# ---- design 1 ----
**config.mk**
```make
export PLATFORM = sky130hd
export DESIGN_NAME = pc_control_fsm
export DESIGN_NICKNAME = d
export VERILOG_FILES = /design/src/rtl/pc_control_fsm.sv
export SDC_FILE = /design/constraint.sdc
export NUM_CORES = 1
export LEC_CHECK = 0
export CORE_UTILIZATION = 27
export CTS_CLUSTER_DIAMETER = 80
export CTS_CLUSTER_SIZE = 16
export DETAILED_ROUTE_END_ITERATION = 8
export PLACE_DENSITY = 0.49
export REMOVE_ABC_BUFFERS = 1
export SKIP_CTS_REPAIR_TIMING = 1
export SLEW_MARGIN = 20
export SYNTH_ARGS = -nofsm -noshare
export SYNTH_HDL_FRONTEND = slang
export SYNTH_SLANG_ARGS = --single-unit
```
**constraint.sdc**
```tcl
create_clock -name CLK -period 2.1 [get_ports CLK]
set_input_delay 0.63 -clock CLK [delete_from_list [all_inputs] [get_ports CLK]]
set_output_delay 0.63 -clock CLK [all_outputs]
set_load 0.02 [all_outputs]
```
**src/rtl/pc_control_fsm.sv**
```systemverilog
// Multi-cycle control unit for the 16-bit processor: sequences fetch/decode/execute/memory/writeback
// and drives the PC control inputs. Define MEM_WAIT_EN to add memory handshake stalls with timeout.
module pc_control_fsm #(
  parameter logic [3:0]  HALT_OPCODE = 4'hF,
  parameter int unsigned MEM_TIMEOUT = 15
) (
  input  logic       CLK,
  input  logic       input_reset,
  input  logic [3:0] input_opcode,
  input  logic       input_mem_ready,
  output logic       output_PCWrite,
  output logic       output_PC_isbranch,
  output logic       output_PC_set,
  output logic [1:0] output_branchType,
  output logic       output_IRWrite,
  output logic       output_MemRead,
  output logic       output_MemWrite,
  output logic       output_RegWrite,
  output logic       output_IorD,
  output logic       output_MemToReg,
  output logic       output_ALUSrcA,
  output logic [1:0] output_ALUSrcB,
  output logic [1:0] output_ALUOp,
  output logic       output_illegal,
  output logic       output_mem_timeout,
  output logic [3:0] output_state
);

  typedef enum logic [3:0] {
    FETCH     = 4'd0,
    DECODE    = 4'd1,
    EXEC_R    = 4'd2,
    EXEC_I    = 4'd3,
    ALU_WB    = 4'd4,
    MEM_ADDR  = 4'd5,
    MEM_READ  = 4'd6,
    MEM_WB    = 4'd7,
    MEM_WRITE = 4'd8,
    BRANCH    = 4'd9,
    JUMP      = 4'd10,
    HALT      = 4'd11
  } state_t;

  typedef struct packed {
    logic       pc_write;
    logic       pc_isbranch;
    logic       pc_set;
    logic [1:0] branch_type;
    logic       ir_write;
    logic       mem_read;
    logic       mem_write;
    logic       reg_write;
    logic       iord;
    logic       mem_to_reg;
    logic       alu_src_a;
    logic [1:0] alu_src_b;
    logic [1:0] alu_op;
  } ctrl_t;

  // Moore control word of a state; bt is only meaningful for BRANCH.
  function automatic ctrl_t decode_ctrl(state_t s, logic [1:0] bt);
    ctrl_t c;
    c = '0;
    case (s)
      FETCH: begin
        c.mem_read  = 1'b1;
        c.ir_write  = 1'b1;
        c.alu_src_b = 2'b01;
        c.pc_write  = 1'b1;
      end
      DECODE: c.alu_src_b = 2'b10;
      EXEC_R: begin
        c.alu_src_a = 1'b1;
        c.alu_op    = 2'b10;
      end
      EXEC_I, MEM_ADDR: begin
        c.alu_src_a = 1'b1;
        c.alu_src_b = 2'b10;
      end
      ALU_WB: c.reg_write = 1'b1;
      MEM_READ: begin
        c.mem_read = 1'b1;
        c.iord     = 1'b1;
      end
      MEM_WB: begin
        c.reg_write  = 1'b1;
        c.mem_to_reg = 1'b1;
      end
      MEM_WRITE: begin
        c.mem_write = 1'b1;
        c.iord      = 1'b1;
      end
      BRANCH: begin
        c.pc_write    = 1'b1;
        c.pc_isbranch = 1'b1;
        c.branch_type = bt;
        c.alu_src_a   = 1'b1;
        c.alu_op      = 2'b01;
      end
      JUMP: begin
        c.pc_write = 1'b1;
        c.pc_set   = 1'b1;
      end
      default: ;
    endcase
    return c;
  endfunction

  function automatic logic op_defined(logic [3:0] op);
    return (op <= 4'd8) || (op == HALT_OPCODE);
  endfunction

  function automatic state_t dispatch(logic [3:0] op);
    state_t n;
    case (op)
      4'd0:                   n = EXEC_R;
      4'd1:                   n = EXEC_I;
      4'd2, 4'd3:             n = MEM_ADDR;
      4'd4, 4'd5, 4'd6, 4'd7: n = BRANCH;
      4'd8:                   n = JUMP;
      default:                n = (op == HALT_OPCODE) ? HALT : FETCH;
    endcase
    return n;
  endfunction

  // done: memory access completes this cycle; abort: access timed out this cycle.
  function automatic state_t next_of(state_t s, logic [3:0] op, logic [3:0] op_q,
                                     logic done, logic abort);
    state_t n;
    case (s)
      FETCH:            n = (!abort && done) ? DECODE : FETCH;
      DECODE:           n = dispatch(op);
      EXEC_R, EXEC_I:   n = ALU_WB;
      MEM_ADDR:         n = (op_q == 4'd2) ? MEM_READ : (op_q == 4'd3) ? MEM_WRITE : FETCH;
      MEM_READ:         n = abort ? FETCH : done ? MEM_WB : MEM_READ;
      MEM_WRITE:        n = (abort || done) ? FETCH : MEM_WRITE;
      HALT:             n = HALT;
      default:          n = FETCH;
    endcase
    return n;
  endfunction

  state_t     state_reg;
  state_t     state_next;
  ctrl_t      ctrl_reg;
  logic [3:0] opcode_reg;
  logic       access_done;
  logic       access_abort;
  logic       fetch_gate;
  logic       run;

`ifdef MEM_WAIT_EN
  logic [7:0] wait_cnt_reg;
  logic       in_access;

  assign in_access    = state_reg inside {FETCH, MEM_READ, MEM_WRITE};
  assign access_done  = input_mem_ready;
  assign access_abort = in_access && !input_mem_ready && (wait_cnt_reg == 8'(MEM_TIMEOUT));
  // PC/IR may only update on the fetch cycle that actually returns the instruction.
  assign fetch_gate   = (state_reg != FETCH) || input_mem_ready;

  always_ff @(posedge CLK) begin
    if (input_reset || !in_access || input_mem_ready || access_abort) begin
      wait_cnt_reg <= '0;
    end else begin
      wait_cnt_reg <= wait_cnt_reg + 8'd1;
    end
  end
`else
  logic unused_wait;

  assign access_done  = 1'b1;
  assign access_abort = 1'b0;
  assign fetch_gate   = 1'b1;
  assign unused_wait  = ^{input_mem_ready, MEM_TIMEOUT[0]};
`endif

  assign state_next = next_of(state_reg, input_opcode, opcode_reg, access_done, access_abort);

  // Control word is registered from the next state so it lines up with state_reg.
  // BRANCH is entered only from DECODE, so the live opcode supplies its branch type.
  always_ff @(posedge CLK) begin
    if (input_reset) begin
      state_reg  <= FETCH;
      ctrl_reg   <= decode_ctrl(FETCH, 2'b00);
      opcode_reg <= '0;
    end else begin
      state_reg <= state_next;
      ctrl_reg  <= decode_ctrl(state_next, input_opcode[1:0]);
      if (state_reg == DECODE) begin
        opcode_reg <= input_opcode;
      end
    end
  end

  assign run = !input_reset;

  assign output_PCWrite     = ctrl_reg.pc_write & fetch_gate & run;
  assign output_IRWrite     = ctrl_reg.ir_write & fetch_gate & run;
  assign output_PC_isbranch = ctrl_reg.pc_isbranch & run;
  assign output_PC_set      = ctrl_reg.pc_set & run;
  assign output_branchType  = ctrl_reg.branch_type;
  assign output_MemRead     = ctrl_reg.mem_read & run;
  assign output_MemWrite    = ctrl_reg.mem_write & run;
  assign output_RegWrite    = ctrl_reg.reg_write & run;
  assign output_IorD        = ctrl_reg.iord;
  assign output_MemToReg    = ctrl_reg.mem_to_reg;
  assign output_ALUSrcA     = ctrl_reg.alu_src_a;
  assign output_ALUSrcB     = ctrl_reg.alu_src_b;
  assign output_ALUOp       = ctrl_reg.alu_op;
  assign output_illegal     = run && (state_reg == DECODE) && !op_defined(input_opcode);
  assign output_mem_timeout = access_abort & run;
  assign output_state       = state_reg;

endmodule

```
# ---- design 2 ----
==> src/rtl/keypad_pkg.sv <==
// keypad_pkg: shared definitions for the 4x4 keypad scanner.
//   - matrix geometry (NUM_ROWS, NUM_COLS)
//   - default timing parameters (dwell per column, debounce depth)
//   - scanner state encoding
//   - small helpers for row priority and column drive patterns
package keypad_pkg;

   localparam int NUM_ROWS           = 4;
   localparam int NUM_COLS           = 4;
   localparam int DWELL_CYCLES_DEF   = 4;
   localparam int DEBOUNCE_COUNT_DEF = 3;

   typedef enum logic [1:0] {
      ST_SCAN     = 2'd0,
      ST_DEBOUNCE = 2'd1,
      ST_HELD     = 2'd2,
      ST_RELEASE  = 2'd3
   } scan_state_e;

   // Lowest-numbered low row wins. Walking from the top down lets the
   // last assignment (row 0) take priority.
   function automatic logic [1:0] first_low_row(input logic [NUM_ROWS-1:0] rows);
      logic [1:0] sel;
      sel = 2'd0;
      for (int i = NUM_ROWS - 1; i >= 0; i--) begin
         if (!rows[i]) sel = 2'(i);
      end
      return sel;
   endfunction

   // Active-low one-cold column pattern for a column index.
   function automatic logic [NUM_COLS-1:0] col_mask(input logic [1:0] idx);
      return ~(4'b0001 << idx);
   endfunction

endpackage

==> src/rtl/sync_2ff.sv <==
// sync_2ff: two-flop synchronizer for asynchronous level inputs.
//   clk  - destination clock
//   rst  - asynchronous active-high reset, both flops load RESET_VALUE
//   d    - asynchronous input bus
//   q    - synchronized output, two clk edges behind d
// Each bit is synchronized independently; only use it for levels that are
// sampled long after they settle (no multi-bit coherence is implied).
module sync_2ff #(
   parameter int                WIDTH       = 4,
   parameter logic [WIDTH-1:0]  RESET_VALUE = '1
) (
   input  logic             clk,
   input  logic             rst,
   input  logic [WIDTH-1:0] d,
   output logic [WIDTH-1:0] q
);

   logic [WIDTH-1:0] meta;

   always_ff @(posedge clk or posedge rst) begin
      if (rst) begin
         meta <= RESET_VALUE;
         q    <= RESET_VALUE;
      end else begin
         meta <= d;
         q    <= meta;
      end
   end

endmodule

==> src/rtl/keypad_scanner.sv <==
// keypad_scanner: column-scanning 4x4 keypad decoder with debounce.
//   slow_clock - the only clock, rising edge
//   reset      - asynchronous active-high reset
//   row_in     - raw active-low rows, asynchronous (pulled up)
//   col_drive  - active-low column drive, exactly one bit low
//   key_code   - last accepted key, col*4 + row
//   key_valid  - one-cycle pulse when a new key is accepted
//   key_held   - high while the accepted key is still pressed
//   state_dbg  - current scanner state, for observation only
//
// Output protocol: key_valid is a single-cycle strobe with no back-pressure;
// key_code is valid from that cycle on and holds until the next strobe.
//
// Each column is driven for DWELL_CYCLES cycles. Rows are only looked at on
// the last cycle of the dwell (the sample point), which leaves time for the
// two synchronizer flops to settle after the column changes.
module keypad_scanner
   import keypad_pkg::*;
#(
   parameter int DWELL_CYCLES   = DWELL_CYCLES_DEF,
   parameter int DEBOUNCE_COUNT = DEBOUNCE_COUNT_DEF
) (
   input  logic        slow_clock,
   input  logic        reset,
   input  logic [3:0]  row_in,
   output logic [3:0]  col_drive,
   output logic [3:0]  key_code,
   output logic        key_valid,
   output logic        key_held,
   output scan_state_e state_dbg
);

   localparam int DW = $clog2(DWELL_CYCLES);
   localparam int MW = $clog2(DEBOUNCE_COUNT + 1);
   localparam logic [DW-1:0] DWELL_LAST = DW'(DWELL_CYCLES - 1);
   localparam logic [MW-1:0] MATCH_DONE = MW'(DEBOUNCE_COUNT);

   scan_state_e   state;
   logic [1:0]    col_idx;
   logic [DW-1:0] dwell_cnt;
   logic [MW-1:0] match_cnt;
   logic [3:0]    cand_code;
   logic [3:0]    rows_sync;

   logic          sample_pt;
   logic          any_low;
   logic [3:0]    code_now;
   logic [1:0]    col_next;
   logic [MW-1:0] match_inc;

   sync_2ff #(
      .WIDTH       (NUM_ROWS),
      .RESET_VALUE (4'b1111)
   ) u_row_sync (
      .clk (slow_clock),
      .rst (reset),
      .d   (row_in),
      .q   (rows_sync)
   );

   assign sample_pt = (dwell_cnt == DWELL_LAST);
   assign any_low   = (rows_sync != 4'b1111);
   assign code_now  = {col_idx, first_low_row(rows_sync)};
   assign col_next  = col_idx + 2'd1;
   assign match_inc = match_cnt + 1'b1;
   assign state_dbg = state;

   always_ff @(posedge slow_clock or posedge reset) begin
      if (reset) begin
         state     <= ST_SCAN;
         col_idx   <= 2'd0;
         col_drive <= 4'b1110;
         dwell_cnt <= '0;
         match_cnt <= '0;
         cand_code <= 4'h0;
         key_code  <= 4'h0;
         key_valid <= 1'b0;
         key_held  <= 1'b0;
      end else begin
         key_valid <= 1'b0;
         // Dwell counter never stops, so sample spacing is constant even
         // while the column is frozen.
         dwell_cnt <= sample_pt ? '0 : dwell_cnt + 1'b1;

         if (sample_pt) begin
            case (state)
               ST_SCAN: begin
                  if (any_low) begin
                     cand_code <= code_now;
                     match_cnt <= MW'(1);
                     state     <= ST_DEBOUNCE;
                  end else begin
                     col_idx   <= col_next;
                     col_drive <= col_mask(col_next);
                  end
               end

               ST_DEBOUNCE: begin
                  // Column is frozen, so equal codes mean the same row.
                  if (any_low && (code_now == cand_code)) begin
                     if (match_inc == MATCH_DONE) begin
                        key_code  <= cand_code;
                        key_valid <= 1'b1;
                        key_held  <= 1'b1;
                        match_cnt <= '0;
                        state     <= ST_HELD;
                     end else begin
                        match_cnt <= match_inc;
                     end
                  end else begin
                     match_cnt <= '0;
                     state     <= ST_SCAN;
                     col_idx   <= col_next;
                     col_drive <= col_mask(col_next);
                  end
               end

               ST_HELD: begin
                  // Any low row counts as "still pressed"; extra keys in
                  // this column are deliberately ignored.
                  if (!any_low) begin
                     match_cnt <= MW'(1);
                     state     <= ST_RELEASE;
                  end
               end

               ST_RELEASE: begin
                  if (!any_low) begin
                     if (match_inc == MATCH_DONE) begin
                        key_held  <= 1'b0;
                        match_cnt <= '0;
                        state     <= ST_SCAN;
                        col_idx   <= col_next;
                        col_drive <= col_mask(col_next);
                     end else begin
                        match_cnt <= match_inc;
                     end
                  end else begin
                     match_cnt <= '0;
                     state     <= ST_HELD;
                  end
               end

               default: begin
                  state <= ST_SCAN;
               end
            endcase
         end
      end
   end

endmodule

==> config.mk <==
export PLATFORM = sky130hd
export DESIGN_NAME = keypad_scanner
export DESIGN_NICKNAME = d
export VERILOG_FILES = /design/src/rtl/keypad_pkg.sv /design/src/rtl/sync_2ff.sv /design/src/rtl/keypad_scanner.sv
export SDC_FILE = /design/constraint.sdc
export NUM_CORES = 1
export LEC_CHECK = 0
export CAP_MARGIN = 20
export CELL_PAD_IN_SITES_DETAIL_PLACEMENT = 1
export CELL_PAD_IN_SITES_GLOBAL_PLACEMENT = 2
export CORE_UTILIZATION = 30
export CTS_BUF_LIST = sky130_fd_sc_hd__clkbuf_2
export CTS_CLUSTER_DIAMETER = 120
export DETAILED_ROUTE_END_ITERATION = 8
export GPL_TIMING_DRIVEN = 1
export PLACE_DENSITY = 0.67
export SYNTH_ARGS = -nofsm -noshare
export SYNTH_HDL_FRONTEND = slang
export SYNTH_SLANG_ARGS = --single-unit
==> constraint.sdc <==
create_clock -name slow_clock -period 2.6 [get_ports slow_clock]
set_input_delay 0.52 -clock slow_clock [delete_from_list [all_inputs] [get_ports slow_clock]]
set_output_delay 0.52 -clock slow_clock [all_outputs]
set_load 0.03 [all_outputs]
**Design 2: I/O pins on the die edge**

The bar under the picture is 20 µm long. Pins as bars across the die edge, other pins in gray.
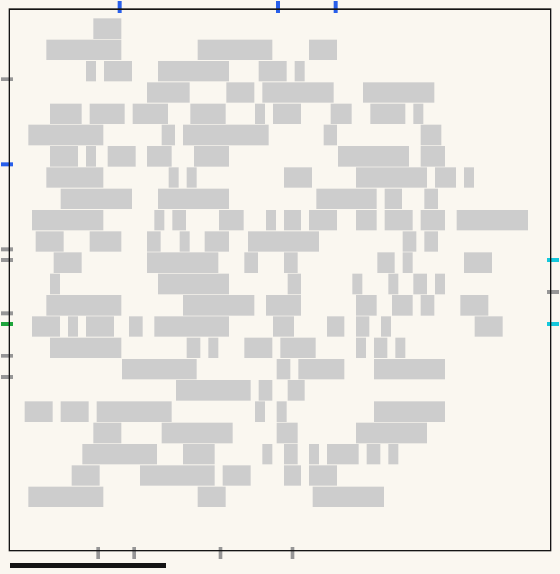
Key: `reset` = green [pins 1, direction input, edge left]; `col_drive` = blue [pins 4, direction output, edge 3 top, 1 left]; `state_dbg` = cyan [pins 2, direction output, edge right]

==> summary.txt, design 2 <==
Implementation numbers.

- The minimum hold slack is 0.3720 ns.
- Headroom to the max-slew limit came out at 0.6065.
- The flow ran to the end, and the final reports show no timing, DRC or antenna violations.
- In the layout the commonest cells are dfrtp_1, clkdlybuf4s50_1, nand2_1, inv_1, dfstp_2.
- The startpoint of the most critical hold path reads u_row_sync.meta[0].
- The fraction of registers with async set or reset after synthesis reads 1.000.
- The worst clock skew reads 0.007464 ns.
- Counting flops with a built-in enable in the synthesized netlist gives 0.
- The placed instance area is 1594 µm².
- Wires add up to 2771 µm.
- The CTS buffer count reads 5.
- Derived from the worst setup path, the maximum achievable clock frequency is 0.4562 GHz.
- The setup path with the least slack is of type flip-flop to output pin.
- The floorplan net count is 124.
- For this run, the final setup violation count is recorded as 0.
- The fraction of final layout cells with drive strength greater than 1 is 0.2263.
- The registers of the reported paths see a clock transition of 0.17 ns.
- The type of the worst min-delay path is flip-flop to flip-flop.
- The arrival time reported for the critical path endpoint reads 1.67 ns.
- The power report attributes to the sequential group a share of 0.467.
- In this run, the synthesized area fraction spent on adder and majority cells is recorded as 0.04643.
- Buffers added to address setup during post-CTS repair amount to 0.
==> design 2: flip-flops by register name, summed over array words and instances, names as in the netlist <==
register	flops
u_row_sync.meta	4
key_held	1
u_row_sync.q	4
dwell_cnt	2
cand_code	4
key_valid	1
col_drive	4
col_idx	2
match_cnt	2
key_code	4
state_dbg	2
==> design 2: power groups by stage <==
| stage | Clock (W) | Combinational [W] | Sequential (W) |
|---|---|---|---|
| final | 0.000335 | 0.000457 | 0.000695 |
| after detailed placement | 0 | 0.000459 | 0.000707 |
| after floorplan | 0 | 0.000255 | 0.000747 |
| after global routing | 0.000373 | 0.000521 | 0.000719 |
| after global placement | 0 | 0.000449 | 0.000701 |
| after CTS | 0.000356 | 0.000465 | 0.000697 |
==> design 2: area by class of cell <==
cell class,instances,area share
sequential,30,0.4594
multi-input combinational,69,0.3180
timing repair buffer,18,0.1143
inverter,12,0.02707
clock inverter,3,0.02707
tap,52,0.03910
clock buffer,5,0.01504
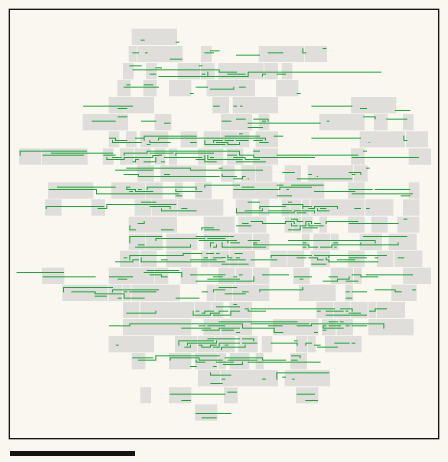
**Above:** design 1 (met1 routing).
The bar under the picture is 20 µm long.
163 nets have wire on it. The layer holds 44% of the routed length.

==> summary.txt, design 1 <==
Implementation numbers.

- The run finished, with violations left.
- The placed instance area reads 1633 µm².
- The cell with the most instances after synthesis is dfxtp_1.
- The number of non-clock inverters reads 5.
- The upper clock frequency limit is 0.4538 GHz.
- The number of sinks on the clock net reads 24.
- The register with the most flip-flops in the layout has 7 of them.
- The final reports fail on negative setup slack.
- The sum of met2 wire segment lengths after detailed routing reads 1531 µm.
- The total congestion overflow is 0.
- The final setup violation count is 1.
- The detailed-routing iteration count for the pre-antenna-repair pass reads 4.
- By area the synthesized netlist is led by dfxtp_1, buf_4, nor2b_1, nor3_1, nand2_1.
- The most used routing layer reads met2.
- The number of I/O port buffers reads 26.
- The worst setup slack after layout reads -0.1035 ns.
- The clock distribution area overhead in the final layout is 0.03904.
[design 1: logic make-up after synthesis]
family                 after synthesis  share of synthesized area
AND-OR/OR-AND                       23                     0.1491
XOR/XNOR                             1                   0.007401
buffers and inverters               19                     0.1163
flip-flops                          24                     0.4059
other                                1                   0.003168
AND/OR/NAND/NOR                     57                     0.3182
[design 1: report_power, final]
part | total (W) | leakage [nW] | switching (W) | internal (W)
Sequential | 0.000499 | 0.197 | 0.0000121 | 0.000487
Clock | 0.000404 | 0.0357 | 0.000149 | 0.000255
Combinational | 0.000337 | 0.545 | 0.000168 | 0.000169
[design 1: path summary, 6_finish.rpt]
path / start / end / slack (ns) / cells after the start
setup / recovery: output_state[0] / output_illegal / -0.10 / 6
hold / removal: opcode_reg[2] / opcode_reg[2] / 0.47 / 2
setup reg to reg: output_state[3] / output_ALUSrcB[1] / 0.03 / 8
hold reg to reg: opcode_reg[2] / opcode_reg[2] / 0.47 / 2
[design 1: critical path, cell delays in order (launching register included)]
cell and delay, ns:
dfxtp_2 0.33, or2b_4 0.27, nor3_2 0.18, buf_4 0.15
nand3_2 0.07, nor3_2 0.15, buf_4 0.16

# ---- design 3 ----
**Design 3: signal wires on met3**

The bar under the picture is 20 µm long.
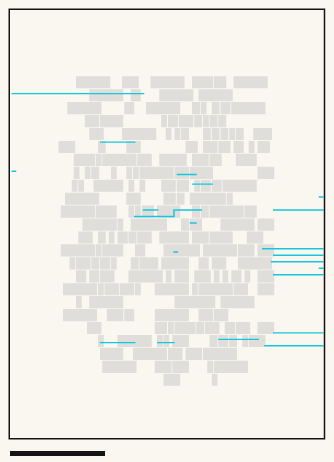

[src/rtl/debounce_pkg.sv]
// Shared definitions for the push-button debouncer: FSM encodings and the
// counter width helper used by the debouncer and its tick generator.
package debounce_pkg;

  typedef enum logic [1:0] {
    IDLE_LOW  = 2'd0,
    WAIT_HIGH = 2'd1,
    IDLE_HIGH = 2'd2,
    WAIT_LOW  = 2'd3
  } state_t;

  // Width of a counter that must hold 0..range_n-1 (at least one bit).
  function automatic int cnt_width(input int range_n);
    return (range_n < 2) ? 1 : $clog2(range_n);
  endfunction

endpackage

[src/rtl/tick_gen.sv]
// Free-running clock-enable generator: tick is high for one clk cycle out of
// every DIV, on the cycle where the counter sits at DIV-1.
module tick_gen
  import debounce_pkg::*;
#(
  parameter int DIV = 12000
) (
  input  logic clk,
  input  logic rst,
  output logic tick
);

  localparam int W = cnt_width(DIV);
  localparam logic [W-1:0] LAST = W'(DIV - 1);

  logic [W-1:0] count;

  always_ff @(posedge clk) begin
    if (rst) begin
      count <= '0;
    end else if (count == LAST) begin
      count <= '0;
    end else begin
      count <= count + 1'b1;
    end
  end

  assign tick = (count == LAST);

endmodule

[src/rtl/button_debounce.sv]
// Push-button conditioner: two-flop synchroniser, tick-sampled debounce FSM,
// registered stable level, one-cycle press/release pulses and a press counter.
module button_debounce
  import debounce_pkg::*;
#(
  parameter int TICK_DIV     = 12000,
  parameter int STABLE_TICKS = 20,
  parameter bit ACTIVE_LOW   = 1'b0
) (
  input  logic       clk,
  input  logic       rst,
  input  logic       btn_in,
  output logic       btn_level,
  output logic       btn_press,
  output logic       btn_release,
  output logic [7:0] press_count,
  output logic [1:0] state
);

  localparam int CW = cnt_width(STABLE_TICKS);
  localparam logic [CW-1:0] LAST = CW'(STABLE_TICKS - 1);

  logic          s1;
  logic          s2;
  logic          btn_s;
  logic          tick;
  state_t        fsm;
  logic [CW-1:0] cnt;

  tick_gen #(.DIV(TICK_DIV)) u_tick (
    .clk  (clk),
    .rst  (rst),
    .tick (tick)
  );

  always_ff @(posedge clk) begin
    if (rst) begin
      s1 <= 1'b0;
      s2 <= 1'b0;
    end else begin
      s1 <= btn_in;
      s2 <= s1;
    end
  end

  // Polarity fix-up after the synchroniser so the FSM always sees 1 = pressed.
  assign btn_s = s2 ^ ACTIVE_LOW;
  assign state = fsm;

  always_ff @(posedge clk) begin
    if (rst) begin
      fsm         <= IDLE_LOW;
      cnt         <= '0;
      btn_level   <= 1'b0;
      btn_press   <= 1'b0;
      btn_release <= 1'b0;
      press_count <= 8'd0;
    end else begin
      btn_press   <= 1'b0;
      btn_release <= 1'b0;
      if (tick) begin
        case (fsm)
          IDLE_LOW: begin
            if (btn_s) begin
              fsm <= WAIT_HIGH;
              cnt <= CW'(1);
            end
          end
          WAIT_HIGH: begin
            if (!btn_s) begin
              fsm <= IDLE_LOW;
              cnt <= '0;
            end else if (cnt == LAST) begin
              fsm         <= IDLE_HIGH;
              cnt         <= '0;
              btn_level   <= 1'b1;
              btn_press   <= 1'b1;
              press_count <= press_count + 8'd1;
            end else begin
              cnt <= cnt + 1'b1;
            end
          end
          IDLE_HIGH: begin
            if (!btn_s) begin
              fsm <= WAIT_LOW;
              cnt <= CW'(1);
            end
          end
          WAIT_LOW: begin
            if (btn_s) begin
              fsm <= IDLE_HIGH;
              cnt <= '0;
            end else if (cnt == LAST) begin
              fsm         <= IDLE_LOW;
              cnt         <= '0;
              btn_level   <= 1'b0;
              btn_release <= 1'b1;
            end else begin
              cnt <= cnt + 1'b1;
            end
          end
          default: begin
            fsm <= IDLE_LOW;
            cnt <= '0;
          end
        endcase
      end
    end
  end

endmodule
[config.mk]
export PLATFORM = sky130hd
export DESIGN_NAME = button_debounce
export DESIGN_NICKNAME = d
export VERILOG_FILES = /design/src/rtl/debounce_pkg.sv /design/src/rtl/tick_gen.sv /design/src/rtl/button_debounce.sv
export SDC_FILE = /design/constraint.sdc
export NUM_CORES = 1
export LEC_CHECK = 0
export CAP_MARGIN = 25
export CORE_AREA = 10 10 56 80
export DETAILED_ROUTE_END_ITERATION = 8
export DIE_AREA = 0 0 66 90
export PLACE_DENSITY = 0.76
export SYNTH_ARGS = -nofsm -noshare
export SYNTH_HDL_FRONTEND = slang
export SYNTH_HIERARCHICAL = 1
export SYNTH_SLANG_ARGS = --single-unit
[constraint.sdc]
create_clock -name clk -period 2.3 [get_ports clk]
set_input_delay 0.46 -clock clk [delete_from_list [all_inputs] [get_ports clk]]
set_output_delay 0.46 -clock clk [all_outputs]
set_load 0.05 [all_outputs]
# ---- design 4 ----
### src/rtl/io_pkg.sv
// rtl/io_pkg.sv - shared types and constants for the CPU I/O port peripherals
package io_pkg;

    localparam int IO_DATA_W = 8;

    typedef enum logic [1:0] {
        IDLE       = 2'd0,
        FIRE       = 2'd1,
        WAIT_EMPTY = 2'd2
    } int_state_t;

endpackage

### src/rtl/io_in_port_if.sv
// rtl/io_in_port_if.sv - producer and CPU-side signal bundle for the input port
interface io_in_port_if #(
    parameter int DATA_W = 8,
    parameter int DEPTH  = 4
);
    localparam int CW = $clog2(DEPTH) + 1;

    logic [DATA_W-1:0] ext_data;
    logic              ext_valid;
    logic              ext_ready;
    logic              cpu_rd;
    logic              int_en;
    logic [DATA_W-1:0] i_port;
    logic              int_sig;
    logic [CW-1:0]     count;
    logic              rd_underflow;

    modport master (
        output ext_data, ext_valid, cpu_rd, int_en,
        input  ext_ready, i_port, int_sig, count, rd_underflow
    );

    modport slave (
        input  ext_data, ext_valid, cpu_rd, int_en,
        output ext_ready, i_port, int_sig, count, rd_underflow
    );

endinterface

### src/rtl/sync_fifo.sv
// rtl/sync_fifo.sv - power-of-two synchronous FIFO with occupancy count
module sync_fifo #(
    parameter int DATA_W = 8,
    parameter int DEPTH  = 4
) (
    input  logic                       clk,
    input  logic                       rst,
    input  logic                       push,
    input  logic                       pop,
    input  logic [DATA_W-1:0]          wdata,
    output logic [DATA_W-1:0]          rdata,
    output logic                       full,
    output logic                       empty,
    output logic [$clog2(DEPTH):0]     count
);
    localparam int AW = $clog2(DEPTH);

    logic [DATA_W-1:0] mem [DEPTH];
    logic [AW-1:0]     wr_ptr;
    logic [AW-1:0]     rd_ptr;
    logic              push_ok;
    logic              pop_ok;

    // Full and empty come from the registered count only, so a pop never frees a slot in the same cycle.
    assign full    = (count == (AW+1)'(DEPTH));
    assign empty   = (count == '0);
    assign push_ok = push & ~full;
    assign pop_ok  = pop & ~empty;
    assign rdata   = empty ? '0 : mem[rd_ptr];

    // Storage array carries no reset; stale entries are hidden by the empty gate on rdata.
    always_ff @(posedge clk) begin
        if (push_ok) begin
            mem[wr_ptr] <= wdata;
        end
    end

    // Pointers wrap naturally at DEPTH because DEPTH is a power of two.
    always_ff @(posedge clk) begin
        if (rst) begin
            wr_ptr <= '0;
            rd_ptr <= '0;
            count  <= '0;
        end else begin
            if (push_ok) wr_ptr <= wr_ptr + 1'b1;
            if (pop_ok)  rd_ptr <= rd_ptr + 1'b1;
            case ({push_ok, pop_ok})
                2'b10:   count <= count + 1'b1;
                2'b01:   count <= count - 1'b1;
                default: count <= count;
            endcase
        end
    end

endmodule

### src/rtl/io_in_port.sv
// rtl/io_in_port.sv - buffered CPU input port with sticky underflow and edge/level interrupt
module io_in_port
    import io_pkg::*;
#(
    parameter int DATA_W    = IO_DATA_W,
    parameter int DEPTH     = 4,
    parameter int INT_LEVEL = 0
) (
    input  logic           clk,
    input  logic           rst,
    io_in_port_if.slave    bus
);
    localparam int CW = $clog2(DEPTH) + 1;

    logic              full;
    logic              empty;
    logic [DATA_W-1:0] head;
    logic [CW-1:0]     occ;
    logic              underflow;
    int_state_t        state;

    sync_fifo #(
        .DATA_W (DATA_W),
        .DEPTH  (DEPTH)
    ) u_fifo (
        .clk   (clk),
        .rst   (rst),
        .push  (bus.ext_valid),
        .pop   (bus.cpu_rd),
        .wdata (bus.ext_data),
        .rdata (head),
        .full  (full),
        .empty (empty),
        .count (occ)
    );

    assign bus.ext_ready    = ~full;
    assign bus.i_port       = head;
    assign bus.count        = occ;
    assign bus.rd_underflow = underflow;
    assign bus.int_sig      = (INT_LEVEL != 0) ? (bus.int_en & ~empty) : (state == FIRE);

    // Sticky record of any pop attempted against an empty FIFO; only reset clears it.
    always_ff @(posedge clk) begin
        if (rst) begin
            underflow <= 1'b0;
        end else if (bus.cpu_rd && empty) begin
            underflow <= 1'b1;
        end
    end

    // One-shot interrupt per empty->non-empty episode; parked in IDLE when level mode is chosen.
    always_ff @(posedge clk) begin
        if (rst) begin
            state <= IDLE;
        end else if (INT_LEVEL != 0) begin
            state <= IDLE;
        end else begin
            case (state)
                IDLE:       if (!empty && bus.int_en) state <= FIRE;
                FIRE:       state <= WAIT_EMPTY;
                WAIT_EMPTY: if (empty) state <= IDLE;
                default:    state <= IDLE;
            endcase
        end
    end

endmodule

### src/flat_wrapper.sv
// flat-port wrapper written by rule: the top's interface ports become plain ports
module io_in_port_flat import io_pkg::*;
#(
    parameter int DATA_W    = IO_DATA_W,
    parameter int DEPTH     = 4,
    parameter int INT_LEVEL = 0
)
  (clk, rst, bus_ext_data, bus_ext_valid, bus_cpu_rd, bus_int_en, bus_ext_ready, bus_i_port, bus_int_sig, bus_count, bus_rd_underflow);
  io_in_port_if #(.DATA_W(DATA_W), .DEPTH(DEPTH)) bus_i ();
  input  logic clk;
  input  logic rst;
  input wire logic [$bits(bus_i.ext_data)-1:0] bus_ext_data;
  input wire logic [$bits(bus_i.ext_valid)-1:0] bus_ext_valid;
  input wire logic [$bits(bus_i.cpu_rd)-1:0] bus_cpu_rd;
  input wire logic [$bits(bus_i.int_en)-1:0] bus_int_en;
  output wire logic [$bits(bus_i.ext_ready)-1:0] bus_ext_ready;
  output wire logic [$bits(bus_i.i_port)-1:0] bus_i_port;
  output wire logic [$bits(bus_i.int_sig)-1:0] bus_int_sig;
  output wire logic [$bits(bus_i.count)-1:0] bus_count;
  output wire logic [$bits(bus_i.rd_underflow)-1:0] bus_rd_underflow;
  assign bus_i.ext_data = bus_ext_data;
  assign bus_i.ext_valid = bus_ext_valid;
  assign bus_i.cpu_rd = bus_cpu_rd;
  assign bus_i.int_en = bus_int_en;
  assign bus_ext_ready = bus_i.ext_ready;
  assign bus_i_port = bus_i.i_port;
  assign bus_int_sig = bus_i.int_sig;
  assign bus_count = bus_i.count;
  assign bus_rd_underflow = bus_i.rd_underflow;
  io_in_port #(.DATA_W(DATA_W), .DEPTH(DEPTH), .INT_LEVEL(INT_LEVEL)) u_core (.clk(clk), .rst(rst), .bus(bus_i));
endmodule
### config.mk
export PLATFORM = sky130hd
export DESIGN_NAME = io_in_port_flat
export DESIGN_NICKNAME = d
export VERILOG_FILES = /design/src/rtl/io_pkg.sv /design/src/rtl/io_in_port_if.sv /design/src/rtl/sync_fifo.sv /design/src/rtl/io_in_port.sv /design/src/flat_wrapper.sv
export SDC_FILE = /design/constraint.sdc
export NUM_CORES = 1
export LEC_CHECK = 0
export ABC_CLOCK_PERIOD_IN_PS = 3550
export CORE_AREA = 3 3 68 70
export CTS_CLUSTER_DIAMETER = 100
export DETAILED_ROUTE_END_ITERATION = 8
export DIE_AREA = 0 0 71 73
export PLACE_DENSITY = 0.66
export SKIP_LAST_GASP = 1
export SYNTH_ARGS = -nofsm -noshare
export SYNTH_HDL_FRONTEND = slang
export SYNTH_SLANG_ARGS = --single-unit
### constraint.sdc
create_clock -name clk -period 3.55 [get_ports clk]
set_input_delay 0.5325 -clock clk [delete_from_list [all_inputs] [get_ports clk]]
set_output_delay 0.5325 -clock clk [all_outputs]
set_load 0.005 [all_outputs]
# ---- design 5 ----
## config.mk

```make
export PLATFORM = sky130hd
export DESIGN_NAME = seq_det_param
export DESIGN_NICKNAME = d
export VERILOG_FILES = /design/src/rtl/seq_det_param.sv
export SDC_FILE = /design/constraint.sdc
export NUM_CORES = 1
export LEC_CHECK = 0
export CAP_MARGIN = 10
export CORE_ASPECT_RATIO = 1.5
export CORE_MARGIN = 5
export CORE_UTILIZATION = 25
export CTS_CLUSTER_SIZE = 8
export DETAILED_ROUTE_END_ITERATION = 10
export PLACE_DENSITY_LB_ADDON = 0.2
export REMOVE_ABC_BUFFERS = 1
export SYNTH_ARGS = -nofsm -noshare
export SYNTH_HDL_FRONTEND = slang
export SYNTH_SLANG_ARGS = --single-unit
```

## constraint.sdc

```tcl
create_clock -name clk -period 2.61 [get_ports clk]
set_input_delay 0.522 -clock clk [delete_from_list [all_inputs] [get_ports clk]]
set_output_delay 0.522 -clock clk [all_outputs]
set_load 0.02 [all_outputs]
```

## src/rtl/seq_det_param.sv

```systemverilog
// seq_det_param -- serial pattern detector with a runtime-loadable pattern.
//
// Shifts accepted bits (en=1) into a history register and compares the newest
// len bits against the active pattern. Pattern, length and overlap mode are
// loaded with load; a match gives a one-cycle registered pulse on z and bumps
// a saturating match counter.
//
// Ports:
//   clk       in   clock, all state changes on the rising edge
//   rst       in   synchronous active-high reset (overrides everything)
//   x         in   serial data bit
//   en        in   x is consumed only on edges with en=1
//   load      in   latch pat_i/len_i/ovl_i; the bit offered on that edge is dropped
//   pat_i     in   new pattern, pat_i[len-1] is received first, pat_i[0] last
//   len_i     in   new pattern length
//   ovl_i     in   new overlap mode (1 = overlapping matches allowed)
//   clr_cnt   in   clear match counter (a same-edge match leaves it at 1)
//   z         out  registered one-cycle match pulse
//   match_cnt out  saturating match count
//   cfg_err   out  active length is 0 or larger than MAX_LEN
module seq_det_param #(
    parameter int                 MAX_LEN = 8,
    parameter int                 CNT_W   = 8,
    parameter logic [MAX_LEN-1:0] DEF_PAT = 8'b0000_1010,
    parameter int                 DEF_LEN = 4,
    parameter bit                 DEF_OVL = 1'b0,
    localparam int                LW      = $clog2(MAX_LEN + 1)
) (
    input  logic               clk,
    input  logic               rst,
    input  logic               x,
    input  logic               en,
    input  logic               load,
    input  logic [MAX_LEN-1:0] pat_i,
    input  logic [LW-1:0]      len_i,
    input  logic               ovl_i,
    input  logic               clr_cnt,
    output logic               z,
    output logic [CNT_W-1:0]   match_cnt,
    output logic               cfg_err
);

    localparam logic [LW-1:0]    LEN_MAX = LW'(MAX_LEN);
    localparam logic [LW-1:0]    LEN_DEF = LW'(DEF_LEN);
    localparam logic [CNT_W-1:0] CNT_SAT = '1;

    function automatic logic len_bad(input logic [LW-1:0] l);
        return (l == '0) || (l > LEN_MAX);
    endfunction

    logic [MAX_LEN-1:0] hist, pat, hist_next, mask;
    logic [LW-1:0]      fill, len, fill_next;
    logic               ovl, match;

    // Only the low len bits of the pattern take part in the compare.
    always_comb begin
        mask = '0;
        for (int i = 0; i < MAX_LEN; i++)
            mask[i] = (i < int'(len));
    end

    always_comb begin
        hist_next = MAX_LEN'({hist, x});
        fill_next = (fill == LEN_MAX) ? fill : fill + 1'b1;
        // fill_next >= len guarantees every compared bit arrived after the
        // last reset/load/non-overlap match, so stale history never matches.
        match = en && !load && !cfg_err && (fill_next >= len) &&
                (((hist_next ^ pat) & mask) == '0);
    end

    always_ff @(posedge clk) begin
        if (rst) begin
            hist      <= '0;
            fill      <= '0;
            z         <= 1'b0;
            match_cnt <= '0;
            pat       <= DEF_PAT;
            len       <= LEN_DEF;
            ovl       <= DEF_OVL;
            cfg_err   <= len_bad(LEN_DEF);
        end else begin
            z <= 1'b0;
            if (load) begin
                pat     <= pat_i;
                len     <= len_i;
                ovl     <= ovl_i;
                fill    <= '0;
                cfg_err <= len_bad(len_i);
            end else if (en) begin
                hist <= hist_next;
                // Non-overlap restarts the fill so the next match needs len fresh bits.
                fill <= (match && !ovl) ? '0 : fill_next;
                z    <= match;
            end

            if (clr_cnt)
                match_cnt <= CNT_W'(match);
            else if (match && match_cnt != CNT_SAT)
                match_cnt <= match_cnt + 1'b1;
        end
    end

endmodule

```

**Design 4: signal wires on met3**

The bar under the picture is 20 µm long.
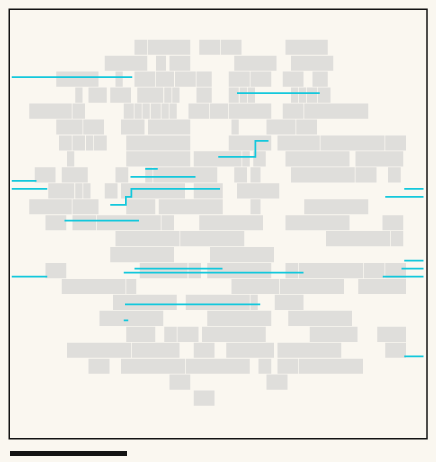
The layer holds 6.5% of the routed length. 16 nets have wire on it. The layer carries 200 µm of wire. The longest straight run is 30.4 µm. The wires run mostly horizontal.

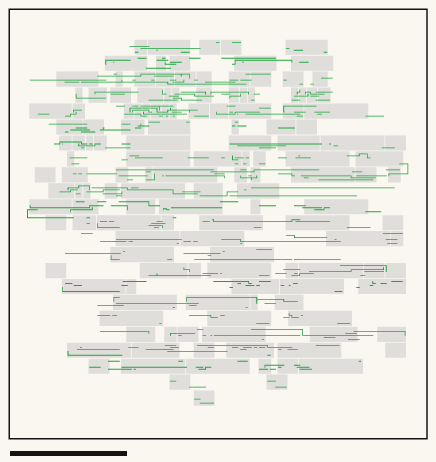
**Above:** design 4 (met1 routing).
The bar under the picture is 20 µm long.
The layer carries 1150 µm of wire. The wires run mostly horizontal. The layer holds 37% of the routed length.

==> summary.txt, design 4 <==
Implementation numbers.

- The run finished with clean final reports.
- The count of antenna diodes in the layout is 0.
- The clock distribution area overhead in the final layout is 0.04842.
- The startpoint of the most critical hold path is u_core.state[0].
- The well-tap cell count is 50.
- The routed design could run at a clock period as short as 2.668 ns.
- The count of maximum capacitance violations is 0.
- OpenSTA lists the critical path endpoint as bus_i_port[3].
- The number of unique standard cell types used by synthesis reads 29.
- The placed cell count reads 189.
- Per the layout report, the design carries 27 non-clock buffers.
- The top cell type by total area after synthesis is edfxtp_1.
- The arrival time reported for the critical path endpoint is 2.14 ns.
- The CTS buffer count is 5.
- In this run the layout overhead on the synthesized area is reported as 22.82%.
design 4: per-layer routing:
metal  vias up  global-route usage  wire length [µm]  part of all wire
met5         -                   0                 0                 0
met3         5             0.03719               200             0.064
met1       489              0.1377              1146              0.37
met4         0             0.05637                36             0.012
met2        28              0.2461              1718              0.55
li1        477                   -                 -                 -
design 4: logic make-up (layout without fill, tap and decap cells):
kind of cell               Yosys count  count (layout)  share of synthesized area
adders and majority gates            6               6                    0.04564
DFF                                 44              44                     0.6639
muxes                               10              10                     0.1113
and+or+nand+nor                     33              33                     0.1037
xor gates and xnor gates             3               3                    0.01453
AOI/OAI and AO/OA                    9               9                    0.03251
buffers and inverters               11              42                    0.02835
design 4: worst max-delay path: stages, from the launching register on:
cell	delay (ns)
dfxtp_1	0.68
mux4_2	0.56
nor2b_1	0.15
clkdlybuf4s50_1	0.45
design 4: report_power, final:
part           internal (W)  switching (W)  leakage [nW]  total [W]
clock              0.000209       0.000159        0.0552   0.000368
sequential         0.000628      0.0000743         0.392   0.000702
combinational      0.000282       0.000191         0.320   0.000473
total               0.00112       0.000424         0.768    0.00154
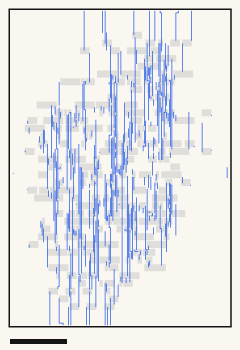
**Above:** design 5 (M2 wires).
The bar under the picture is 20 µm long.
207 nets have wire on it. The layer holds 55% of the routed length. The longest straight run is 49.0 µm. The layer carries 2300 µm of wire. The wires run mostly vertical.

==> summary.txt, design 5 <==
Implementation numbers.

- The CTS buffer count is 5.
- The effective utilization at floorplan reads 0.2578.
- The top-level port count reads 29.
- The kind of critical path is flip-flop to flip-flop.
- The count of tool warnings is 27.
- The type of the worst min-delay path is flip-flop to flip-flop.
- The number of signal-net buffers in the layout is 39.
- Per the detailed placement report, the placed cell area equals 2061 µm².
- For the worst reg-to-reg path, the startpoint reported by OpenROAD is fill[0].
- Looking at the hold checks, the worst path lands on hist[6].
- The flow inserted 76 tap cells.
- The run finished with clean final reports.
- The cell with the most instances after synthesis reads dfxtp_1.
- The layout report lists the non-clock buffer share of cell area as 0.1606.
- The number of buffers added to fix hold violations after cts reads 0.
- In this run, the synthesized area fraction spent on and/or/nand/nor cells is recorded as 0.2258.
- The logic share of the area reads 0.4353.
- After clock tree synthesis, the setup repair step added 0 buffers.
- The remaining antenna violation count after routing reads 0.
- For this run, the detailed router reports a per-instance via density of 4.695.
[design 5: layer usage]
layer,part of all wire,GRT usage
met2,0.55,0.1760
met4,0.013,0.03784
met3,0.031,0.02358
met1,0.41,0.1093
met5,0,0
[design 5: power groups by stage]
stage / Combinational [W] / Sequential (W) / Clock, W
finish: 0.000138 / 0.000551 / 0.000478
global route: 0.000152 / 0.000553 / 0.000516
CTS: 0.000128 / 0.000551 / 0.000496
detailed placement: 0.000127 / 0.000563 / 0
global placement: 0.000128 / 0.000563 / 0
floorplan: 0.0000624 / 0.000559 / 0
[design 5: worst min-delay path: cells and delay by family, from the launching register on]
| family | cells | cell delay (ns) |
|---|---|---|
| flops | 1 | 0.32 |
| simple gates | 1 | 0.05 |
| compound gates | 1 | 0.05 |
[design 5: state kept, by name, indices dropped and copies added (netlist names)]
name,flops
cfg_err,1
fill,4
hist,7
len,4
match_cnt,8
ovl,1
pat,8
z,1
[design 5: per-stage QoR]
stage	instances	setup TNS, ns	utilization
after global routing	308	-0.2205	0.3470
final	308	0	0.3470
after CTS	302	0	0.3299
after floorplan	185	0	-
after detailed placement	294	0	0.3134
after global placement	294	0	0.3134
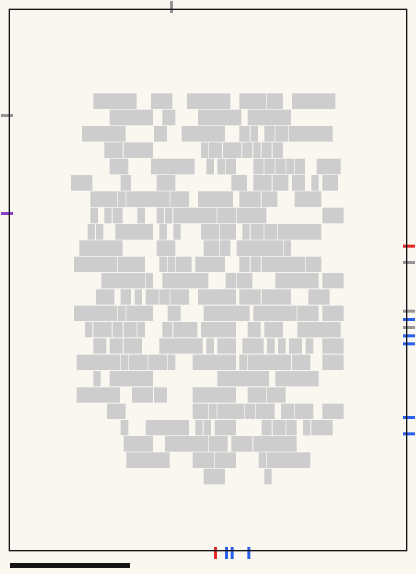
**Above:** design 3 (I/O pins on the die edge).
The bar under the picture is 20 µm long. Pins as bars across the die edge, other pins in gray.
Key: `rst` = purple [pins 1, direction input, edge left]; `state` = red [pins 2, direction output, edge 1 right, 1 bottom]; `press_count` = blue [pins 8, direction output, edge 5 right, 3 bottom]
All pins by edge: 9 right, 4 bottom, 2 left, 1 top.

Notes on 'signal wires on met3' of design 3 above:
The layer holds 5.0% of the routed length. The layer carries 161 µm of wire.

==> summary.txt, design 3 <==
Implementation numbers.

- The run finished with clean final reports.
- TritonCTS reports the number of clock sinks as 34.
- The most used flip-flop cell after synthesis reads dfxtp_1.
- The number of signal-net buffers in the layout is 20.
- The sequential share of power reads 0.577.
- The static leakage is 0.7100 nW.
- In this run, power in flip-flops and latches comes to 0.000605 W.
- The clock tree root buffer cell is clkbuf_8.
- The final timing report gives a worst setup slack of 0.2670 ns.
- The internal power component is 0.0008146 W.
- The mapped netlist covers 1668 µm².
- The synthesized instance count is 171.
- The final setup violation count is 0.
- In the layout the commonest cells are dfxtp_1, nor2_1, xnor2_1, clkdlybuf4s50_1, nand3_1.
- The pin count of the biggest net entering global routing is 14.
- The largest voltage drop on the vdd net is 0.4115 mV.
- The met3 demand-to-capacity share in global routing reads 0.04596.
- The multi-input logic cell count is 125.
[design 3: sequential cells by signal (all words and copies together) (netlist names), named ones only]
register,count
u_tick/count,14
press_count,8
cnt,5
btn_level,1
btn_press,1
btn_release,1
btn_s,1
s1,1
state,1
[design 3: worst paths after layout]
| check | endpoint | depth (start not counted) | slack (ns) |
|---|---|---|---|
| hold reg to reg | btn_s | 1 | 0.45 |
| setup reg to reg | cnt[2] | 7 | 0.33 |
| hold / removal | btn_s | 1 | 0.45 |
| setup / recovery | press_count[2] | 1 | 0.27 |
[design 3: synth_stat cells, types with 3 or more instances]
cell and number:
xor2_1 4, nor4_1 4, nand4_1 3, inv_1 5
xnor2_1 15, nor4_4 3, ha_1 3, a21oi_1 3
nor3_1 3, nand3_1 13, nor2_1 29, nand2_1 7
nor2b_1 4, nand3b_1 5, dfxtp_1 34
[design 3: logic make-up after synthesis]
family / synth area share
and+or+nand+nor: 0.3668
DFF: 0.4081
xor gates and xnor gates: 0.1095
buffers and inverters: 0.04951
AOI/OAI and AO/OA: 0.03752
adders and majority gates: 0.02251
muxes: 0.006002

# ---- design 6 ----
--- src/rtl/combo_lock_controller_pkg.sv ---
// Shared definitions for the combination lock controller.
// State encodings and default build parameters.
// Imported by the controller top and its sub-modules.
package combo_lock_controller_pkg;

  typedef enum logic [1:0] {
    LOCKED  = 2'd0,
    OPEN    = 2'd1,
    PROGRAM = 2'd2,
    ALARM   = 2'd3
  } state_t;

  localparam int          DEF_DIGITS         = 4;
  localparam int          DEF_DIGIT_W        = 4;
  localparam int          DEF_MAX_TRIES      = 3;
  localparam int          DEF_LOCKOUT_CYCLES = 16;
  localparam logic [15:0] DEF_RESET_CODE     = 16'h1234;

endpackage

--- src/rtl/combo_lock_controller_lockout_timer.sv ---
// Lockout timer: counts LOCKOUT_CYCLES cycles after a start pulse.
// Latency: done pulses LOCKOUT_CYCLES cycles after the cycle start was high.
// No backpressure; a start while running restarts the count.
module lockout_timer #(
  parameter int LOCKOUT_CYCLES = 16
) (
  input  logic Clock,
  input  logic Resetn,
  input  logic start,
  output logic done
);

  localparam int CW = $clog2(LOCKOUT_CYCLES + 1);

  logic          running;
  logic [CW-1:0] cnt;

  // Terminal count reached in the last cycle of the lockout window.
  assign done = running && (cnt == CW'(LOCKOUT_CYCLES - 1));

  // Free-running count from 0 to LOCKOUT_CYCLES-1 while armed.
  always_ff @(posedge Clock or negedge Resetn) begin
    if (!Resetn) begin
      running <= 1'b0;
      cnt     <= '0;
    end else if (start) begin
      running <= 1'b1;
      cnt     <= '0;
    end else if (done) begin
      running <= 1'b0;
      cnt     <= '0;
    end else if (running) begin
      cnt <= cnt + CW'(1);
    end
  end

endmodule

--- src/rtl/combo_lock_controller.sv ---
// Combination lock sequencer: digit entry, compare, reprogram, lockout alarm.
// Latency: every output is a flop; a pulse in cycle n shows up in cycle n+1.
// No backpressure; pulses are consumed in the cycle they arrive.
module combo_lock_controller
  import combo_lock_controller_pkg::*;
#(
  parameter int DIGITS         = DEF_DIGITS,
  parameter int DIGIT_W        = DEF_DIGIT_W,
  parameter int MAX_TRIES      = DEF_MAX_TRIES,
  parameter int LOCKOUT_CYCLES = DEF_LOCKOUT_CYCLES,
  parameter logic [DIGITS*DIGIT_W-1:0] RESET_CODE = DEF_RESET_CODE
) (
  input  logic                               Clock,
  input  logic                               Resetn,
  input  logic                               enter_pulse,
  input  logic                               set_pulse,
  input  logic [DIGIT_W-1:0]                 digit,
  output logic                               unlocked,
  output logic                               programming,
  output logic                               alarm,
  output logic                               err_pulse,
  output logic [$clog2(DIGITS+1)-1:0]        digit_count,
  output logic [$clog2(MAX_TRIES+1)-1:0]     tries_left
);

  localparam int CODE_W = DIGITS * DIGIT_W;
  localparam int CW     = $clog2(DIGITS + 1);
  localparam int TW     = $clog2(MAX_TRIES + 1);

  state_t                    state_q, state_d;
  logic [CODE_W-1:0]         code_q, code_d;
  logic [CODE_W-1:0]         stage_q, stage_d;
  logic [CODE_W+DIGIT_W-1:0] stage_ext;
  logic                      mism_q, mism_d;
  logic                      mism_now;
  logic [CW-1:0]             count_d;
  logic [TW-1:0]             tries_d;
  logic                      err_d;
  logic                      last_digit;
  logic [DIGIT_W-1:0]        exp_digit;
  logic                      tmr_start;
  logic                      tmr_done;

  lockout_timer #(
    .LOCKOUT_CYCLES(LOCKOUT_CYCLES)
  ) u_timer (
    .Clock (Clock),
    .Resetn(Resetn),
    .start (tmr_start),
    .done  (tmr_done)
  );

  // First digit entered is the most-significant digit of the code.
  assign stage_ext  = {stage_q, digit};
  assign last_digit = (digit_count == CW'(DIGITS - 1));

  // Select the stored code digit that the next entry is compared against.
  always_comb begin
    exp_digit = '0;
    for (int i = 0; i < DIGITS; i++) begin
      if (digit_count == CW'(i)) exp_digit = code_q[(DIGITS-1-i)*DIGIT_W +: DIGIT_W];
    end
  end

  // Next-state and datapath decisions for every state.
  always_comb begin
    state_d   = state_q;
    code_d    = code_q;
    stage_d   = stage_q;
    mism_d    = mism_q;
    count_d   = digit_count;
    tries_d   = tries_left;
    err_d     = 1'b0;
    tmr_start = 1'b0;
    mism_now  = mism_q | (digit != exp_digit);
    unique case (state_q)
      LOCKED: begin
        if (enter_pulse) begin
          if (last_digit) begin
            count_d = '0;
            mism_d  = 1'b0;
            if (!mism_now) begin
              state_d = OPEN;
              tries_d = TW'(MAX_TRIES);
            end else if (tries_left > TW'(1)) begin
              tries_d = tries_left - TW'(1);
              err_d   = 1'b1;
            end else begin
              // Final allowed failure: fail count reaches MAX_TRIES.
              state_d   = ALARM;
              tries_d   = '0;
              tmr_start = 1'b1;
            end
          end else begin
            count_d = digit_count + CW'(1);
            mism_d  = mism_now;
          end
        end
      end
      OPEN: begin
        // set_pulse has priority over a simultaneous enter_pulse.
        if (set_pulse) begin
          state_d = PROGRAM;
          count_d = '0;
        end else if (enter_pulse) begin
          state_d = LOCKED;
          count_d = '0;
        end
      end
      PROGRAM: begin
        if (set_pulse) begin
          state_d = OPEN;
          count_d = '0;
        end else if (enter_pulse) begin
          stage_d = stage_ext[CODE_W-1:0];
          if (last_digit) begin
            code_d  = stage_ext[CODE_W-1:0];
            state_d = LOCKED;
            count_d = '0;
          end else begin
            count_d = digit_count + CW'(1);
          end
        end
      end
      ALARM: begin
        if (tmr_done) begin
          state_d = LOCKED;
          tries_d = TW'(MAX_TRIES);
        end
      end
      default: state_d = LOCKED;
    endcase
  end

  // State, datapath and registered outputs.
  always_ff @(posedge Clock or negedge Resetn) begin
    if (!Resetn) begin
      state_q     <= LOCKED;
      code_q      <= RESET_CODE;
      stage_q     <= '0;
      mism_q      <= 1'b0;
      digit_count <= '0;
      tries_left  <= TW'(MAX_TRIES);
      err_pulse   <= 1'b0;
      unlocked    <= 1'b0;
      programming <= 1'b0;
      alarm       <= 1'b0;
    end else begin
      state_q     <= state_d;
      code_q      <= code_d;
      stage_q     <= stage_d;
      mism_q      <= mism_d;
      digit_count <= count_d;
      tries_left  <= tries_d;
      err_pulse   <= err_d;
      unlocked    <= (state_d == OPEN);
      programming <= (state_d == PROGRAM);
      alarm       <= (state_d == ALARM);
    end
  end

endmodule

--- config.mk ---
export PLATFORM = sky130hd
export DESIGN_NAME = combo_lock_controller
export DESIGN_NICKNAME = d
export VERILOG_FILES = /design/src/rtl/combo_lock_controller_pkg.sv /design/src/rtl/combo_lock_controller_lockout_timer.sv /design/src/rtl/combo_lock_controller.sv
export SDC_FILE = /design/constraint.sdc
export NUM_CORES = 1
export LEC_CHECK = 0
export ABC_CLOCK_PERIOD_IN_PS = 4100
export CAP_MARGIN = 20
export CORE_MARGIN = 3
export CORE_UTILIZATION = 41
export CTS_CLUSTER_SIZE = 8
export DETAILED_ROUTE_END_ITERATION = 16
export PLACE_DENSITY = 0.7
export SLEW_MARGIN = 20
export SYNTH_ARGS = -nofsm -noshare
export SYNTH_HDL_FRONTEND = slang
export SYNTH_SLANG_ARGS = --single-unit
--- constraint.sdc ---
create_clock -name Clock -period 4.1 [get_ports Clock]
set_clock_uncertainty 0.1 [all_clocks]
set_input_delay 1.025 -clock Clock [delete_from_list [all_inputs] [get_ports Clock]]
set_output_delay 1.025 -clock Clock [all_outputs]
set_load 0.05 [all_outputs]
# ---- design 7 ----
<file path="src/rtl/seven_segment_scanner.sv">
// seven_segment_scanner
// Time-multiplexed driver for NUM_DIGITS common-anode seven-segment digits.
// A prescaler divides clk into digit slots. Each slot begins with GUARD
// blank cycles so the previous digit's pattern cannot ghost onto the next
// anode. New data is staged on load and only reaches the display register
// at a frame boundary, so one scan never mixes old and new digits.
// All pin outputs are registered.

module seven_segment_scanner #(
   parameter int NUM_DIGITS  = 4,
   parameter int REFRESH_DIV = 50000,
   parameter int GUARD       = 16,
   parameter int LZ_SUPPRESS = 1
) (
   input  logic                    clk,
   input  logic                    rst_n,
   input  logic [4*NUM_DIGITS-1:0] value,
   input  logic [NUM_DIGITS-1:0]   dp_in,
   input  logic [NUM_DIGITS-1:0]   digit_en,
   input  logic                    load,
   output logic [NUM_DIGITS-1:0]   anode,
   output logic [6:0]              segment,
   output logic                    dp,
   output logic                    pending,
   output logic                    frame_done
);

   localparam int PW = (REFRESH_DIV > 1) ? $clog2(REFRESH_DIV) : 1;
   localparam int IW = (NUM_DIGITS > 1) ? $clog2(NUM_DIGITS) : 1;

   localparam logic [PW-1:0] PRESC_LAST = PW'(REFRESH_DIV - 1);
   localparam logic [PW-1:0] GUARD_END  = PW'(GUARD);
   localparam logic [IW-1:0] INDEX_LAST = IW'(NUM_DIGITS - 1);

   // One complete set of digit data: nibbles, decimal points and enables.
   typedef struct packed {
      logic [4*NUM_DIGITS-1:0] nibbles;
      logic [NUM_DIGITS-1:0]   dots;
      logic [NUM_DIGITS-1:0]   enables;
   } frame_t;

   // Out of reset every digit is enabled. With all-zero nibbles this
   // shows a single '0' on digit 0, which proves the scan is alive.
   localparam frame_t RESET_FRAME = {{(4*NUM_DIGITS){1'b0}},
                                     {NUM_DIGITS{1'b0}},
                                     {NUM_DIGITS{1'b1}}};

   logic [PW-1:0]         presc;
   logic [IW-1:0]         index;
   logic                  tick;
   frame_t                staging;
   frame_t                display;
   frame_t                incoming;

   logic [NUM_DIGITS-1:0] suppress;
   logic                  all_zero;
   logic [3:0]            cur_nibble;
   logic                  cur_en;
   logic                  cur_dot;
   logic                  cur_sup;
   logic [6:0]            seg_decoded;
   logic [NUM_DIGITS-1:0] anode_sel;
   logic                  in_guard;

   assign tick       = (presc == PRESC_LAST);
   assign frame_done = tick && (index == INDEX_LAST);
   assign in_guard   = (presc < GUARD_END);
   assign incoming   = {value, dp_in, digit_en};

   // Slot prescaler: counts 0..REFRESH_DIV-1, wraps on the tick.
   // NOTE: state registers use non-blocking assignments so every flop
   // samples pre-edge values; blocking here would create order races.
   always_ff @(posedge clk) begin
      if (!rst_n) begin
         presc <= '0;
      end else if (tick) begin
         presc <= '0;
      end else begin
         presc <= presc + 1'b1;
      end
   end

   // Digit index: steps once per slot, wrapping after the last digit.
   always_ff @(posedge clk) begin
      if (!rst_n) begin
         index <= '0;
      end else if (tick) begin
         if (index == INDEX_LAST) begin
            index <= '0;
         end else begin
            index <= index + 1'b1;
         end
      end
   end

   // Staging and display registers: load goes to staging, and staging moves
   // to display only on the frame boundary. A load on the boundary itself
   // bypasses staging.
   // NOTE: these data registers are reset on purpose, so a reset aborts any
   // captured load and the first frame shows known content.
   always_ff @(posedge clk) begin
      if (!rst_n) begin
         staging <= RESET_FRAME;
         display <= RESET_FRAME;
         pending <= 1'b0;
      end else if (load && frame_done) begin
         staging <= incoming;
         display <= incoming;
         pending <= 1'b0;
      end else if (load) begin
         staging <= incoming;
         pending <= 1'b1;
      end else if (frame_done) begin
         if (pending) begin
            display <= staging;
         end
         pending <= 1'b0;
      end
   end

   // Leading-zero map: a digit above 0 is blanked when it and every higher
   // digit hold a zero nibble.
   // NOTE: every combinational output gets a default first, so no path
   // through the block can leave a variable unassigned and infer a latch.
   always_comb begin
      all_zero = 1'b1;
      suppress = '0;
      for (int i = NUM_DIGITS - 1; i >= 0; i--) begin
         all_zero = all_zero & (display.nibbles[4*i +: 4] == 4'h0);
         if (i > 0) begin
            suppress[i] = all_zero & (LZ_SUPPRESS != 0);
         end
      end
   end

   // Select the data and the anode pattern of the digit currently being scanned.
   always_comb begin
      cur_nibble = 4'h0;
      cur_en     = 1'b0;
      cur_dot    = 1'b0;
      cur_sup    = 1'b0;
      anode_sel  = '1;
      for (int i = 0; i < NUM_DIGITS; i++) begin
         if (index == IW'(i)) begin
            cur_nibble   = display.nibbles[4*i +: 4];
            cur_en       = display.enables[i];
            cur_dot      = display.dots[i];
            cur_sup      = suppress[i];
            anode_sel[i] = 1'b0;
         end
      end
   end

   // Hex to active-low segment decode, bit6 = a through bit0 = g.
   always_comb begin
      seg_decoded = 7'b1111111;
      case (cur_nibble)
         4'h0: seg_decoded = 7'b0000001;
         4'h1: seg_decoded = 7'b1001111;
         4'h2: seg_decoded = 7'b0010010;
         4'h3: seg_decoded = 7'b0000110;
         4'h4: seg_decoded = 7'b1001100;
         4'h5: seg_decoded = 7'b0100100;
         4'h6: seg_decoded = 7'b0100000;
         4'h7: seg_decoded = 7'b0001111;
         4'h8: seg_decoded = 7'b0000000;
         4'h9: seg_decoded = 7'b0000100;
         4'hA: seg_decoded = 7'b0001000;
         4'hB: seg_decoded = 7'b1100000;
         4'hC: seg_decoded = 7'b0110001;
         4'hD: seg_decoded = 7'b1000010;
         4'hE: seg_decoded = 7'b0110000;
         4'hF: seg_decoded = 7'b0111000;
         default: seg_decoded = 7'b1111111;
      endcase
   end

   // Pin registers: the anode is blank during the guard window. Disabled
   // digits are fully blank. Suppressed digits blank their segments but keep
   // their decimal point.
   always_ff @(posedge clk) begin
      if (!rst_n) begin
         anode   <= '1;
         segment <= 7'b1111111;
         dp      <= 1'b1;
      end else begin
         anode   <= in_guard ? '1 : anode_sel;
         segment <= (cur_en && !cur_sup) ? seg_decoded : 7'b1111111;
         dp      <= cur_en ? ~cur_dot : 1'b1;
      end
   end

endmodule

</file>
<file path="config.mk">
export PLATFORM = sky130hd
export DESIGN_NAME = seven_segment_scanner
export DESIGN_NICKNAME = d
export VERILOG_FILES = /design/src/rtl/seven_segment_scanner.sv
export SDC_FILE = /design/constraint.sdc
export NUM_CORES = 1
export LEC_CHECK = 0
export CORE_ASPECT_RATIO = 0.8
export CORE_UTILIZATION = 55
export DETAILED_ROUTE_END_ITERATION = 10
export PLACE_DENSITY = 0.78
export SLEW_MARGIN = 20
export SYNTH_ARGS = -nofsm -noshare
export SYNTH_HDL_FRONTEND = slang
export SYNTH_SLANG_ARGS = --single-unit
</file>
<file path="constraint.sdc">
create_clock -name clk -period 3.1 [get_ports clk]
set_input_delay 0.62 -clock clk [delete_from_list [all_inputs] [get_ports clk]]
set_output_delay 0.62 -clock clk [all_outputs]
set_load 0.005 [all_outputs]
</file>
# ---- design 8 ----
[config.mk]
export PLATFORM = sky130hd
export DESIGN_NAME = uart_tx_arbiter
export DESIGN_NICKNAME = d
export VERILOG_FILES = /design/src/rtl/uart_pkg.sv /design/src/rtl/rr_arbiter.sv /design/src/rtl/uart_tx_arbiter.sv
export SDC_FILE = /design/constraint.sdc
export NUM_CORES = 1
export LEC_CHECK = 0
export CAP_MARGIN = 10
export CORE_UTILIZATION = 40
export DETAILED_ROUTE_END_ITERATION = 16
export PLACE_DENSITY = 0.85
export REMOVE_ABC_BUFFERS = 1
export SYNTH_ARGS = -nofsm -noshare
export SYNTH_HDL_FRONTEND = slang
export SYNTH_SLANG_ARGS = --single-unit
[constraint.sdc]
create_clock -name clk -period 2 [get_ports clk]
set_input_delay 0.2 -clock clk [delete_from_list [all_inputs] [get_ports clk]]
set_output_delay 0.2 -clock clk [all_outputs]
set_load 0.01 [all_outputs]
[src/rtl/uart_pkg.sv]
// Shared types and helpers for the UART transmit arbiter.
// Latency: n/a (types and constant functions only).
// Backpressure: n/a.
//
// Contents:
//   arb_state_t  - arbiter FSM state encoding (IDLE / LOCKED)
//   cnt_width()  - register width needed to hold counts 0 .. max_count-1
package uart_pkg;

   typedef enum logic [0:0] {
      ST_IDLE   = 1'b0,
      ST_LOCKED = 1'b1
   } arb_state_t;

   // Width of a counter that must represent 0 .. max_count-1.
   // Never narrower than one bit so a timeout of 2 still gets a real register.
   function automatic int cnt_width(input int max_count);
      if (max_count <= 2) begin
         return 1;
      end
      return $clog2(max_count);
   endfunction

endpackage : uart_pkg

[src/rtl/rr_arbiter.sv]
// Round-robin winner select for the UART transmit arbiter.
// Latency: purely combinational, zero cycles.
// Backpressure: none; the caller decides when to register the winner.
//
// Ports:
//   req        - request vector, one bit per requester
//   last_owner - index of the previous owner; search starts one above it
//   winner     - first requesting index found at or after last_owner+1 (mod NUM_REQ)
//   any_req    - at least one request bit is set (winner is only meaningful then)
module rr_arbiter
   import uart_pkg::*;
#(
   parameter int NUM_REQ = 4,
   parameter int IDX_W   = $clog2(NUM_REQ)
) (
   input  logic [NUM_REQ-1:0] req,
   input  logic [IDX_W-1:0]   last_owner,
   output logic [IDX_W-1:0]   winner,
   output logic               any_req
);

   // One extra bit so last_owner + offset never overflows before the wrap.
   localparam logic [IDX_W:0] NUM_REQ_W = (IDX_W+1)'(NUM_REQ);

   logic [IDX_W:0] cand;
   logic           found;

   always_comb begin
      winner  = '0;
      any_req = |req;
      found   = 1'b0;
      cand    = '0;
      // Offsets 1..NUM_REQ visit every index exactly once, ending on last_owner
      // itself, so a lone requester is always re-granted.
      for (int i = 1; i <= NUM_REQ; i++) begin
         cand = {1'b0, last_owner} + (IDX_W+1)'(i);
         if (cand >= NUM_REQ_W) begin
            cand = cand - NUM_REQ_W;
         end
         if (!found && req[cand[IDX_W-1:0]]) begin
            winner = cand[IDX_W-1:0];
            found  = 1'b1;
         end
      end
   end

endmodule : rr_arbiter

[src/rtl/uart_tx_arbiter.sv]
// Shares one UART transmitter between NUM_REQ byte-stream requesters, packet-locked.
// Latency: one IDLE cycle to arbitrate; bytes then pass through combinationally.
// Backpressure: tx_rdy routes straight to the owner's req_rdy; no byte storage.
//
// Ports:
//   clk, rst        - clock and synchronous active-high reset
//   req_vld/_data/_last, req_rdy - per-requester byte stream (valid/ready)
//   tx_vld, tx_data, tx_rdy      - byte stream toward the shared transmitter
//   grant_id        - current or most recent owner index
//   busy            - a requester currently owns the transmitter
//   timeout_pulse   - one-cycle pulse when an owner is released for stalling
module uart_tx_arbiter
   import uart_pkg::*;
#(
   parameter int NUM_REQ      = 4,
   parameter int DATA_WIDTH   = 8,
   parameter int IDLE_TIMEOUT = 1024
) (
   input  logic                                clk,
   input  logic                                rst,
   input  logic [NUM_REQ-1:0]                  req_vld,
   input  logic [NUM_REQ-1:0][DATA_WIDTH-1:0]  req_data,
   input  logic [NUM_REQ-1:0]                  req_last,
   output logic [NUM_REQ-1:0]                  req_rdy,
   output logic                                tx_vld,
   output logic [DATA_WIDTH-1:0]               tx_data,
   input  logic                                tx_rdy,
   output logic [$clog2(NUM_REQ)-1:0]          grant_id,
   output logic                                busy,
   output logic                                timeout_pulse
);

   localparam int IDX_W = $clog2(NUM_REQ);
   localparam int CNT_W = cnt_width(IDLE_TIMEOUT);

   // Stall count at which the owner is forcibly released.
   localparam logic [CNT_W-1:0] STALL_LAST = CNT_W'(IDLE_TIMEOUT - 1);
   // Reset last_owner to the top index so requester 0 is searched first.
   localparam logic [IDX_W-1:0] LAST_RESET = IDX_W'(NUM_REQ - 1);

   // ------------------------------------------------------------------
   // Elaboration-time parameter checks
   // ------------------------------------------------------------------
   if (NUM_REQ < 2 || NUM_REQ > 8) begin : g_bad_num_req
      $fatal(1, "uart_tx_arbiter: NUM_REQ=%0d outside 2..8", NUM_REQ);
   end
   if (IDLE_TIMEOUT < 2) begin : g_bad_timeout
      $fatal(1, "uart_tx_arbiter: IDLE_TIMEOUT=%0d must be >= 2", IDLE_TIMEOUT);
   end
   if (DATA_WIDTH < 1) begin : g_bad_width
      $fatal(1, "uart_tx_arbiter: DATA_WIDTH=%0d must be >= 1", DATA_WIDTH);
   end

   // ------------------------------------------------------------------
   // State
   // ------------------------------------------------------------------
   arb_state_t       state;
   logic [IDX_W-1:0] last_owner;
   logic [CNT_W-1:0] stall_cnt;

   // Round-robin candidate, only consumed while IDLE.
   logic [IDX_W-1:0] rr_winner;
   logic             rr_any;

   rr_arbiter #(
      .NUM_REQ (NUM_REQ),
      .IDX_W   (IDX_W)
   ) u_rr (
      .req        (req_vld),
      .last_owner (last_owner),
      .winner     (rr_winner),
      .any_req    (rr_any)
   );

   // Owner's stream, selected by the registered grant.
   logic                  own_vld;
   logic                  own_last;
   logic [DATA_WIDTH-1:0] own_data;

   assign own_vld  = req_vld[grant_id];
   assign own_last = req_last[grant_id];
   assign own_data = req_data[grant_id];

   // ------------------------------------------------------------------
   // FSM: IDLE arbitrates, LOCKED holds ownership until last byte or stall
   // ------------------------------------------------------------------
   always_ff @(posedge clk) begin
      if (rst) begin
         state         <= ST_IDLE;
         last_owner    <= LAST_RESET;
         grant_id      <= '0;
         stall_cnt     <= '0;
         timeout_pulse <= 1'b0;
      end else begin
         timeout_pulse <= 1'b0;
         case (state)
            ST_IDLE: begin
               if (rr_any) begin
                  grant_id  <= rr_winner;
                  stall_cnt <= '0;
                  state     <= ST_LOCKED;
               end
            end

            ST_LOCKED: begin
               if (own_vld) begin
                  // A presented byte is not a stall, even if tx_rdy holds it.
                  stall_cnt <= '0;
                  if (tx_rdy && own_last) begin
                     state      <= ST_IDLE;
                     last_owner <= grant_id;
                  end
               end else if (stall_cnt == STALL_LAST) begin
                  state         <= ST_IDLE;
                  last_owner    <= grant_id;
                  stall_cnt     <= '0;
                  timeout_pulse <= 1'b1;
               end else begin
                  stall_cnt <= stall_cnt + CNT_W'(1);
               end
            end

            default: begin
               state <= ST_IDLE;
            end
         endcase
      end
   end

   // ------------------------------------------------------------------
   // Datapath: combinational pass-through of the owner's stream
   // ------------------------------------------------------------------
   always_comb begin
      req_rdy = '0;
      tx_vld  = 1'b0;
      tx_data = '0;
      if (state == ST_LOCKED) begin
         tx_vld            = own_vld;
         req_rdy[grant_id] = tx_rdy;
         // Keep the transmitter bus quiet when nothing is offered.
         if (own_vld) begin
            tx_data = own_data;
         end
      end
   end

   assign busy = (state == ST_LOCKED);

endmodule : uart_tx_arbiter

# ---- design 9 ----
--- config.mk ---
export PLATFORM = sky130hd
export DESIGN_NAME = i2c_slave_read_byte
export DESIGN_NICKNAME = d
export VERILOG_FILES = /design/src/rtl/i2c_pkg.sv /design/src/rtl/i2c_scl_edge_detect.sv /design/src/rtl/i2c_slave_read_byte.sv
export SDC_FILE = /design/constraint.sdc
export NUM_CORES = 1
export LEC_CHECK = 0
export CAP_MARGIN = 20
export CORE_UTILIZATION = 52
export CTS_BUF_LIST = sky130_fd_sc_hd__clkbuf_8 sky130_fd_sc_hd__clkbuf_16
export DETAILED_ROUTE_END_ITERATION = 7
export MAX_ROUTING_LAYER = met4
export PLACE_DENSITY = 0.76
export SETUP_SLACK_MARGIN = 0.02
export SLEW_MARGIN = 0
export SYNTH_ARGS = -nofsm -noshare
export SYNTH_HDL_FRONTEND = slang
export SYNTH_HIERARCHICAL = 1
export SYNTH_SLANG_ARGS = --single-unit
--- constraint.sdc ---
create_clock -name clock -period 1.85 [get_ports clock]
set_clock_uncertainty 0.05 [all_clocks]
set_input_delay 0.4625 -clock clock [delete_from_list [all_inputs] [get_ports clock]]
set_output_delay 0.4625 -clock clock [all_outputs]
set_load 0.01 [all_outputs]
--- src/rtl/i2c_pkg.sv ---
// rtl/i2c_pkg.sv - shared FSM encoding and width constant for the I2C slave word receiver
//
// Contents:
//   I2C_BYTE_WIDTH : default number of bits per received word
//   i2c_state_e    : receiver FSM states (IDLE, WAIT_RISE, HIGH, DONE)

package i2c_pkg;

    localparam int I2C_BYTE_WIDTH = 8;

    typedef enum logic [1:0] {
        IDLE      = 2'd0,
        WAIT_RISE = 2'd1,
        HIGH      = 2'd2,
        DONE      = 2'd3
    } i2c_state_e;

endpackage

--- src/rtl/i2c_scl_edge_detect.sv ---
// rtl/i2c_scl_edge_detect.sv - optional SCL/SDA synchroniser plus SCL edge detector
//
// Ports:
//   clock     in   system clock
//   reset_n   in   asynchronous active-low reset
//   scl       in   raw I2C clock line
//   sda       in   raw I2C data line
//   scl_s     out  SCL as seen by the receiver logic
//   sda_s     out  SDA as seen by the receiver logic
//   scl_rise  out  one-cycle flag: SCL went 0 -> 1
//   scl_fall  out  one-cycle flag: SCL went 1 -> 0
//
// Build option I2C_SLAVE_READ_BYTE_SYNC_EN: when defined, scl and sda each pass
// through a two-flop synchroniser (reset value 1) before any other logic.

module i2c_scl_edge_detect
    import i2c_pkg::*;
(
    input  logic clock,
    input  logic reset_n,
    input  logic scl,
    input  logic sda,
    output logic scl_s,
    output logic sda_s,
    output logic scl_rise,
    output logic scl_fall
);

`ifdef I2C_SLAVE_READ_BYTE_SYNC_EN
    logic [1:0] scl_sync_q;
    logic [1:0] scl_sync_d;
    logic [1:0] sda_sync_q;
    logic [1:0] sda_sync_d;

    always_comb begin
        scl_sync_d = {scl_sync_q[0], scl};
        sda_sync_d = {sda_sync_q[0], sda};
    end

    // Reset to 1 so an idle (pulled-up) bus never looks like an edge.
    always_ff @(posedge clock or negedge reset_n) begin
        if (!reset_n) begin
            scl_sync_q <= 2'b11;
            sda_sync_q <= 2'b11;
        end else begin
            scl_sync_q <= scl_sync_d;
            sda_sync_q <= sda_sync_d;
        end
    end

    assign scl_s = scl_sync_q[1];
    assign sda_s = sda_sync_q[1];
`else
    assign scl_s = scl;
    assign sda_s = sda;
`endif

    logic scl_last_q;
    logic scl_last_d;

    always_comb begin
        scl_last_d = scl_s;
    end

    always_ff @(posedge clock or negedge reset_n) begin
        if (!reset_n) begin
            scl_last_q <= 1'b1;
        end else begin
            scl_last_q <= scl_last_d;
        end
    end

    assign scl_rise = !scl_last_q &&  scl_s;
    assign scl_fall =  scl_last_q && !scl_s;

endmodule

--- src/rtl/i2c_slave_read_byte.sv ---
// rtl/i2c_slave_read_byte.sv - slave-side I2C word receiver with SDA-stability abort
//
// Ports:
//   clock    in   system clock (much faster than SCL)
//   reset_n  in   asynchronous active-low reset
//   enable   in   start pulse, accepted only when idle
//   scl      in   I2C clock line
//   sda      in   I2C data line
//   data     out  last completed word, held until the next completion
//   finish   out  one-cycle pulse when data is updated
//   error    out  sticky abort flag, cleared by the next accepted enable
//   busy     out  high from accepted enable until finish or abort
//
// Parameters: DATA_WIDTH (>= 2), MSB_FIRST (1: first bit into data[DATA_WIDTH-1]).
// Build option I2C_SLAVE_READ_BYTE_SYNC_EN adds input synchronisers (see
// i2c_scl_edge_detect); all edge-relative latencies grow by 2 clocks.

module i2c_slave_read_byte
    import i2c_pkg::*;
#(
    parameter int DATA_WIDTH = I2C_BYTE_WIDTH,
    parameter bit MSB_FIRST  = 1'b1
) (
    input  logic                  clock,
    input  logic                  reset_n,
    input  logic                  enable,
    input  logic                  scl,
    input  logic                  sda,
    output logic [DATA_WIDTH-1:0] data,
    output logic                  finish,
    output logic                  error,
    output logic                  busy
);

    localparam int                CW       = $clog2(DATA_WIDTH);
    localparam logic [CW-1:0]     LAST_BIT = CW'(DATA_WIDTH - 1);

    logic scl_s;
    logic sda_s;
    logic scl_rise;
    logic scl_fall;

    i2c_scl_edge_detect u_edge (
        .clock    (clock),
        .reset_n  (reset_n),
        .scl      (scl),
        .sda      (sda),
        .scl_s    (scl_s),
        .sda_s    (sda_s),
        .scl_rise (scl_rise),
        .scl_fall (scl_fall)
    );

    i2c_state_e            state_q,   state_d;
    logic [CW-1:0]         cnt_q,     cnt_d;
    logic [DATA_WIDTH-1:0] shift_q,   shift_d;
    logic                  bit_ref_q, bit_ref_d;
    logic [DATA_WIDTH-1:0] data_q,    data_d;
    logic                  finish_q,  finish_d;
    logic                  error_q,   error_d;

    always_comb begin
        state_d   = state_q;
        cnt_d     = cnt_q;
        shift_d   = shift_q;
        bit_ref_d = bit_ref_q;
        data_d    = data_q;
        finish_d  = 1'b0;
        error_d   = error_q;

        case (state_q)
            IDLE: begin
                // An SCL edge coinciding with enable is deliberately not sampled.
                if (enable) begin
                    error_d = 1'b0;
                    cnt_d   = '0;
                    shift_d = '0;
                    state_d = WAIT_RISE;
                end
            end

            WAIT_RISE: begin
                // SDA may move freely while SCL is low; only the rising edge matters.
                if (scl_rise) begin
                    if (MSB_FIRST) begin
                        shift_d = {shift_q[DATA_WIDTH-2:0], sda_s};
                    end else begin
                        shift_d = {sda_s, shift_q[DATA_WIDTH-1:1]};
                    end
                    bit_ref_d = sda_s;
                    state_d   = HIGH;
                end
            end

            HIGH: begin
                // SDA moving under high SCL is a START/STOP: drop the word.
                // A change coincident with the fall sees scl_s=0 and is legal.
                if (scl_s && (sda_s != bit_ref_q)) begin
                    error_d = 1'b1;
                    state_d = IDLE;
                end else if (scl_fall) begin
                    if (cnt_q == LAST_BIT) begin
                        state_d = DONE;
                    end else begin
                        cnt_d   = cnt_q + CW'(1);
                        state_d = WAIT_RISE;
                    end
                end
            end

            DONE: begin
                data_d   = shift_q;
                finish_d = 1'b1;
                state_d  = IDLE;
            end

            default: begin
                state_d = IDLE;
            end
        endcase
    end

    always_ff @(posedge clock or negedge reset_n) begin
        if (!reset_n) begin
            state_q   <= IDLE;
            cnt_q     <= '0;
            shift_q   <= '0;
            bit_ref_q <= 1'b0;
            data_q    <= '0;
            finish_q  <= 1'b0;
            error_q   <= 1'b0;
        end else begin
            state_q   <= state_d;
            cnt_q     <= cnt_d;
            shift_q   <= shift_d;
            bit_ref_q <= bit_ref_d;
            data_q    <= data_d;
            finish_q  <= finish_d;
            error_q   <= error_d;
        end
    end

    assign data   = data_q;
    assign finish = finish_q;
    assign error  = error_q;
    assign busy   = (state_q != IDLE);

endmodule

**Design 8: M2 wires**

The bar under the picture is 20 µm long.
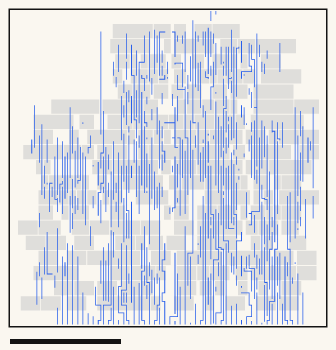
The longest straight run is 23.8 µm. 234 nets have wire on it. The layer holds 53% of the routed length. The layer carries 2190 µm of wire. The wires run mostly vertical.

==> summary.txt, design 8 <==
Implementation numbers.

- The via density per instance is 5.959.
- STA classifies the critical path endpoint as an output pin.
- The worst setup slack after layout is 0.08327 ns.
- The power consumption reads 0.0008806 W.
- The flow ran to the end, but the final reports show violations.
- The final reports fail on design-rule violations.
- In this run the critical register-to-register path is captured at stall_cnt[9].
- The yosys cell count is 137.
- The clock tree root buffer cell is clkbuf_4.
- The number of buffers and inverters on the critical path is 3.
- Once the clock tree was built, the setup fixing pass inserted 7 buffers.
- For met2 alone, demand over resource in global routing was 0.4796.
- The post-synthesis mux area share is 0.2331.
- Per the power-grid run, VDD falls by no more than 0.5218 mV.
- In this run the count of I/O pins placed on the die edge is 60.
- The register-to-register path setup slack is 0.09 ns.
- For this run, global-route usage on met3 was measured as 0.05991.
- Setup repair after global routing left no endpoint under its margin.
- The worst-path cell with the longest stage delay is mux4_1.
- The post-route utilization of the core is recorded as 0.6985.
- The type of the worst min-delay path reads flip-flop to flip-flop.
- The last weighted congestion value of the routability-driven placer reads 0.8671.
- The layout-stage area growth over the synthesis result reads 62.96%.
- The first-pass GRT wire length reads 6741 µm.
- The post-route DRC violation count reads 4.
- The basic-gate share of the synthesized area counting and, or, nand and nor cells reads 0.2716.
[design 8: cells in the final DEF (no fill, tap or decap), drive strengths merged, types with 2 or more instances in the layout]
master	instances
a31oi	2
inv	8
nor3	7
buf	28
and3	10
a311oi	2
o2111ai	2
nor4	3
dfxtp	16
nand2	13
a21oi	3
nand3	8
dlygate4sd2	2
mux2i	4
nand2b	2
o21ai	7
clkbuf	6
clkdlybuf4s50	48
or4	4
nor2	12
o221ai	2
a41oi	3
mux4	10
[design 8: layout make-up]
type	count	area, µm²
flip-flops and latches	16	325.3
repair buffers	81	719.4
multi-input cells	105	809.5
inverters	8	30.03
fillers	223	845.8
clock buffers	4	36.28
well taps	31	38.79
[design 8: flip-flops by register name, indices dropped and copies added (netlist names)]
| signal | count |
|---|---|
| grant_id | 2 |
| last_owner | 2 |
| busy | 1 |
| timeout_pulse | 1 |
| stall_cnt | 10 |
[design 8: power groups by stage]
stage,Combinational (W),Sequential [W],Clock (W)
CTS,0.000335,0.000340,0.000217
finish,0.000331,0.000341,0.000208
global placement,0.000304,0.000348,0
global route,0.000353,0.000343,0.000228
floorplan,0.000117,0.000360,0
detailed placement,0.000318,0.000349,0
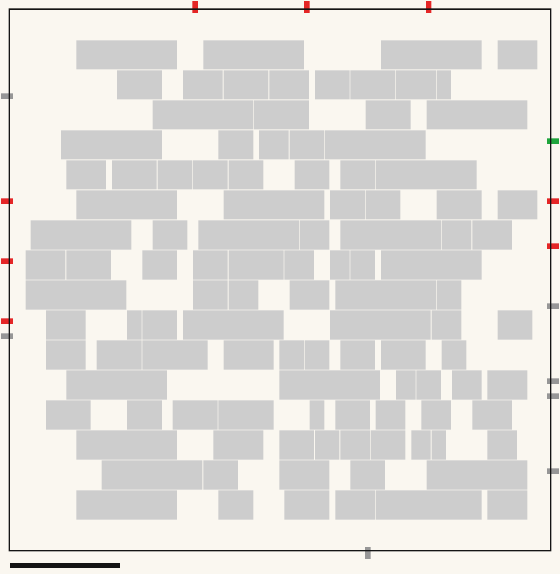
**Above:** design 9 (I/O pins on the die edge).
The bar under the picture is 10 µm long. Pins as bars across the die edge, other pins in gray.
Key: `data` = red [pins 8, direction output, edge 3 left, 3 top, 2 right]; `finish` = green [pins 1, direction output, edge right]

==> summary.txt, design 9 <==
Implementation numbers.

- The flow ran to the end, and the final reports show no timing, DRC or antenna violations.
- The remaining antenna violation count after routing reads 0.
- The final cell count without fillers is 135.
- The number of H-tree levels reads 1.
- According to the CTS report, the clock sink count is 25.
- The final power report lists total power as 0.001605 W.
- The maximum fanout encountered on the critical timing path reads 10.
- For reference, the top cells by count after synthesis are dfrtp_1, a22o_1, mux2_2.
- The detailed placer's ending HPWL reads 1331 µm.
- Per the synthesis report, the XOR/XNOR share of the synthesized area is 0.01419.
- After global routing the overflow that remains totals 0.
- The floorplan step defined a core boundary enclosing 2022 µm².
- The final critical delay including setup and external delays is 1.761 ns.
- The internal power component reads 0.001090 W.
- In this run, the synthesized area fraction spent on adder and majority cells is recorded as 0.02183.
- The die height is 48.95 µm.
- The placed instance area reads 1343 µm².
- Setup repair after global routing left no endpoint under its margin.
- According to the floorplan report, the die width is 48.95 µm.
- The final critical-path share of the clock period is 0.9516.
-- design 9: worst paths after layout --
kind / slack, ns / to / cells after the start
hold / removal: 0.46 / error / 2
min in group asynchronous: 0.50 / shift_q[5] / 2
hold reg to reg: 0.46 / error / 2
setup reg to reg: 0.23 / cnt_q[0] / 5
max in group asynchronous: 0.96 / u_edge/scl_last_q / 2
setup / recovery: 0.09 / shift_q[3] / 7
-- design 9: stage by stage --
stage	setup slack [ns]	hold slack, ns
floorplan	0.3502	0.1169
global placement	-0.1614	0.4370
detailed placement	-0.1811	0.4428
CTS	0.06263	0.4665
global route	0.02021	0.4857
finish	0.08948	0.4600
-- design 9: placed cells by master, fill, tap and decap left out, drive strengths merged, types with 2 or more instances in the layout --
master | netlist | routed
dfrtp | 24 | 24
a22o | 18 | 18
clkdlybuf4s50 | 0 | 14
mux2 | 10 | 10
buf | 5 | 9
nand2b | 3 | 3
clkbuf | 1 | 3
nand2 | 3 | 3
inv | 2 | 2
a21oi | 2 | 2
ha | 2 | 2
nor2b | 2 | 2
-- design 9: what timing repair did --
item,4_1_cts,5_1_grt
gates resized,1,1
endpoints found under the setup margin,1,2
buffers inserted,0,2
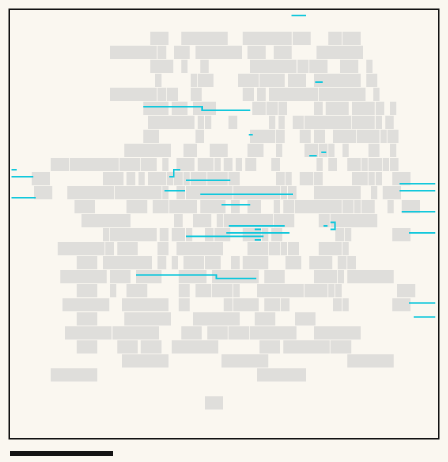
**Above:** design 6 (signal wires on met3).
The bar under the picture is 20 µm long.
The longest straight run is 17.7 µm. The layer carries 173 µm of wire. 20 nets have wire on it.

==> summary.txt, design 6 <==
Implementation numbers.

- Per the synthesis report, the XOR/XNOR share of the synthesized area is 0.01441.
- The worst setup slack after layout reads 1.185 ns.
- The count of antenna diodes in the layout is 0.
- Leaving out fill and tap cells, the most frequent cells in the layout are dfrtp_1, mux2_2, nand2_1.
- The skew report gives the latency at the later pin of the worst-skew pair as 0.30 ns.
- From the final report, the count of setup violators was given as 0.
- The relative contribution of combinational cells to total power reads 0.383.
- The worst reg2reg path startpoint is digit_count[0].
- The type of the worst min-delay path reads flip-flop to flip-flop.
- The detailed router reported a total wirelength of 4764 µm.
- The number of buffers added to fix hold violations after cts is 0.
- The met3 layer wire length in the routed design is 172 µm.
- The effective utilization at floorplan reads 0.4335.
- The pin count of the biggest net entering global routing reads 47.
- The cell resize tally after clock tree synthesis is 0.
- The per-instance average area after synthesis is 10.62 µm².
- The run finished with clean final reports.
- The measured slew at the worst slew-check pin reads 0.6600 ns.
- The clock tree synthesis step divided the H-tree into 2 levels.
- The top-level port count is 17.
- Input and output buffers added on the ports amount to 16.
- In this run the remaining antenna-violating nets after routing total 0.
- The worst setup path endpoint reads code_q[15].
- The final critical-path share of the clock period is 0.7110.
- The power drawn by the clock network reads 0.000310 W.
- The count of flip-flops with a built-in enable after synthesis is 0.
- The register bit total from synthesis is 46.
- The detailed router reports a met2 wire length of 2193 µm.
- The last weighted congestion value of the routability-driven placer is 0.7920.
- The horizontal die dimension reported for this design is 83.01 µm.
## design 6: cells in the mapped netlist, types with 2 or more instances
cell      instances  area (µm²)
dfrtp_1          39       975.9
mux2_2           21       236.5
nand2_1          19       71.32
inv_1            14       52.55
o21ai_0          14       70.07
a21oi_1          13       65.06
nor2_1           13       48.80
ha_1             10       125.1
dfstp_2           7       183.9
buf_2             5       25.02
mux2_1            5       56.30
nor2b_1           4       25.02
mux2i_1           3       30.03
nor2_2            3       18.77
nor3_1            3       15.01
o21ai_1           3       15.01
xor2_1            3       26.28
a32oi_1           2       17.52
and3_1            2       12.51
clkbuf_1          2       7.510
inv_2             2       7.510
nand2b_1          2       12.51
nand3_1           2       10.01
nand4_1           2       12.51
nor3b_1           2       15.01
nor4_1            2       12.51
o211a_1           2       20.02
o211ai_1          2       15.01
o22ai_1           2       12.51
## design 6: registers in the layout (all words and copies together), names as in the netlist
signal and flops:
tries_left 2, alarm 1, unlocked 1, mism_q 1, programming 1, u_timer.cnt 5
state_q 2, digit_count 3, stage_q 12, err_pulse 1, code_q 16, u_timer.running 1
## design 6: worst max-delay path: cells and delay by family
family        cells  cell delay (ns)
buf+inv           2             0.74
mux               1             0.35
simple gates      3             0.88
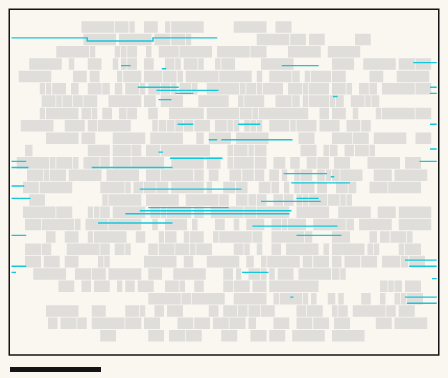
**Above:** design 7 (signal wires on met3).
The bar under the picture is 20 µm long.
The wires run mostly horizontal. 37 nets have wire on it. The longest straight run is 35.9 µm. The layer holds 5.0% of the routed length. The layer carries 397 µm of wire.

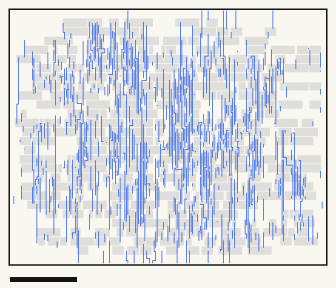
**Above:** design 7 (M2 wires).
The bar under the picture is 20 µm long.
The layer holds 45% of the routed length. The longest straight run is 32.0 µm. 388 nets have wire on it.

==> summary.txt, design 7 <==
Implementation numbers.

- For reference, the critical path is launched at index[0].
- The setup total negative slack is 0 ns.
- The last weighted congestion value of the routability-driven placer reads 0.8951.
- The clock tree buffer depth is 2.
- In the final layout, the share of cells above drive strength 1 is 0.09821.
- The clock latency on the worst-skew pair reads 0.36 ns.
- The number of cells on the worst hold path is listed as 1.
- The worst setup path is launched from a flip-flop.
- The family of cells with the greatest summed delay on the critical path is buffers and inverters.
- The number of H-tree levels reads 3.
- The required time at the worst endpoint is listed as 2.48 ns.
- The number of antenna violations at the first check in global routing is 0.
- The clock drives 79 sinks.
- The run finished with clean final reports.
- The effective utilization at floorplan reads 0.5790.
- By count the netlist is led by dfxtp_1, nand2_1, nor2_1.
- The die height reads 75.84 µm.
- The final timing summary puts the cycle share of the worst path at 0.9429.
- STA classifies the critical path endpoint as an output pin.
- Listed in order, past its start point the critical path passes ha_1 -> inv_1 -> or4_1 -> nor4_2 -> clkdlybuf4s50_1.
- The final cell count without fillers is 532.
- The total congestion overflow is 0.
- In the CTS report, the clock slew at the register clock pins of the worst setup and hold paths is listed as 0.08 ns.
- The power density of the placed cells is 480.4 nW/µm².
## design 7: report_power, final
group | total, W | switching [W] | internal (W) | leakage [nW]
sequential | 0.00105 | 0.0000127 | 0.00104 | 0.645
combinational | 0.000150 | 0.0000694 | 0.0000809 | 0.945
clock | 0.000909 | 0.000372 | 0.000537 | 0.114
total | 0.00211 | 0.000454 | 0.00166 | 1.70
## design 7: through the flow
stage               setup WS [ns]  hold WS, ns
finish                     0.1771       0.4617
global route              0.05302       0.4711
CTS                        0.1020       0.4520
detailed placement         0.5381       0.4401
global placement           0.5551       0.4306
floorplan                  0.6759       0.4130
## design 7: layout make-up
class	count	area share
Multi-Input combinational cell	288	0.4455
Timing Repair Buffer	48	0.1024
Sequential cell	79	0.3596
Clock inverter	5	0.02418
Inverter	17	0.01451
Clock buffer	11	0.02987
Tap cell	84	0.02390
## design 7: registers in the layout (all words and copies together) (netlist names)
register  cells
index         2
anode         4
presc        16
pending       1
dp            1
segment       7
staging      24
display      24
## design 7: cells by family after synthesis
logic type / share of synthesized area
buffers and inverters: 0.05707
DFF: 0.4219
and+or+nand+nor: 0.2273
muxes: 0.08344
adders and majority gates: 0.03672
AOI/OAI and AO/OA: 0.1409
xor gates and xnor gates: 0.03271

# ---- design 10 ----
**Design 10: M2 wires**

The bar under the picture is 10 µm long.
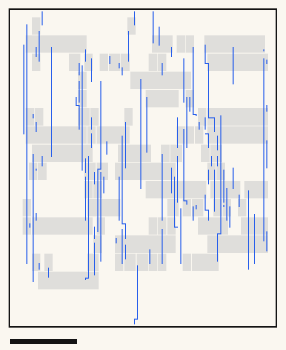

--- src/rtl/serial_word_feeder_if.sv ---
// Word-in / bit-out bundle of the serial word feeder.
// With SER_STALL_EN defined the bundle also carries the downstream ser_stall request.
interface serial_word_feeder_if #(
  parameter int WIDTH = 8
);
  logic [WIDTH-1:0] din;
  logic             din_valid;
  logic             din_ready;
  logic             ser_bit;
  logic             ser_valid;
  logic             ser_first;
  logic             ser_last;
  logic             busy;
`ifdef SER_STALL_EN
  logic             ser_stall;

  modport master (
    output din, din_valid, ser_stall,
    input  din_ready, ser_bit, ser_valid, ser_first, ser_last, busy
  );

  modport slave (
    input  din, din_valid, ser_stall,
    output din_ready, ser_bit, ser_valid, ser_first, ser_last, busy
  );
`else
  modport master (
    output din, din_valid,
    input  din_ready, ser_bit, ser_valid, ser_first, ser_last, busy
  );

  modport slave (
    input  din, din_valid,
    output din_ready, ser_bit, ser_valid, ser_first, ser_last, busy
  );
`endif
endinterface

--- src/rtl/serial_word_feeder.sv ---
// Parallel-to-serial feeder for the bit-serial inverter: LSB first, first/last strobes, no gap between words.
// Optional SER_STALL_EN adds a ser_stall input that freezes the word in flight.
module serial_word_feeder #(
  parameter int WIDTH = 8,
  parameter int CNT_W = $clog2(WIDTH)
) (
  input logic                 t_clk,
  input logic                 rst_n,
  serial_word_feeder_if.slave bus
);

  typedef enum logic {IDLE, SHIFT} state_t;

  localparam logic [CNT_W-1:0] LAST = CNT_W'(WIDTH - 1);

  state_t           state, nxt_state;
  logic [CNT_W-1:0] cnt, nxt_cnt;
  logic [WIDTH-1:0] sreg, nxt_sreg;
  logic             ser_bit_q, ser_valid_q, ser_first_q, ser_last_q, busy_q;
  logic             nxt_bit, nxt_valid, nxt_first, nxt_last, nxt_busy;
  logic             stall, xfer;

  always_comb begin
    stall = 1'b0;
`ifdef SER_STALL_EN
    stall = bus.ser_stall && (state == SHIFT);
`endif
  end

  // Ready in IDLE, and on the last bit so the next word follows without a bubble.
  assign bus.din_ready = (state == IDLE) || ((state == SHIFT) && (cnt == LAST) && !stall);
  assign xfer          = bus.din_valid && bus.din_ready;

  always_ff @(posedge t_clk or negedge rst_n) begin
    if (!rst_n) begin
      state       <= IDLE;
      cnt         <= '0;
      sreg        <= '0;
      ser_bit_q   <= 1'b0;
      ser_valid_q <= 1'b0;
      ser_first_q <= 1'b0;
      ser_last_q  <= 1'b0;
      busy_q      <= 1'b0;
    end else begin
      state       <= nxt_state;
      cnt         <= nxt_cnt;
      sreg        <= nxt_sreg;
      ser_bit_q   <= nxt_bit;
      ser_valid_q <= nxt_valid;
      ser_first_q <= nxt_first;
      ser_last_q  <= nxt_last;
      busy_q      <= nxt_busy;
    end
  end

  always_comb begin
    nxt_state = state;
    nxt_cnt   = cnt;
    nxt_sreg  = sreg;
    unique case (state)
      IDLE: begin
        if (xfer) begin
          nxt_state = SHIFT;
          nxt_cnt   = '0;
          nxt_sreg  = bus.din;
        end
      end
      SHIFT: begin
        if (stall) begin
          nxt_state = SHIFT;
        end else if (cnt == LAST) begin
          nxt_cnt = '0;
          if (xfer) begin
            nxt_sreg = bus.din;
          end else begin
            nxt_state = IDLE;
          end
        end else begin
          nxt_cnt  = cnt + CNT_W'(1);
          nxt_sreg = sreg >> 1;
        end
      end
      default: nxt_state = IDLE;
    endcase
  end

  // Output registers are loaded from the upcoming state, so bit 0 appears one cycle after the transfer.
  always_comb begin
    nxt_valid = 1'b0;
    nxt_bit   = 1'b0;
    nxt_first = 1'b0;
    nxt_last  = 1'b0;
    nxt_busy  = 1'b0;
    if (nxt_state == SHIFT) begin
      nxt_valid = 1'b1;
      nxt_busy  = 1'b1;
      nxt_bit   = nxt_sreg[0];
      nxt_first = (nxt_cnt == '0);
      nxt_last  = (nxt_cnt == LAST);
    end
  end

  assign bus.ser_bit   = ser_bit_q;
  assign bus.ser_valid = ser_valid_q;
  assign bus.ser_first = ser_first_q;
  assign bus.ser_last  = ser_last_q;
  assign bus.busy      = busy_q;

endmodule

--- src/flat_wrapper.sv ---
// flat-port wrapper written by rule: the top's interface ports become plain ports
module serial_word_feeder_flat 
#(
  parameter int WIDTH = 8,
  parameter int CNT_W = $clog2(WIDTH)
)
  (t_clk, rst_n, bus_din, bus_din_valid, bus_din_ready, bus_ser_bit, bus_ser_valid, bus_ser_first, bus_ser_last, bus_busy);
  serial_word_feeder_if #(.WIDTH(WIDTH)) bus_i ();
  input logic t_clk;
  input logic rst_n;
  input wire logic [$bits(bus_i.din)-1:0] bus_din;
  input wire logic [$bits(bus_i.din_valid)-1:0] bus_din_valid;
  output wire logic [$bits(bus_i.din_ready)-1:0] bus_din_ready;
  output wire logic [$bits(bus_i.ser_bit)-1:0] bus_ser_bit;
  output wire logic [$bits(bus_i.ser_valid)-1:0] bus_ser_valid;
  output wire logic [$bits(bus_i.ser_first)-1:0] bus_ser_first;
  output wire logic [$bits(bus_i.ser_last)-1:0] bus_ser_last;
  output wire logic [$bits(bus_i.busy)-1:0] bus_busy;
  assign bus_i.din = bus_din;
  assign bus_i.din_valid = bus_din_valid;
  assign bus_din_ready = bus_i.din_ready;
  assign bus_ser_bit = bus_i.ser_bit;
  assign bus_ser_valid = bus_i.ser_valid;
  assign bus_ser_first = bus_i.ser_first;
  assign bus_ser_last = bus_i.ser_last;
  assign bus_busy = bus_i.busy;
  serial_word_feeder #(.WIDTH(WIDTH), .CNT_W(CNT_W)) u_core (.t_clk(t_clk), .rst_n(rst_n), .bus(bus_i));
endmodule
--- config.mk ---
export PLATFORM = sky130hd
export DESIGN_NAME = serial_word_feeder_flat
export DESIGN_NICKNAME = d
export VERILOG_FILES = /design/src/rtl/serial_word_feeder_if.sv /design/src/rtl/serial_word_feeder.sv /design/src/flat_wrapper.sv
export SDC_FILE = /design/constraint.sdc
export NUM_CORES = 1
export LEC_CHECK = 0
export ABC_AREA = 1
export CAP_MARGIN = 20
export CELL_PAD_IN_SITES_DETAIL_PLACEMENT = 0
export CELL_PAD_IN_SITES_GLOBAL_PLACEMENT = 2
export CORE_ASPECT_RATIO = 1.2
export CORE_UTILIZATION = 39
export CTS_BUF_LIST = sky130_fd_sc_hd__clkbuf_8
export DETAILED_ROUTE_END_ITERATION = 8
export DONT_BUFFER_PORTS = 1
export GPL_TIMING_DRIVEN = 0
export PLACE_DENSITY_LB_ADDON = 0.08
export REMOVE_ABC_BUFFERS = 1
export SLEW_MARGIN = 0
export SYNTH_ARGS = -nofsm -noshare
export SYNTH_HDL_FRONTEND = slang
export SYNTH_SLANG_ARGS = --single-unit
export TNS_END_PERCENT = 30
--- constraint.sdc ---
create_clock -name t_clk -period 2.2 [get_ports t_clk]
set_input_delay 0.22 -clock t_clk [delete_from_list [all_inputs] [get_ports t_clk]]
set_output_delay 0.22 -clock t_clk [all_outputs]
set_load 0.01 [all_outputs]
# ---- design 11 ----
## src/rtl/vga_sync_gen.sv

```systemverilog
// vga_sync_gen: timing decoder for the 640x480@60 VGA path.
// Decodes the upstream h/v pixel counts into registered hsync/vsync, the
// video_on blanking gate, pixel coordinates, line/frame strobes and a frame
// counter. Two small FSMs track the horizontal and vertical timing regions.
// Optional feature: define VGA_SYNC_CHECK_EN to build the count-sequence
// checker that drives the sticky timing_err flag (otherwise timing_err = 0).
module vga_sync_gen #(
  parameter int H_VIS  = 640,
  parameter int H_FP   = 16,
  parameter int H_SYNC = 96,
  parameter int H_BP   = 48,
  parameter int V_VIS  = 480,
  parameter int V_FP   = 10,
  parameter int V_SYNC = 2,
  parameter int V_BP   = 33
) (
  input  logic       clk,
  input  logic       rst_n,
  input  logic       pix_en,
  input  logic [9:0] h_count,
  input  logic [9:0] v_count,
  output logic       hsync,
  output logic       vsync,
  output logic       video_on,
  output logic [9:0] pixel_x,
  output logic [9:0] pixel_y,
  output logic       line_start,
  output logic       frame_start,
  output logic [7:0] frame_count,
  output logic       timing_err
);

  // Region start points; anything at or beyond *_TOT is out of range.
  localparam logic [9:0] H_FP_START   = 10'(H_VIS);
  localparam logic [9:0] H_SYNC_START = 10'(H_VIS + H_FP);
  localparam logic [9:0] H_BP_START   = 10'(H_VIS + H_FP + H_SYNC);
  localparam logic [9:0] H_TOT        = 10'(H_VIS + H_FP + H_SYNC + H_BP);
  localparam logic [9:0] V_FP_START   = 10'(V_VIS);
  localparam logic [9:0] V_SYNC_START = 10'(V_VIS + V_FP);
  localparam logic [9:0] V_BP_START   = 10'(V_VIS + V_FP + V_SYNC);
  localparam logic [9:0] V_TOT        = 10'(V_VIS + V_FP + V_SYNC + V_BP);

  typedef enum logic [1:0] {ST_H_VIS, ST_H_FP, ST_H_SYNC, ST_H_BP} h_state_t;
  typedef enum logic [1:0] {ST_V_VIS, ST_V_FP, ST_V_SYNC, ST_V_BP} v_state_t;

  h_state_t   h_state_q, h_state_d;
  v_state_t   v_state_q, v_state_d;
  logic       hsync_q, hsync_d;
  logic       vsync_q, vsync_d;
  logic       video_on_q, video_on_d;
  logic [9:0] pixel_x_q, pixel_x_d;
  logic [9:0] pixel_y_q, pixel_y_d;
  logic       line_start_q, line_start_d;
  logic       frame_start_q, frame_start_d;
  logic [7:0] frame_count_q, frame_count_d;

  // Next H/V state: decoded from the sampled counts on enabled cycles, held otherwise.
  always_comb begin
    h_state_d = h_state_q;
    v_state_d = v_state_q;
    if (pix_en) begin
      if (h_count < H_FP_START)        h_state_d = ST_H_VIS;
      else if (h_count < H_SYNC_START) h_state_d = ST_H_FP;
      else if (h_count < H_BP_START)   h_state_d = ST_H_SYNC;
      else                             h_state_d = ST_H_BP;  // includes out-of-range
      if (v_count < V_FP_START)        v_state_d = ST_V_VIS;
      else if (v_count < V_SYNC_START) v_state_d = ST_V_FP;
      else if (v_count < V_BP_START)   v_state_d = ST_V_SYNC;
      else                             v_state_d = ST_V_BP;  // includes out-of-range
    end else begin
      h_state_d = h_state_q;
      v_state_d = v_state_q;
    end
  end

  // Output next-values derived from the next FSM states; everything holds while pix_en=0.
  always_comb begin
    hsync_d       = hsync_q;
    vsync_d       = vsync_q;
    video_on_d    = video_on_q;
    pixel_x_d     = pixel_x_q;
    pixel_y_d     = pixel_y_q;
    line_start_d  = line_start_q;
    frame_start_d = frame_start_q;
    frame_count_d = frame_count_q;
    if (pix_en) begin
      hsync_d       = (h_state_d != ST_H_SYNC);
      vsync_d       = (v_state_d != ST_V_SYNC);
      video_on_d    = (h_state_d == ST_H_VIS) && (v_state_d == ST_V_VIS);
      pixel_x_d     = video_on_d ? h_count : 10'd0;
      pixel_y_d     = video_on_d ? v_count : 10'd0;
      line_start_d  = (h_count == 10'd0);
      frame_start_d = (h_count == 10'd0) && (v_count == 10'd0);
      if (frame_start_d) begin
        frame_count_d = frame_count_q + 8'd1;  // wraps 255 -> 0 naturally
      end else begin
        frame_count_d = frame_count_q;
      end
    end else begin
      hsync_d = hsync_q;
    end
  end

  // State and output registers with asynchronous reset.
  always_ff @(posedge clk or negedge rst_n) begin
    if (!rst_n) begin
      h_state_q     <= ST_H_BP;
      v_state_q     <= ST_V_BP;
      hsync_q       <= 1'b1;
      vsync_q       <= 1'b1;
      video_on_q    <= 1'b0;
      pixel_x_q     <= 10'd0;
      pixel_y_q     <= 10'd0;
      line_start_q  <= 1'b0;
      frame_start_q <= 1'b0;
      frame_count_q <= 8'd0;
    end else begin
      h_state_q     <= h_state_d;
      v_state_q     <= v_state_d;
      hsync_q       <= hsync_d;
      vsync_q       <= vsync_d;
      video_on_q    <= video_on_d;
      pixel_x_q     <= pixel_x_d;
      pixel_y_q     <= pixel_y_d;
      line_start_q  <= line_start_d;
      frame_start_q <= frame_start_d;
      frame_count_q <= frame_count_d;
    end
  end

  assign hsync       = hsync_q;
  assign vsync       = vsync_q;
  assign video_on    = video_on_q;
  assign pixel_x     = pixel_x_q;
  assign pixel_y     = pixel_y_q;
  assign line_start  = line_start_q;
  assign frame_start = frame_start_q;
  assign frame_count = frame_count_q;

`ifdef VGA_SYNC_CHECK_EN
  logic [9:0] prev_h_q, prev_h_d;
  logic [9:0] prev_v_q, prev_v_d;
  logic       primed_q, primed_d;
  logic       timing_err_q, timing_err_d;
  logic       seq_ok_s;

  // Sequence check: the new sample must be the successor of the previous one.
  always_comb begin
    prev_h_d     = prev_h_q;
    prev_v_d     = prev_v_q;
    primed_d     = primed_q;
    timing_err_d = timing_err_q;
    seq_ok_s     = 1'b1;
    if (prev_h_q == H_TOT - 10'd1) begin
      seq_ok_s = (h_count == 10'd0) &&
                 (v_count == ((prev_v_q == V_TOT - 10'd1) ? 10'd0 : 10'(prev_v_q + 10'd1)));
    end else begin
      seq_ok_s = (h_count == 10'(prev_h_q + 10'd1)) && (v_count == prev_v_q);
    end
    if (pix_en) begin
      prev_h_d = h_count;
      prev_v_d = v_count;
      primed_d = 1'b1;
      // The first sample after reset only primes the history.
      if (primed_q && (!seq_ok_s || (h_count >= H_TOT) || (v_count >= V_TOT))) begin
        timing_err_d = 1'b1;
      end else begin
        timing_err_d = timing_err_q;
      end
    end else begin
      primed_d = primed_q;
    end
  end

  // Checker history and sticky error flag.
  always_ff @(posedge clk or negedge rst_n) begin
    if (!rst_n) begin
      prev_h_q     <= 10'd0;
      prev_v_q     <= 10'd0;
      primed_q     <= 1'b0;
      timing_err_q <= 1'b0;
    end else begin
      prev_h_q     <= prev_h_d;
      prev_v_q     <= prev_v_d;
      primed_q     <= primed_d;
      timing_err_q <= timing_err_d;
    end
  end

  assign timing_err = timing_err_q;
`else
  assign timing_err = 1'b0;
`endif

endmodule

```

## config.mk

```make
export PLATFORM = sky130hd
export DESIGN_NAME = vga_sync_gen
export DESIGN_NICKNAME = d
export VERILOG_FILES = /design/src/rtl/vga_sync_gen.sv
export SDC_FILE = /design/constraint.sdc
export NUM_CORES = 1
export LEC_CHECK = 0
export CORE_UTILIZATION = 44
export CTS_BUF_LIST = sky130_fd_sc_hd__clkbuf_4
export DETAILED_ROUTE_END_ITERATION = 10
export PLACE_DENSITY = 0.79
export SLEW_MARGIN = 20
export SYNTH_ARGS = -nofsm -noshare
export SYNTH_HDL_FRONTEND = slang
export SYNTH_SLANG_ARGS = --single-unit
```

## constraint.sdc

```tcl
create_clock -name clk -period 1.4 [get_ports clk]
set_clock_uncertainty 0.05 [all_clocks]
set_input_delay 0.14 -clock clk [delete_from_list [all_inputs] [get_ports clk]]
set_output_delay 0.14 -clock clk [all_outputs]
set_load 0.005 [all_outputs]
```

# ---- design 12 ----
--- config.mk ---
export PLATFORM = sky130hd
export DESIGN_NAME = serial_rx
export DESIGN_NICKNAME = d
export VERILOG_FILES = /design/src/rtl/serial_rx.sv
export SDC_FILE = /design/constraint.sdc
export NUM_CORES = 1
export LEC_CHECK = 0
export CORE_ASPECT_RATIO = 0.6
export CORE_UTILIZATION = 60
export DETAILED_ROUTE_END_ITERATION = 12
export PLACE_DENSITY = 0.83
export SKIP_LAST_GASP = 1
export SLEW_MARGIN = 10
export SYNTH_ARGS = -nofsm -noshare
export SYNTH_HDL_FRONTEND = slang
export SYNTH_SLANG_ARGS = --single-unit
--- constraint.sdc ---
create_clock -name clk -period 2.7 [get_ports clk]
set_input_delay 0.27 -clock clk [delete_from_list [all_inputs] [get_ports clk]]
set_output_delay 0.27 -clock clk [all_outputs]
set_load 0.1 [all_outputs]
--- src/rtl/serial_rx.sv ---
// serial_rx: asynchronous serial receiver (idle high, start low, LSB first, stop high).
// Optional even-parity bit between data and stop when SERIAL_RX_PARITY_EN is defined.
module serial_rx #(
  parameter int CLKS_PER_BIT = 16,
  parameter int DATA_BITS    = 8
) (
  input  logic                 clk,
  input  logic                 rst,
  input  logic                 rx,
  output logic [DATA_BITS-1:0] data_out,
  output logic                 data_valid,
  output logic                 frame_err,
  output logic                 parity_err,
  output logic                 busy
);

  // state  | meaning
  // IDLE   | waiting for a falling edge on the synchronized line
  // START  | half-bit wait, then confirm the start bit is still low
  // DATA   | full-bit waits, sampling DATA_BITS data bits LSB first
  // PARITY | full-bit wait, then compare against even parity (SERIAL_RX_PARITY_EN only)
  // STOP   | full-bit wait, then check stop bit and emit the result

  localparam int CW = $clog2(CLKS_PER_BIT);
  localparam int IW = (DATA_BITS > 1) ? $clog2(DATA_BITS) : 1;
  localparam logic [CW-1:0] HALF_TC  = CW'(CLKS_PER_BIT / 2 - 1);
  localparam logic [CW-1:0] FULL_TC  = CW'(CLKS_PER_BIT - 1);
  localparam logic [IW-1:0] LAST_IDX = IW'(DATA_BITS - 1);

`ifdef SERIAL_RX_PARITY_EN
  typedef enum logic [2:0] {
    IDLE   = 3'd0,
    START  = 3'd1,
    DATA   = 3'd2,
    PARITY = 3'd3,
    STOP   = 3'd4
  } state_t;
`else
  typedef enum logic [2:0] {
    IDLE   = 3'd0,
    START  = 3'd1,
    DATA   = 3'd2,
    STOP   = 3'd4
  } state_t;
`endif

  state_t               state, state_n;
  logic                 rx_meta, rx_s, rx_d;
  logic [CW-1:0]        cnt, cnt_n;
  logic [IW-1:0]        idx, idx_n;
  logic [DATA_BITS-1:0] shreg, shreg_n;
  logic [DATA_BITS-1:0] data_n;
  logic                 valid_n, ferr_n, perr_n;
  logic                 tc;

`ifdef SERIAL_RX_PARITY_EN
  logic perr_flag, perr_flag_n;
`endif

  // Synchronizer and edge-detect flops idle high so reset never looks like a start edge.
  always_ff @(posedge clk or posedge rst) begin
    if (rst) begin
      rx_meta <= 1'b1;
      rx_s    <= 1'b1;
      rx_d    <= 1'b1;
    end else begin
      rx_meta <= rx;
      rx_s    <= rx_meta;
      rx_d    <= rx_s;
    end
  end

  always_ff @(posedge clk or posedge rst) begin
    if (rst) begin
      state      <= IDLE;
      cnt        <= '0;
      idx        <= '0;
      shreg      <= '0;
      data_out   <= '0;
      data_valid <= 1'b0;
      frame_err  <= 1'b0;
    end else begin
      state      <= state_n;
      cnt        <= cnt_n;
      idx        <= idx_n;
      shreg      <= shreg_n;
      data_out   <= data_n;
      data_valid <= valid_n;
      frame_err  <= ferr_n;
    end
  end

`ifdef SERIAL_RX_PARITY_EN
  always_ff @(posedge clk or posedge rst) begin
    if (rst) begin
      perr_flag  <= 1'b0;
      parity_err <= 1'b0;
    end else begin
      perr_flag  <= perr_flag_n;
      parity_err <= perr_n;
    end
  end
`else
  assign parity_err = 1'b0;
`endif

  assign busy = (state != IDLE);
  assign tc   = (cnt == '0);

  // Bit timer is a down-counter loaded with the wait length; sampling happens at zero.
  always_comb begin
    state_n = state;
    cnt_n   = cnt;
    idx_n   = idx;
    shreg_n = shreg;
    data_n  = data_out;
    valid_n = 1'b0;
    ferr_n  = 1'b0;
    perr_n  = 1'b0;
`ifdef SERIAL_RX_PARITY_EN
    perr_flag_n = perr_flag;
`endif

    case (state)
      IDLE: begin
        if (rx_d && !rx_s) begin
          state_n = START;
          cnt_n   = HALF_TC;
        end
      end

      START: begin
        if (tc) begin
          if (!rx_s) begin
            state_n = DATA;
            cnt_n   = FULL_TC;
            idx_n   = '0;
`ifdef SERIAL_RX_PARITY_EN
            perr_flag_n = 1'b0;
`endif
          end else begin
            state_n = IDLE;
          end
        end else begin
          cnt_n = cnt - 1'b1;
        end
      end

      DATA: begin
        if (tc) begin
          shreg_n[idx] = rx_s;
          cnt_n        = FULL_TC;
          if (idx == LAST_IDX) begin
`ifdef SERIAL_RX_PARITY_EN
            state_n = PARITY;
`else
            state_n = STOP;
`endif
          end else begin
            idx_n = idx + 1'b1;
          end
        end else begin
          cnt_n = cnt - 1'b1;
        end
      end

`ifdef SERIAL_RX_PARITY_EN
      PARITY: begin
        if (tc) begin
          perr_flag_n = (rx_s != ^shreg);
          cnt_n       = FULL_TC;
          state_n     = STOP;
        end else begin
          cnt_n = cnt - 1'b1;
        end
      end
`endif

      STOP: begin
        if (tc) begin
          // Leaving at mid-stop lets a back-to-back start edge be caught without a gap.
          state_n = IDLE;
          if (rx_s) begin
            data_n  = shreg;
            valid_n = 1'b1;
`ifdef SERIAL_RX_PARITY_EN
            perr_n  = perr_flag;
`endif
          end else begin
            ferr_n = 1'b1;
          end
        end else begin
          cnt_n = cnt - 1'b1;
        end
      end

      default: begin
        state_n = IDLE;
      end
    endcase
  end

endmodule

**Design 11: met1 routing**

The bar under the picture is 20 µm long.
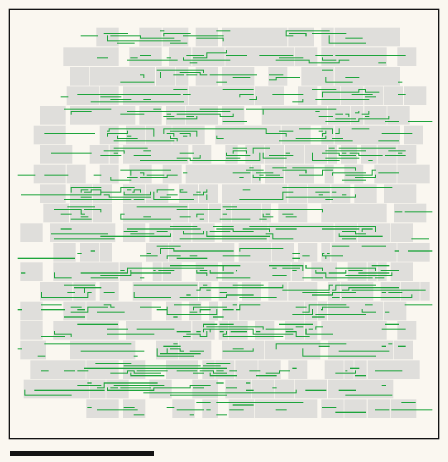
The wires run mostly horizontal. The layer carries 1730 µm of wire. The layer holds 38% of the routed length. The longest straight run is 21.2 µm.

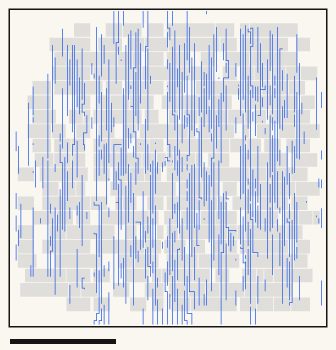
**Above:** design 11 (M2 wires).
The bar under the picture is 20 µm long.
The wires run mostly vertical. The layer holds 54% of the routed length.

==> summary.txt, design 11 <==
Implementation numbers.

- The detailed router reported a total wirelength of 4592 µm.
- The layout-stage area growth over the synthesis result reads 74.74%.
- The number of sinks on the clock net is 33.
- The count of cells in the finished layout, fillers not included, comes to 267.
- The static leakage is 1.535 nW.
- The relative contribution of combinational cells to total power is 0.173.
- The final critical-path share of the clock period is 1.038.
- The data required time at the worst endpoint reads 1.61 ns.
- The wire length per cell after detailed routing reads 17.20 µm.
- The last timing report of the flow puts the setup violation total at 2.
- The cell resize tally after clock tree synthesis is 31.
- The mapped netlist covers 1456 µm².
- The flow ran to the end, but the final reports show violations.
- The post-route DRC violation count reads 0.
- The final net count is 246.
- The fraction of registers with async set or reset after synthesis is 1.000.
- The sum of met2 wire segment lengths after detailed routing reads 2502 µm.
- The checks that failed: negative setup slack.
- The worst setup slack after layout is -0.05381 ns.
==> design 11: cell type report <==
class | count | area share
well taps | 44 | 0.02163
repair buffers | 103 | 0.3756
inverters | 6 | 0.008850
clock buffers | 6 | 0.01770
clock inverters | 2 | 0.003933
flip-flops and latches | 33 | 0.3255
multi-input cells | 73 | 0.2468
==> design 11: kinds of logic (layout without fill, tap and decap cells) <==
| family | count (synthesis) | count (layout) | share of synthesized area |
|---|---|---|---|
| and+or+nand+nor | 35 | 35 | 0.1839 |
| DFF | 33 | 33 | 0.5687 |
| AOI/OAI and AO/OA | 28 | 28 | 0.1495 |
| buffers and inverters | 12 | 117 | 0.03693 |
| xor gates and xnor gates | 7 | 7 | 0.04210 |
| adders and majority gates | 1 | 1 | 0.008590 |
| other | 1 | 1 | 0.002575 |
| muxes | 1 | 1 | 0.007731 |
==> design 11: power by group through the flow <==
stage                     combinational [W]  sequential, W  clock, W
after CTS                          0.000317        0.00102  0.000549
after floorplan                   0.0000774        0.00104         0
final                              0.000328        0.00102  0.000546
after global placement             0.000317        0.00104         0
after global routing               0.000350        0.00102  0.000593
after detailed placement           0.000326        0.00104         0
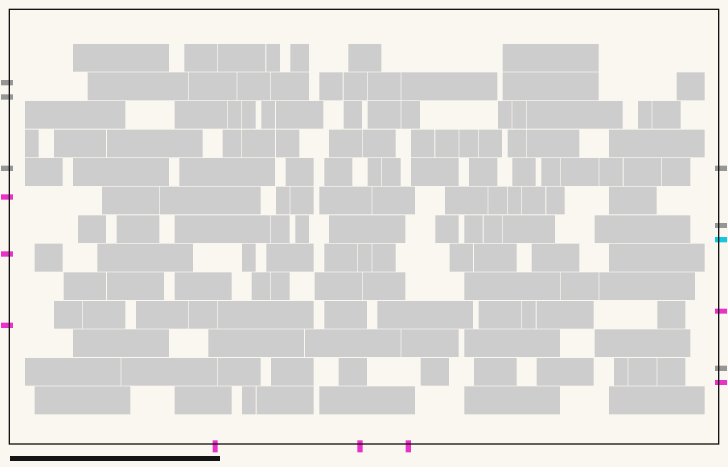
**Above:** design 12 (I/O pins on the die edge).
The bar under the picture is 20 µm long. Pins as bars across the die edge, other pins in gray.
Key: `data_out` = magenta [pins 8, direction output, edge 3 bottom, 3 left, 2 right]; `rst` = cyan [pins 1, direction input, edge right]
All pins by edge: 6 right, 6 left, 3 bottom.

==> summary.txt, design 12 <==
Implementation numbers.

- The power consumption is 0.001225 W.
- The sequential standard cell area reads 779.5 µm².
- The sequential share of power is 0.459.
- The floorplan net count is 131.
- The number of sinks on the clock net is 31.
- The clock tree root buffer cell reads clkbuf_8.
- Per the timing report, the biggest fanout along the worst path comes to 10.
- The clock buffer instance count of the final layout is 7.
- The type of the worst min-delay path reads flip-flop to flip-flop.
- The number of setup buffers added after CTS is 0.
- The die height reads 41.28 µm.
- The run finished with clean final reports.
- Of the total power, the clock network draws 0.296.
- The terminating pin of the worst hold path is rx_s.
- The clock transition at the registers of the reported paths is 0.06 ns.
==> design 12: state kept, by name, summed over array words and instances (netlist names), 3 cells and up <==
| register | cells |
|---|---|
| shreg | 8 |
| data_out | 8 |
| state | 3 |
| cnt | 4 |
| idx | 3 |
==> design 12: metal layers <==
metal	share of wire	track usage
met2	0.42	0.3094
met5	0	0
met3	0.067	0.09167
met4	0.012	0.09574
met1	0.50	0.3099
==> design 12: worst max-delay path: cells and delay by family (launching register included) <==
family        cells  cell delay, ns
simple gates      2            0.96
flops             1            0.41
mux               1            0.35
fa+ha+maj         1            0.20
buf+inv           1            0.07
==> design 12: power by group through the flow <==
| stage | combinational (W) | clock [W] | sequential, W |
|---|---|---|---|
| final | 0.000300 | 0.000362 | 0.000563 |
| after global routing | 0.000335 | 0.000402 | 0.000570 |
| after CTS | 0.000302 | 0.000371 | 0.000561 |
| after detailed placement | 0.000301 | 0 | 0.000568 |
| after global placement | 0.000295 | 0 | 0.000565 |
| after floorplan | 0.000279 | 0 | 0.000538 |
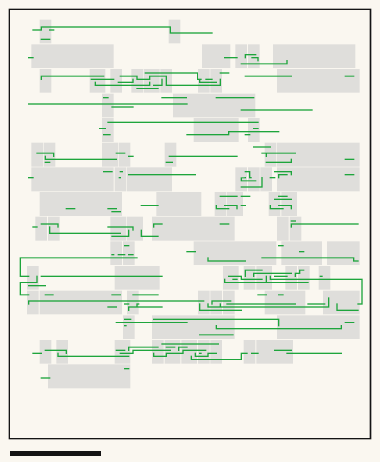
**Above:** design 10 (met1 routing).
The bar under the picture is 10 µm long.
The layer carries 506 µm of wire. The longest straight run is 19.3 µm.

## Picture notes: 'M2 wires' of design 10
The wires run mostly vertical. 69 nets have wire on it. The longest straight run is 35.7 µm. The layer carries 525 µm of wire.

==> summary.txt, design 10 <==
Implementation numbers.

- The nature of the critical path startpoint reads a flip-flop.
- The tool warning count for the run is 25.
- The total congestion overflow reads 0.
- The final cell count without fillers reads 101.
- The largest individual stage delay along the critical path comes from the cell dfrtp_1.
- The power drawn by the clock network is 0.000245 W.
- The via count reads 470.
- The run finished with clean final reports.
- The count of maximum capacitance violations reads 0.
- The logic share of the area is 0.3288.
- The final net count reads 97.
- The top-level port count is 17.
- The total wire length after detailed routing reads 1094 µm.
- The fraction of cell area in non-clock buffers reads 0.01370.
- The worst setup path endpoint reads u_core.sreg[5].
- The number of buffers and inverters on the critical path reads 2.
- The post-synthesis mux area share is 0.
- The die height is 47.26 µm.
-- design 10: synthesized netlist by cell type --
| library cell | number | area share |
|---|---|---|
| o21ai_0 | 8 | 0.060 |
| ha_1 | 2 | 0.038 |
| nor2_1 | 16 | 0.090 |
| dfrtp_1 | 14 | 0.53 |
| nand3_1 | 4 | 0.030 |
| nand2_4 | 2 | 0.034 |
| inv_1 | 14 | 0.079 |
| buf_8 | 1 | 0.023 |
| o21ai_2 | 1 | 0.013 |
| buf_4 | 1 | 0.011 |
| nand2_1 | 17 | 0.096 |
-- design 10: through the flow --
step | worst slack (ns) | total power, W | hold slack, ns
finish | 0.6630 | 0.001097 | 0.1226
global route | 0.5302 | 0.001213 | 0.1167
CTS | 0.6488 | 0.001121 | 0.1228
detailed placement | 0.6971 | 0.0008577 | -0.07525
global placement | 0.7025 | 0.0008546 | -0.07531
floorplan | 0.8564 | 0.0007763 | -0.07559
-- design 10: sequential cells by signal, indices dropped and copies added, names as in the netlist --
name and flops:
u_core.sreg 7, u_core.cnt 3, u_core.bus.busy 1, u_core.bus.ser_bit 1
u_core.bus.ser_first 1, u_core.bus.ser_last 1


==> gallery <==
Signal wires on met3.
panel A
The bar under the picture is 10 µm long.
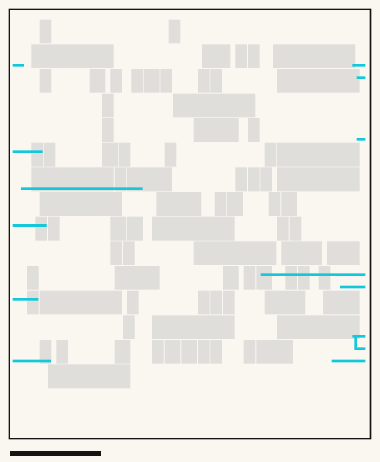
panel B
The bar under the picture is 20 µm long.
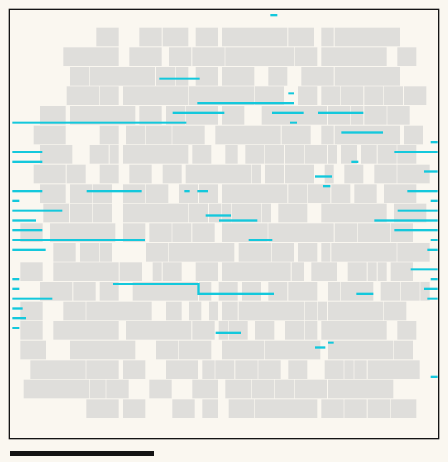
panel C
The bar under the picture is 20 µm long.
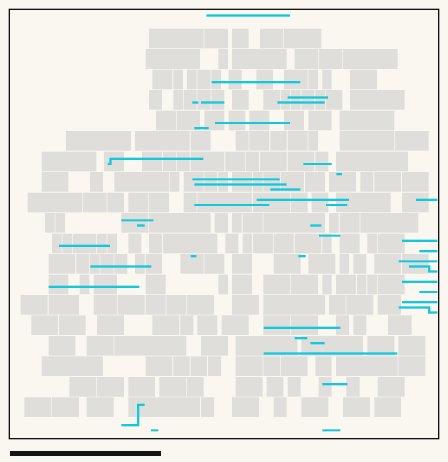
panel D
The bar under the picture is 10 µm long.
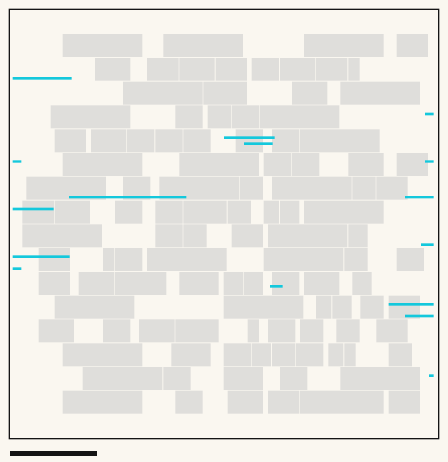
panel E
The bar under the picture is 20 µm long.
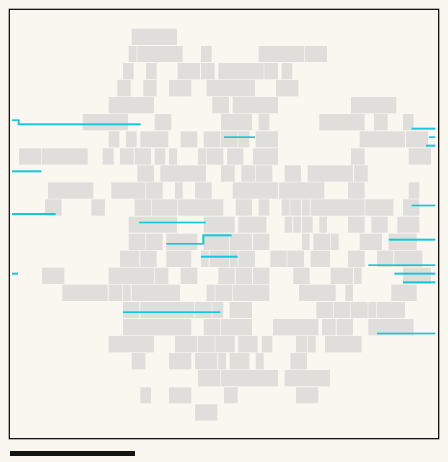
panel F
The bar under the picture is 20 µm long.
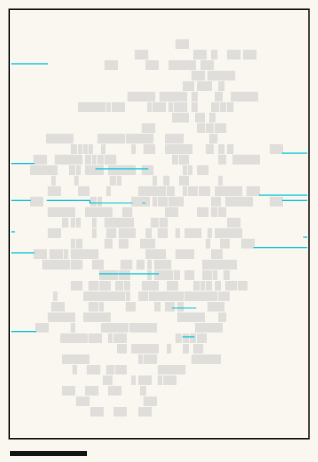
Design 9 is panel D.
Design 10 is panel A.
Design 11 is panel B.
Design 1 is panel E.
Design 8 is panel C.
Design 5 is panel F.
Of these, largest die: panel F
Of these, smallest die: panel A

Key to panel E:
The layer carries 126 µm of wire. 17 nets have wire on it. The longest straight run is 19.3 µm.


==> layout pictures side by side <==
I/O pins on the die edge.
picture 1
The bar under the picture is 10 µm long. Pins as bars across the die edge, other pins in gray.
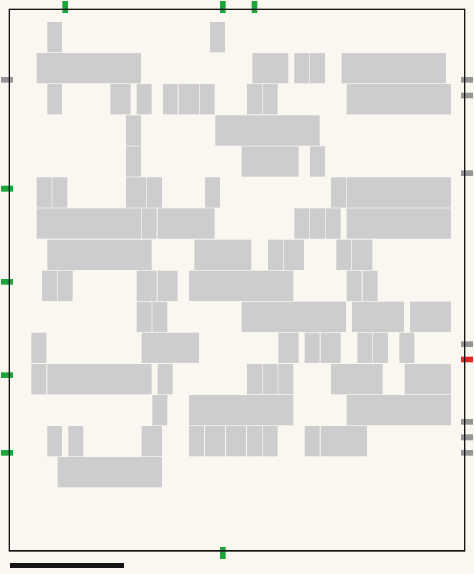
picture 2
The bar under the picture is 20 µm long. Pins as bars across the die edge, other pins in gray.
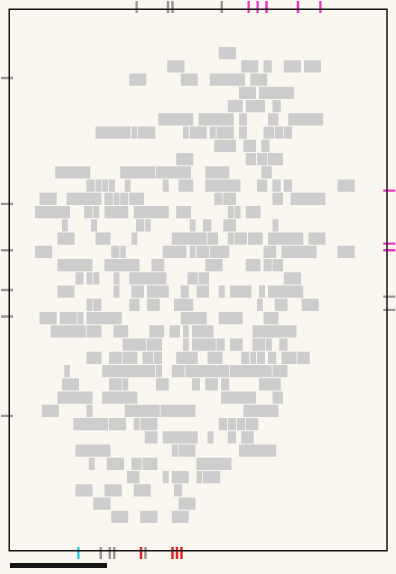
picture 3
The bar under the picture is 20 µm long. Pins as bars across the die edge, other pins in gray.
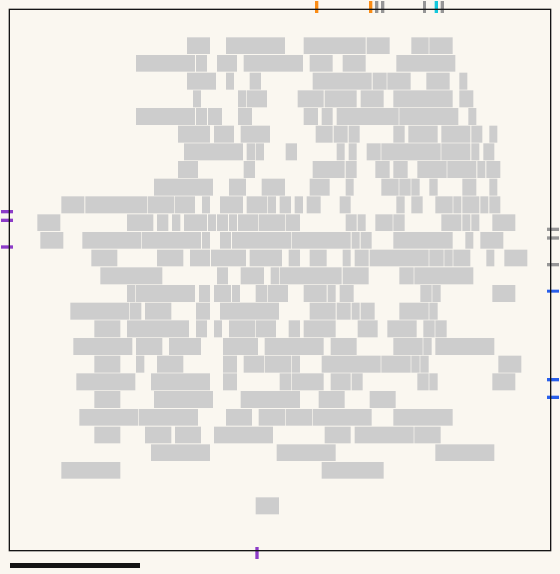
picture 4
The bar under the picture is 20 µm long. Pins as bars across the die edge, other pins in gray.
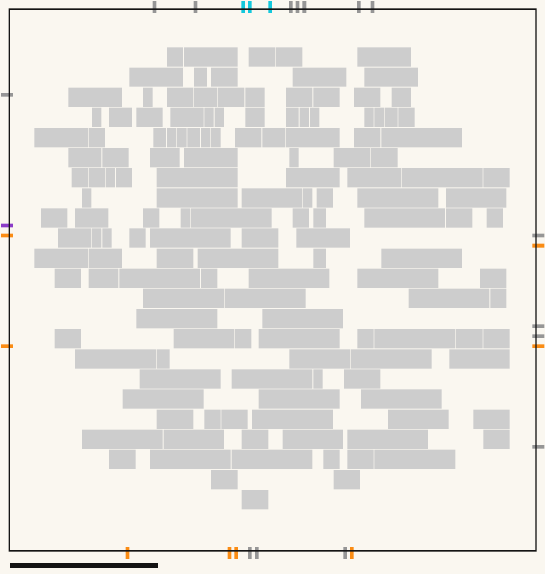
picture 5
The bar under the picture is 20 µm long. Pins as bars across the die edge, other pins in gray.
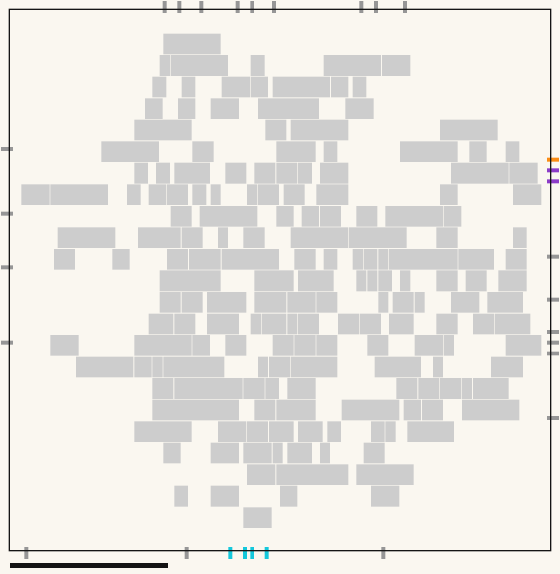
picture 6
The bar under the picture is 20 µm long. Pins as bars across the die edge, other pins in gray.
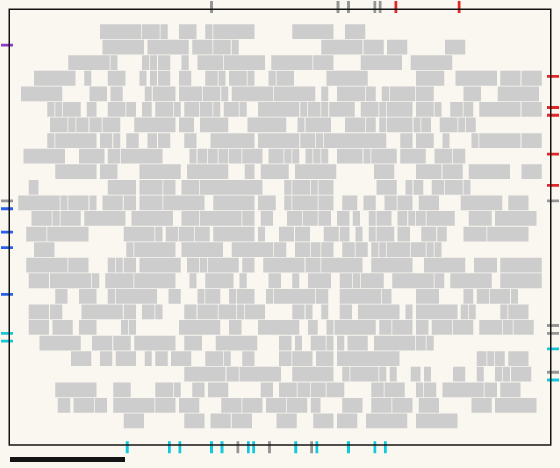
For design 10, see picture 1.
For design 1, see picture 5.
For design 6, see picture 3.
For design 4, see picture 4.
For design 5, see picture 2.
For design 7, see picture 6.

Key to picture 4:
Key: `bus_count` = cyan [pins 3, direction output, edge top]; `bus_ext_data` = orange [pins 8, direction input, edge 4 bottom, 2 right, 2 left]; `rst` = purple [pins 1, direction input, edge left]

Power and IR drop assume default switching activity.
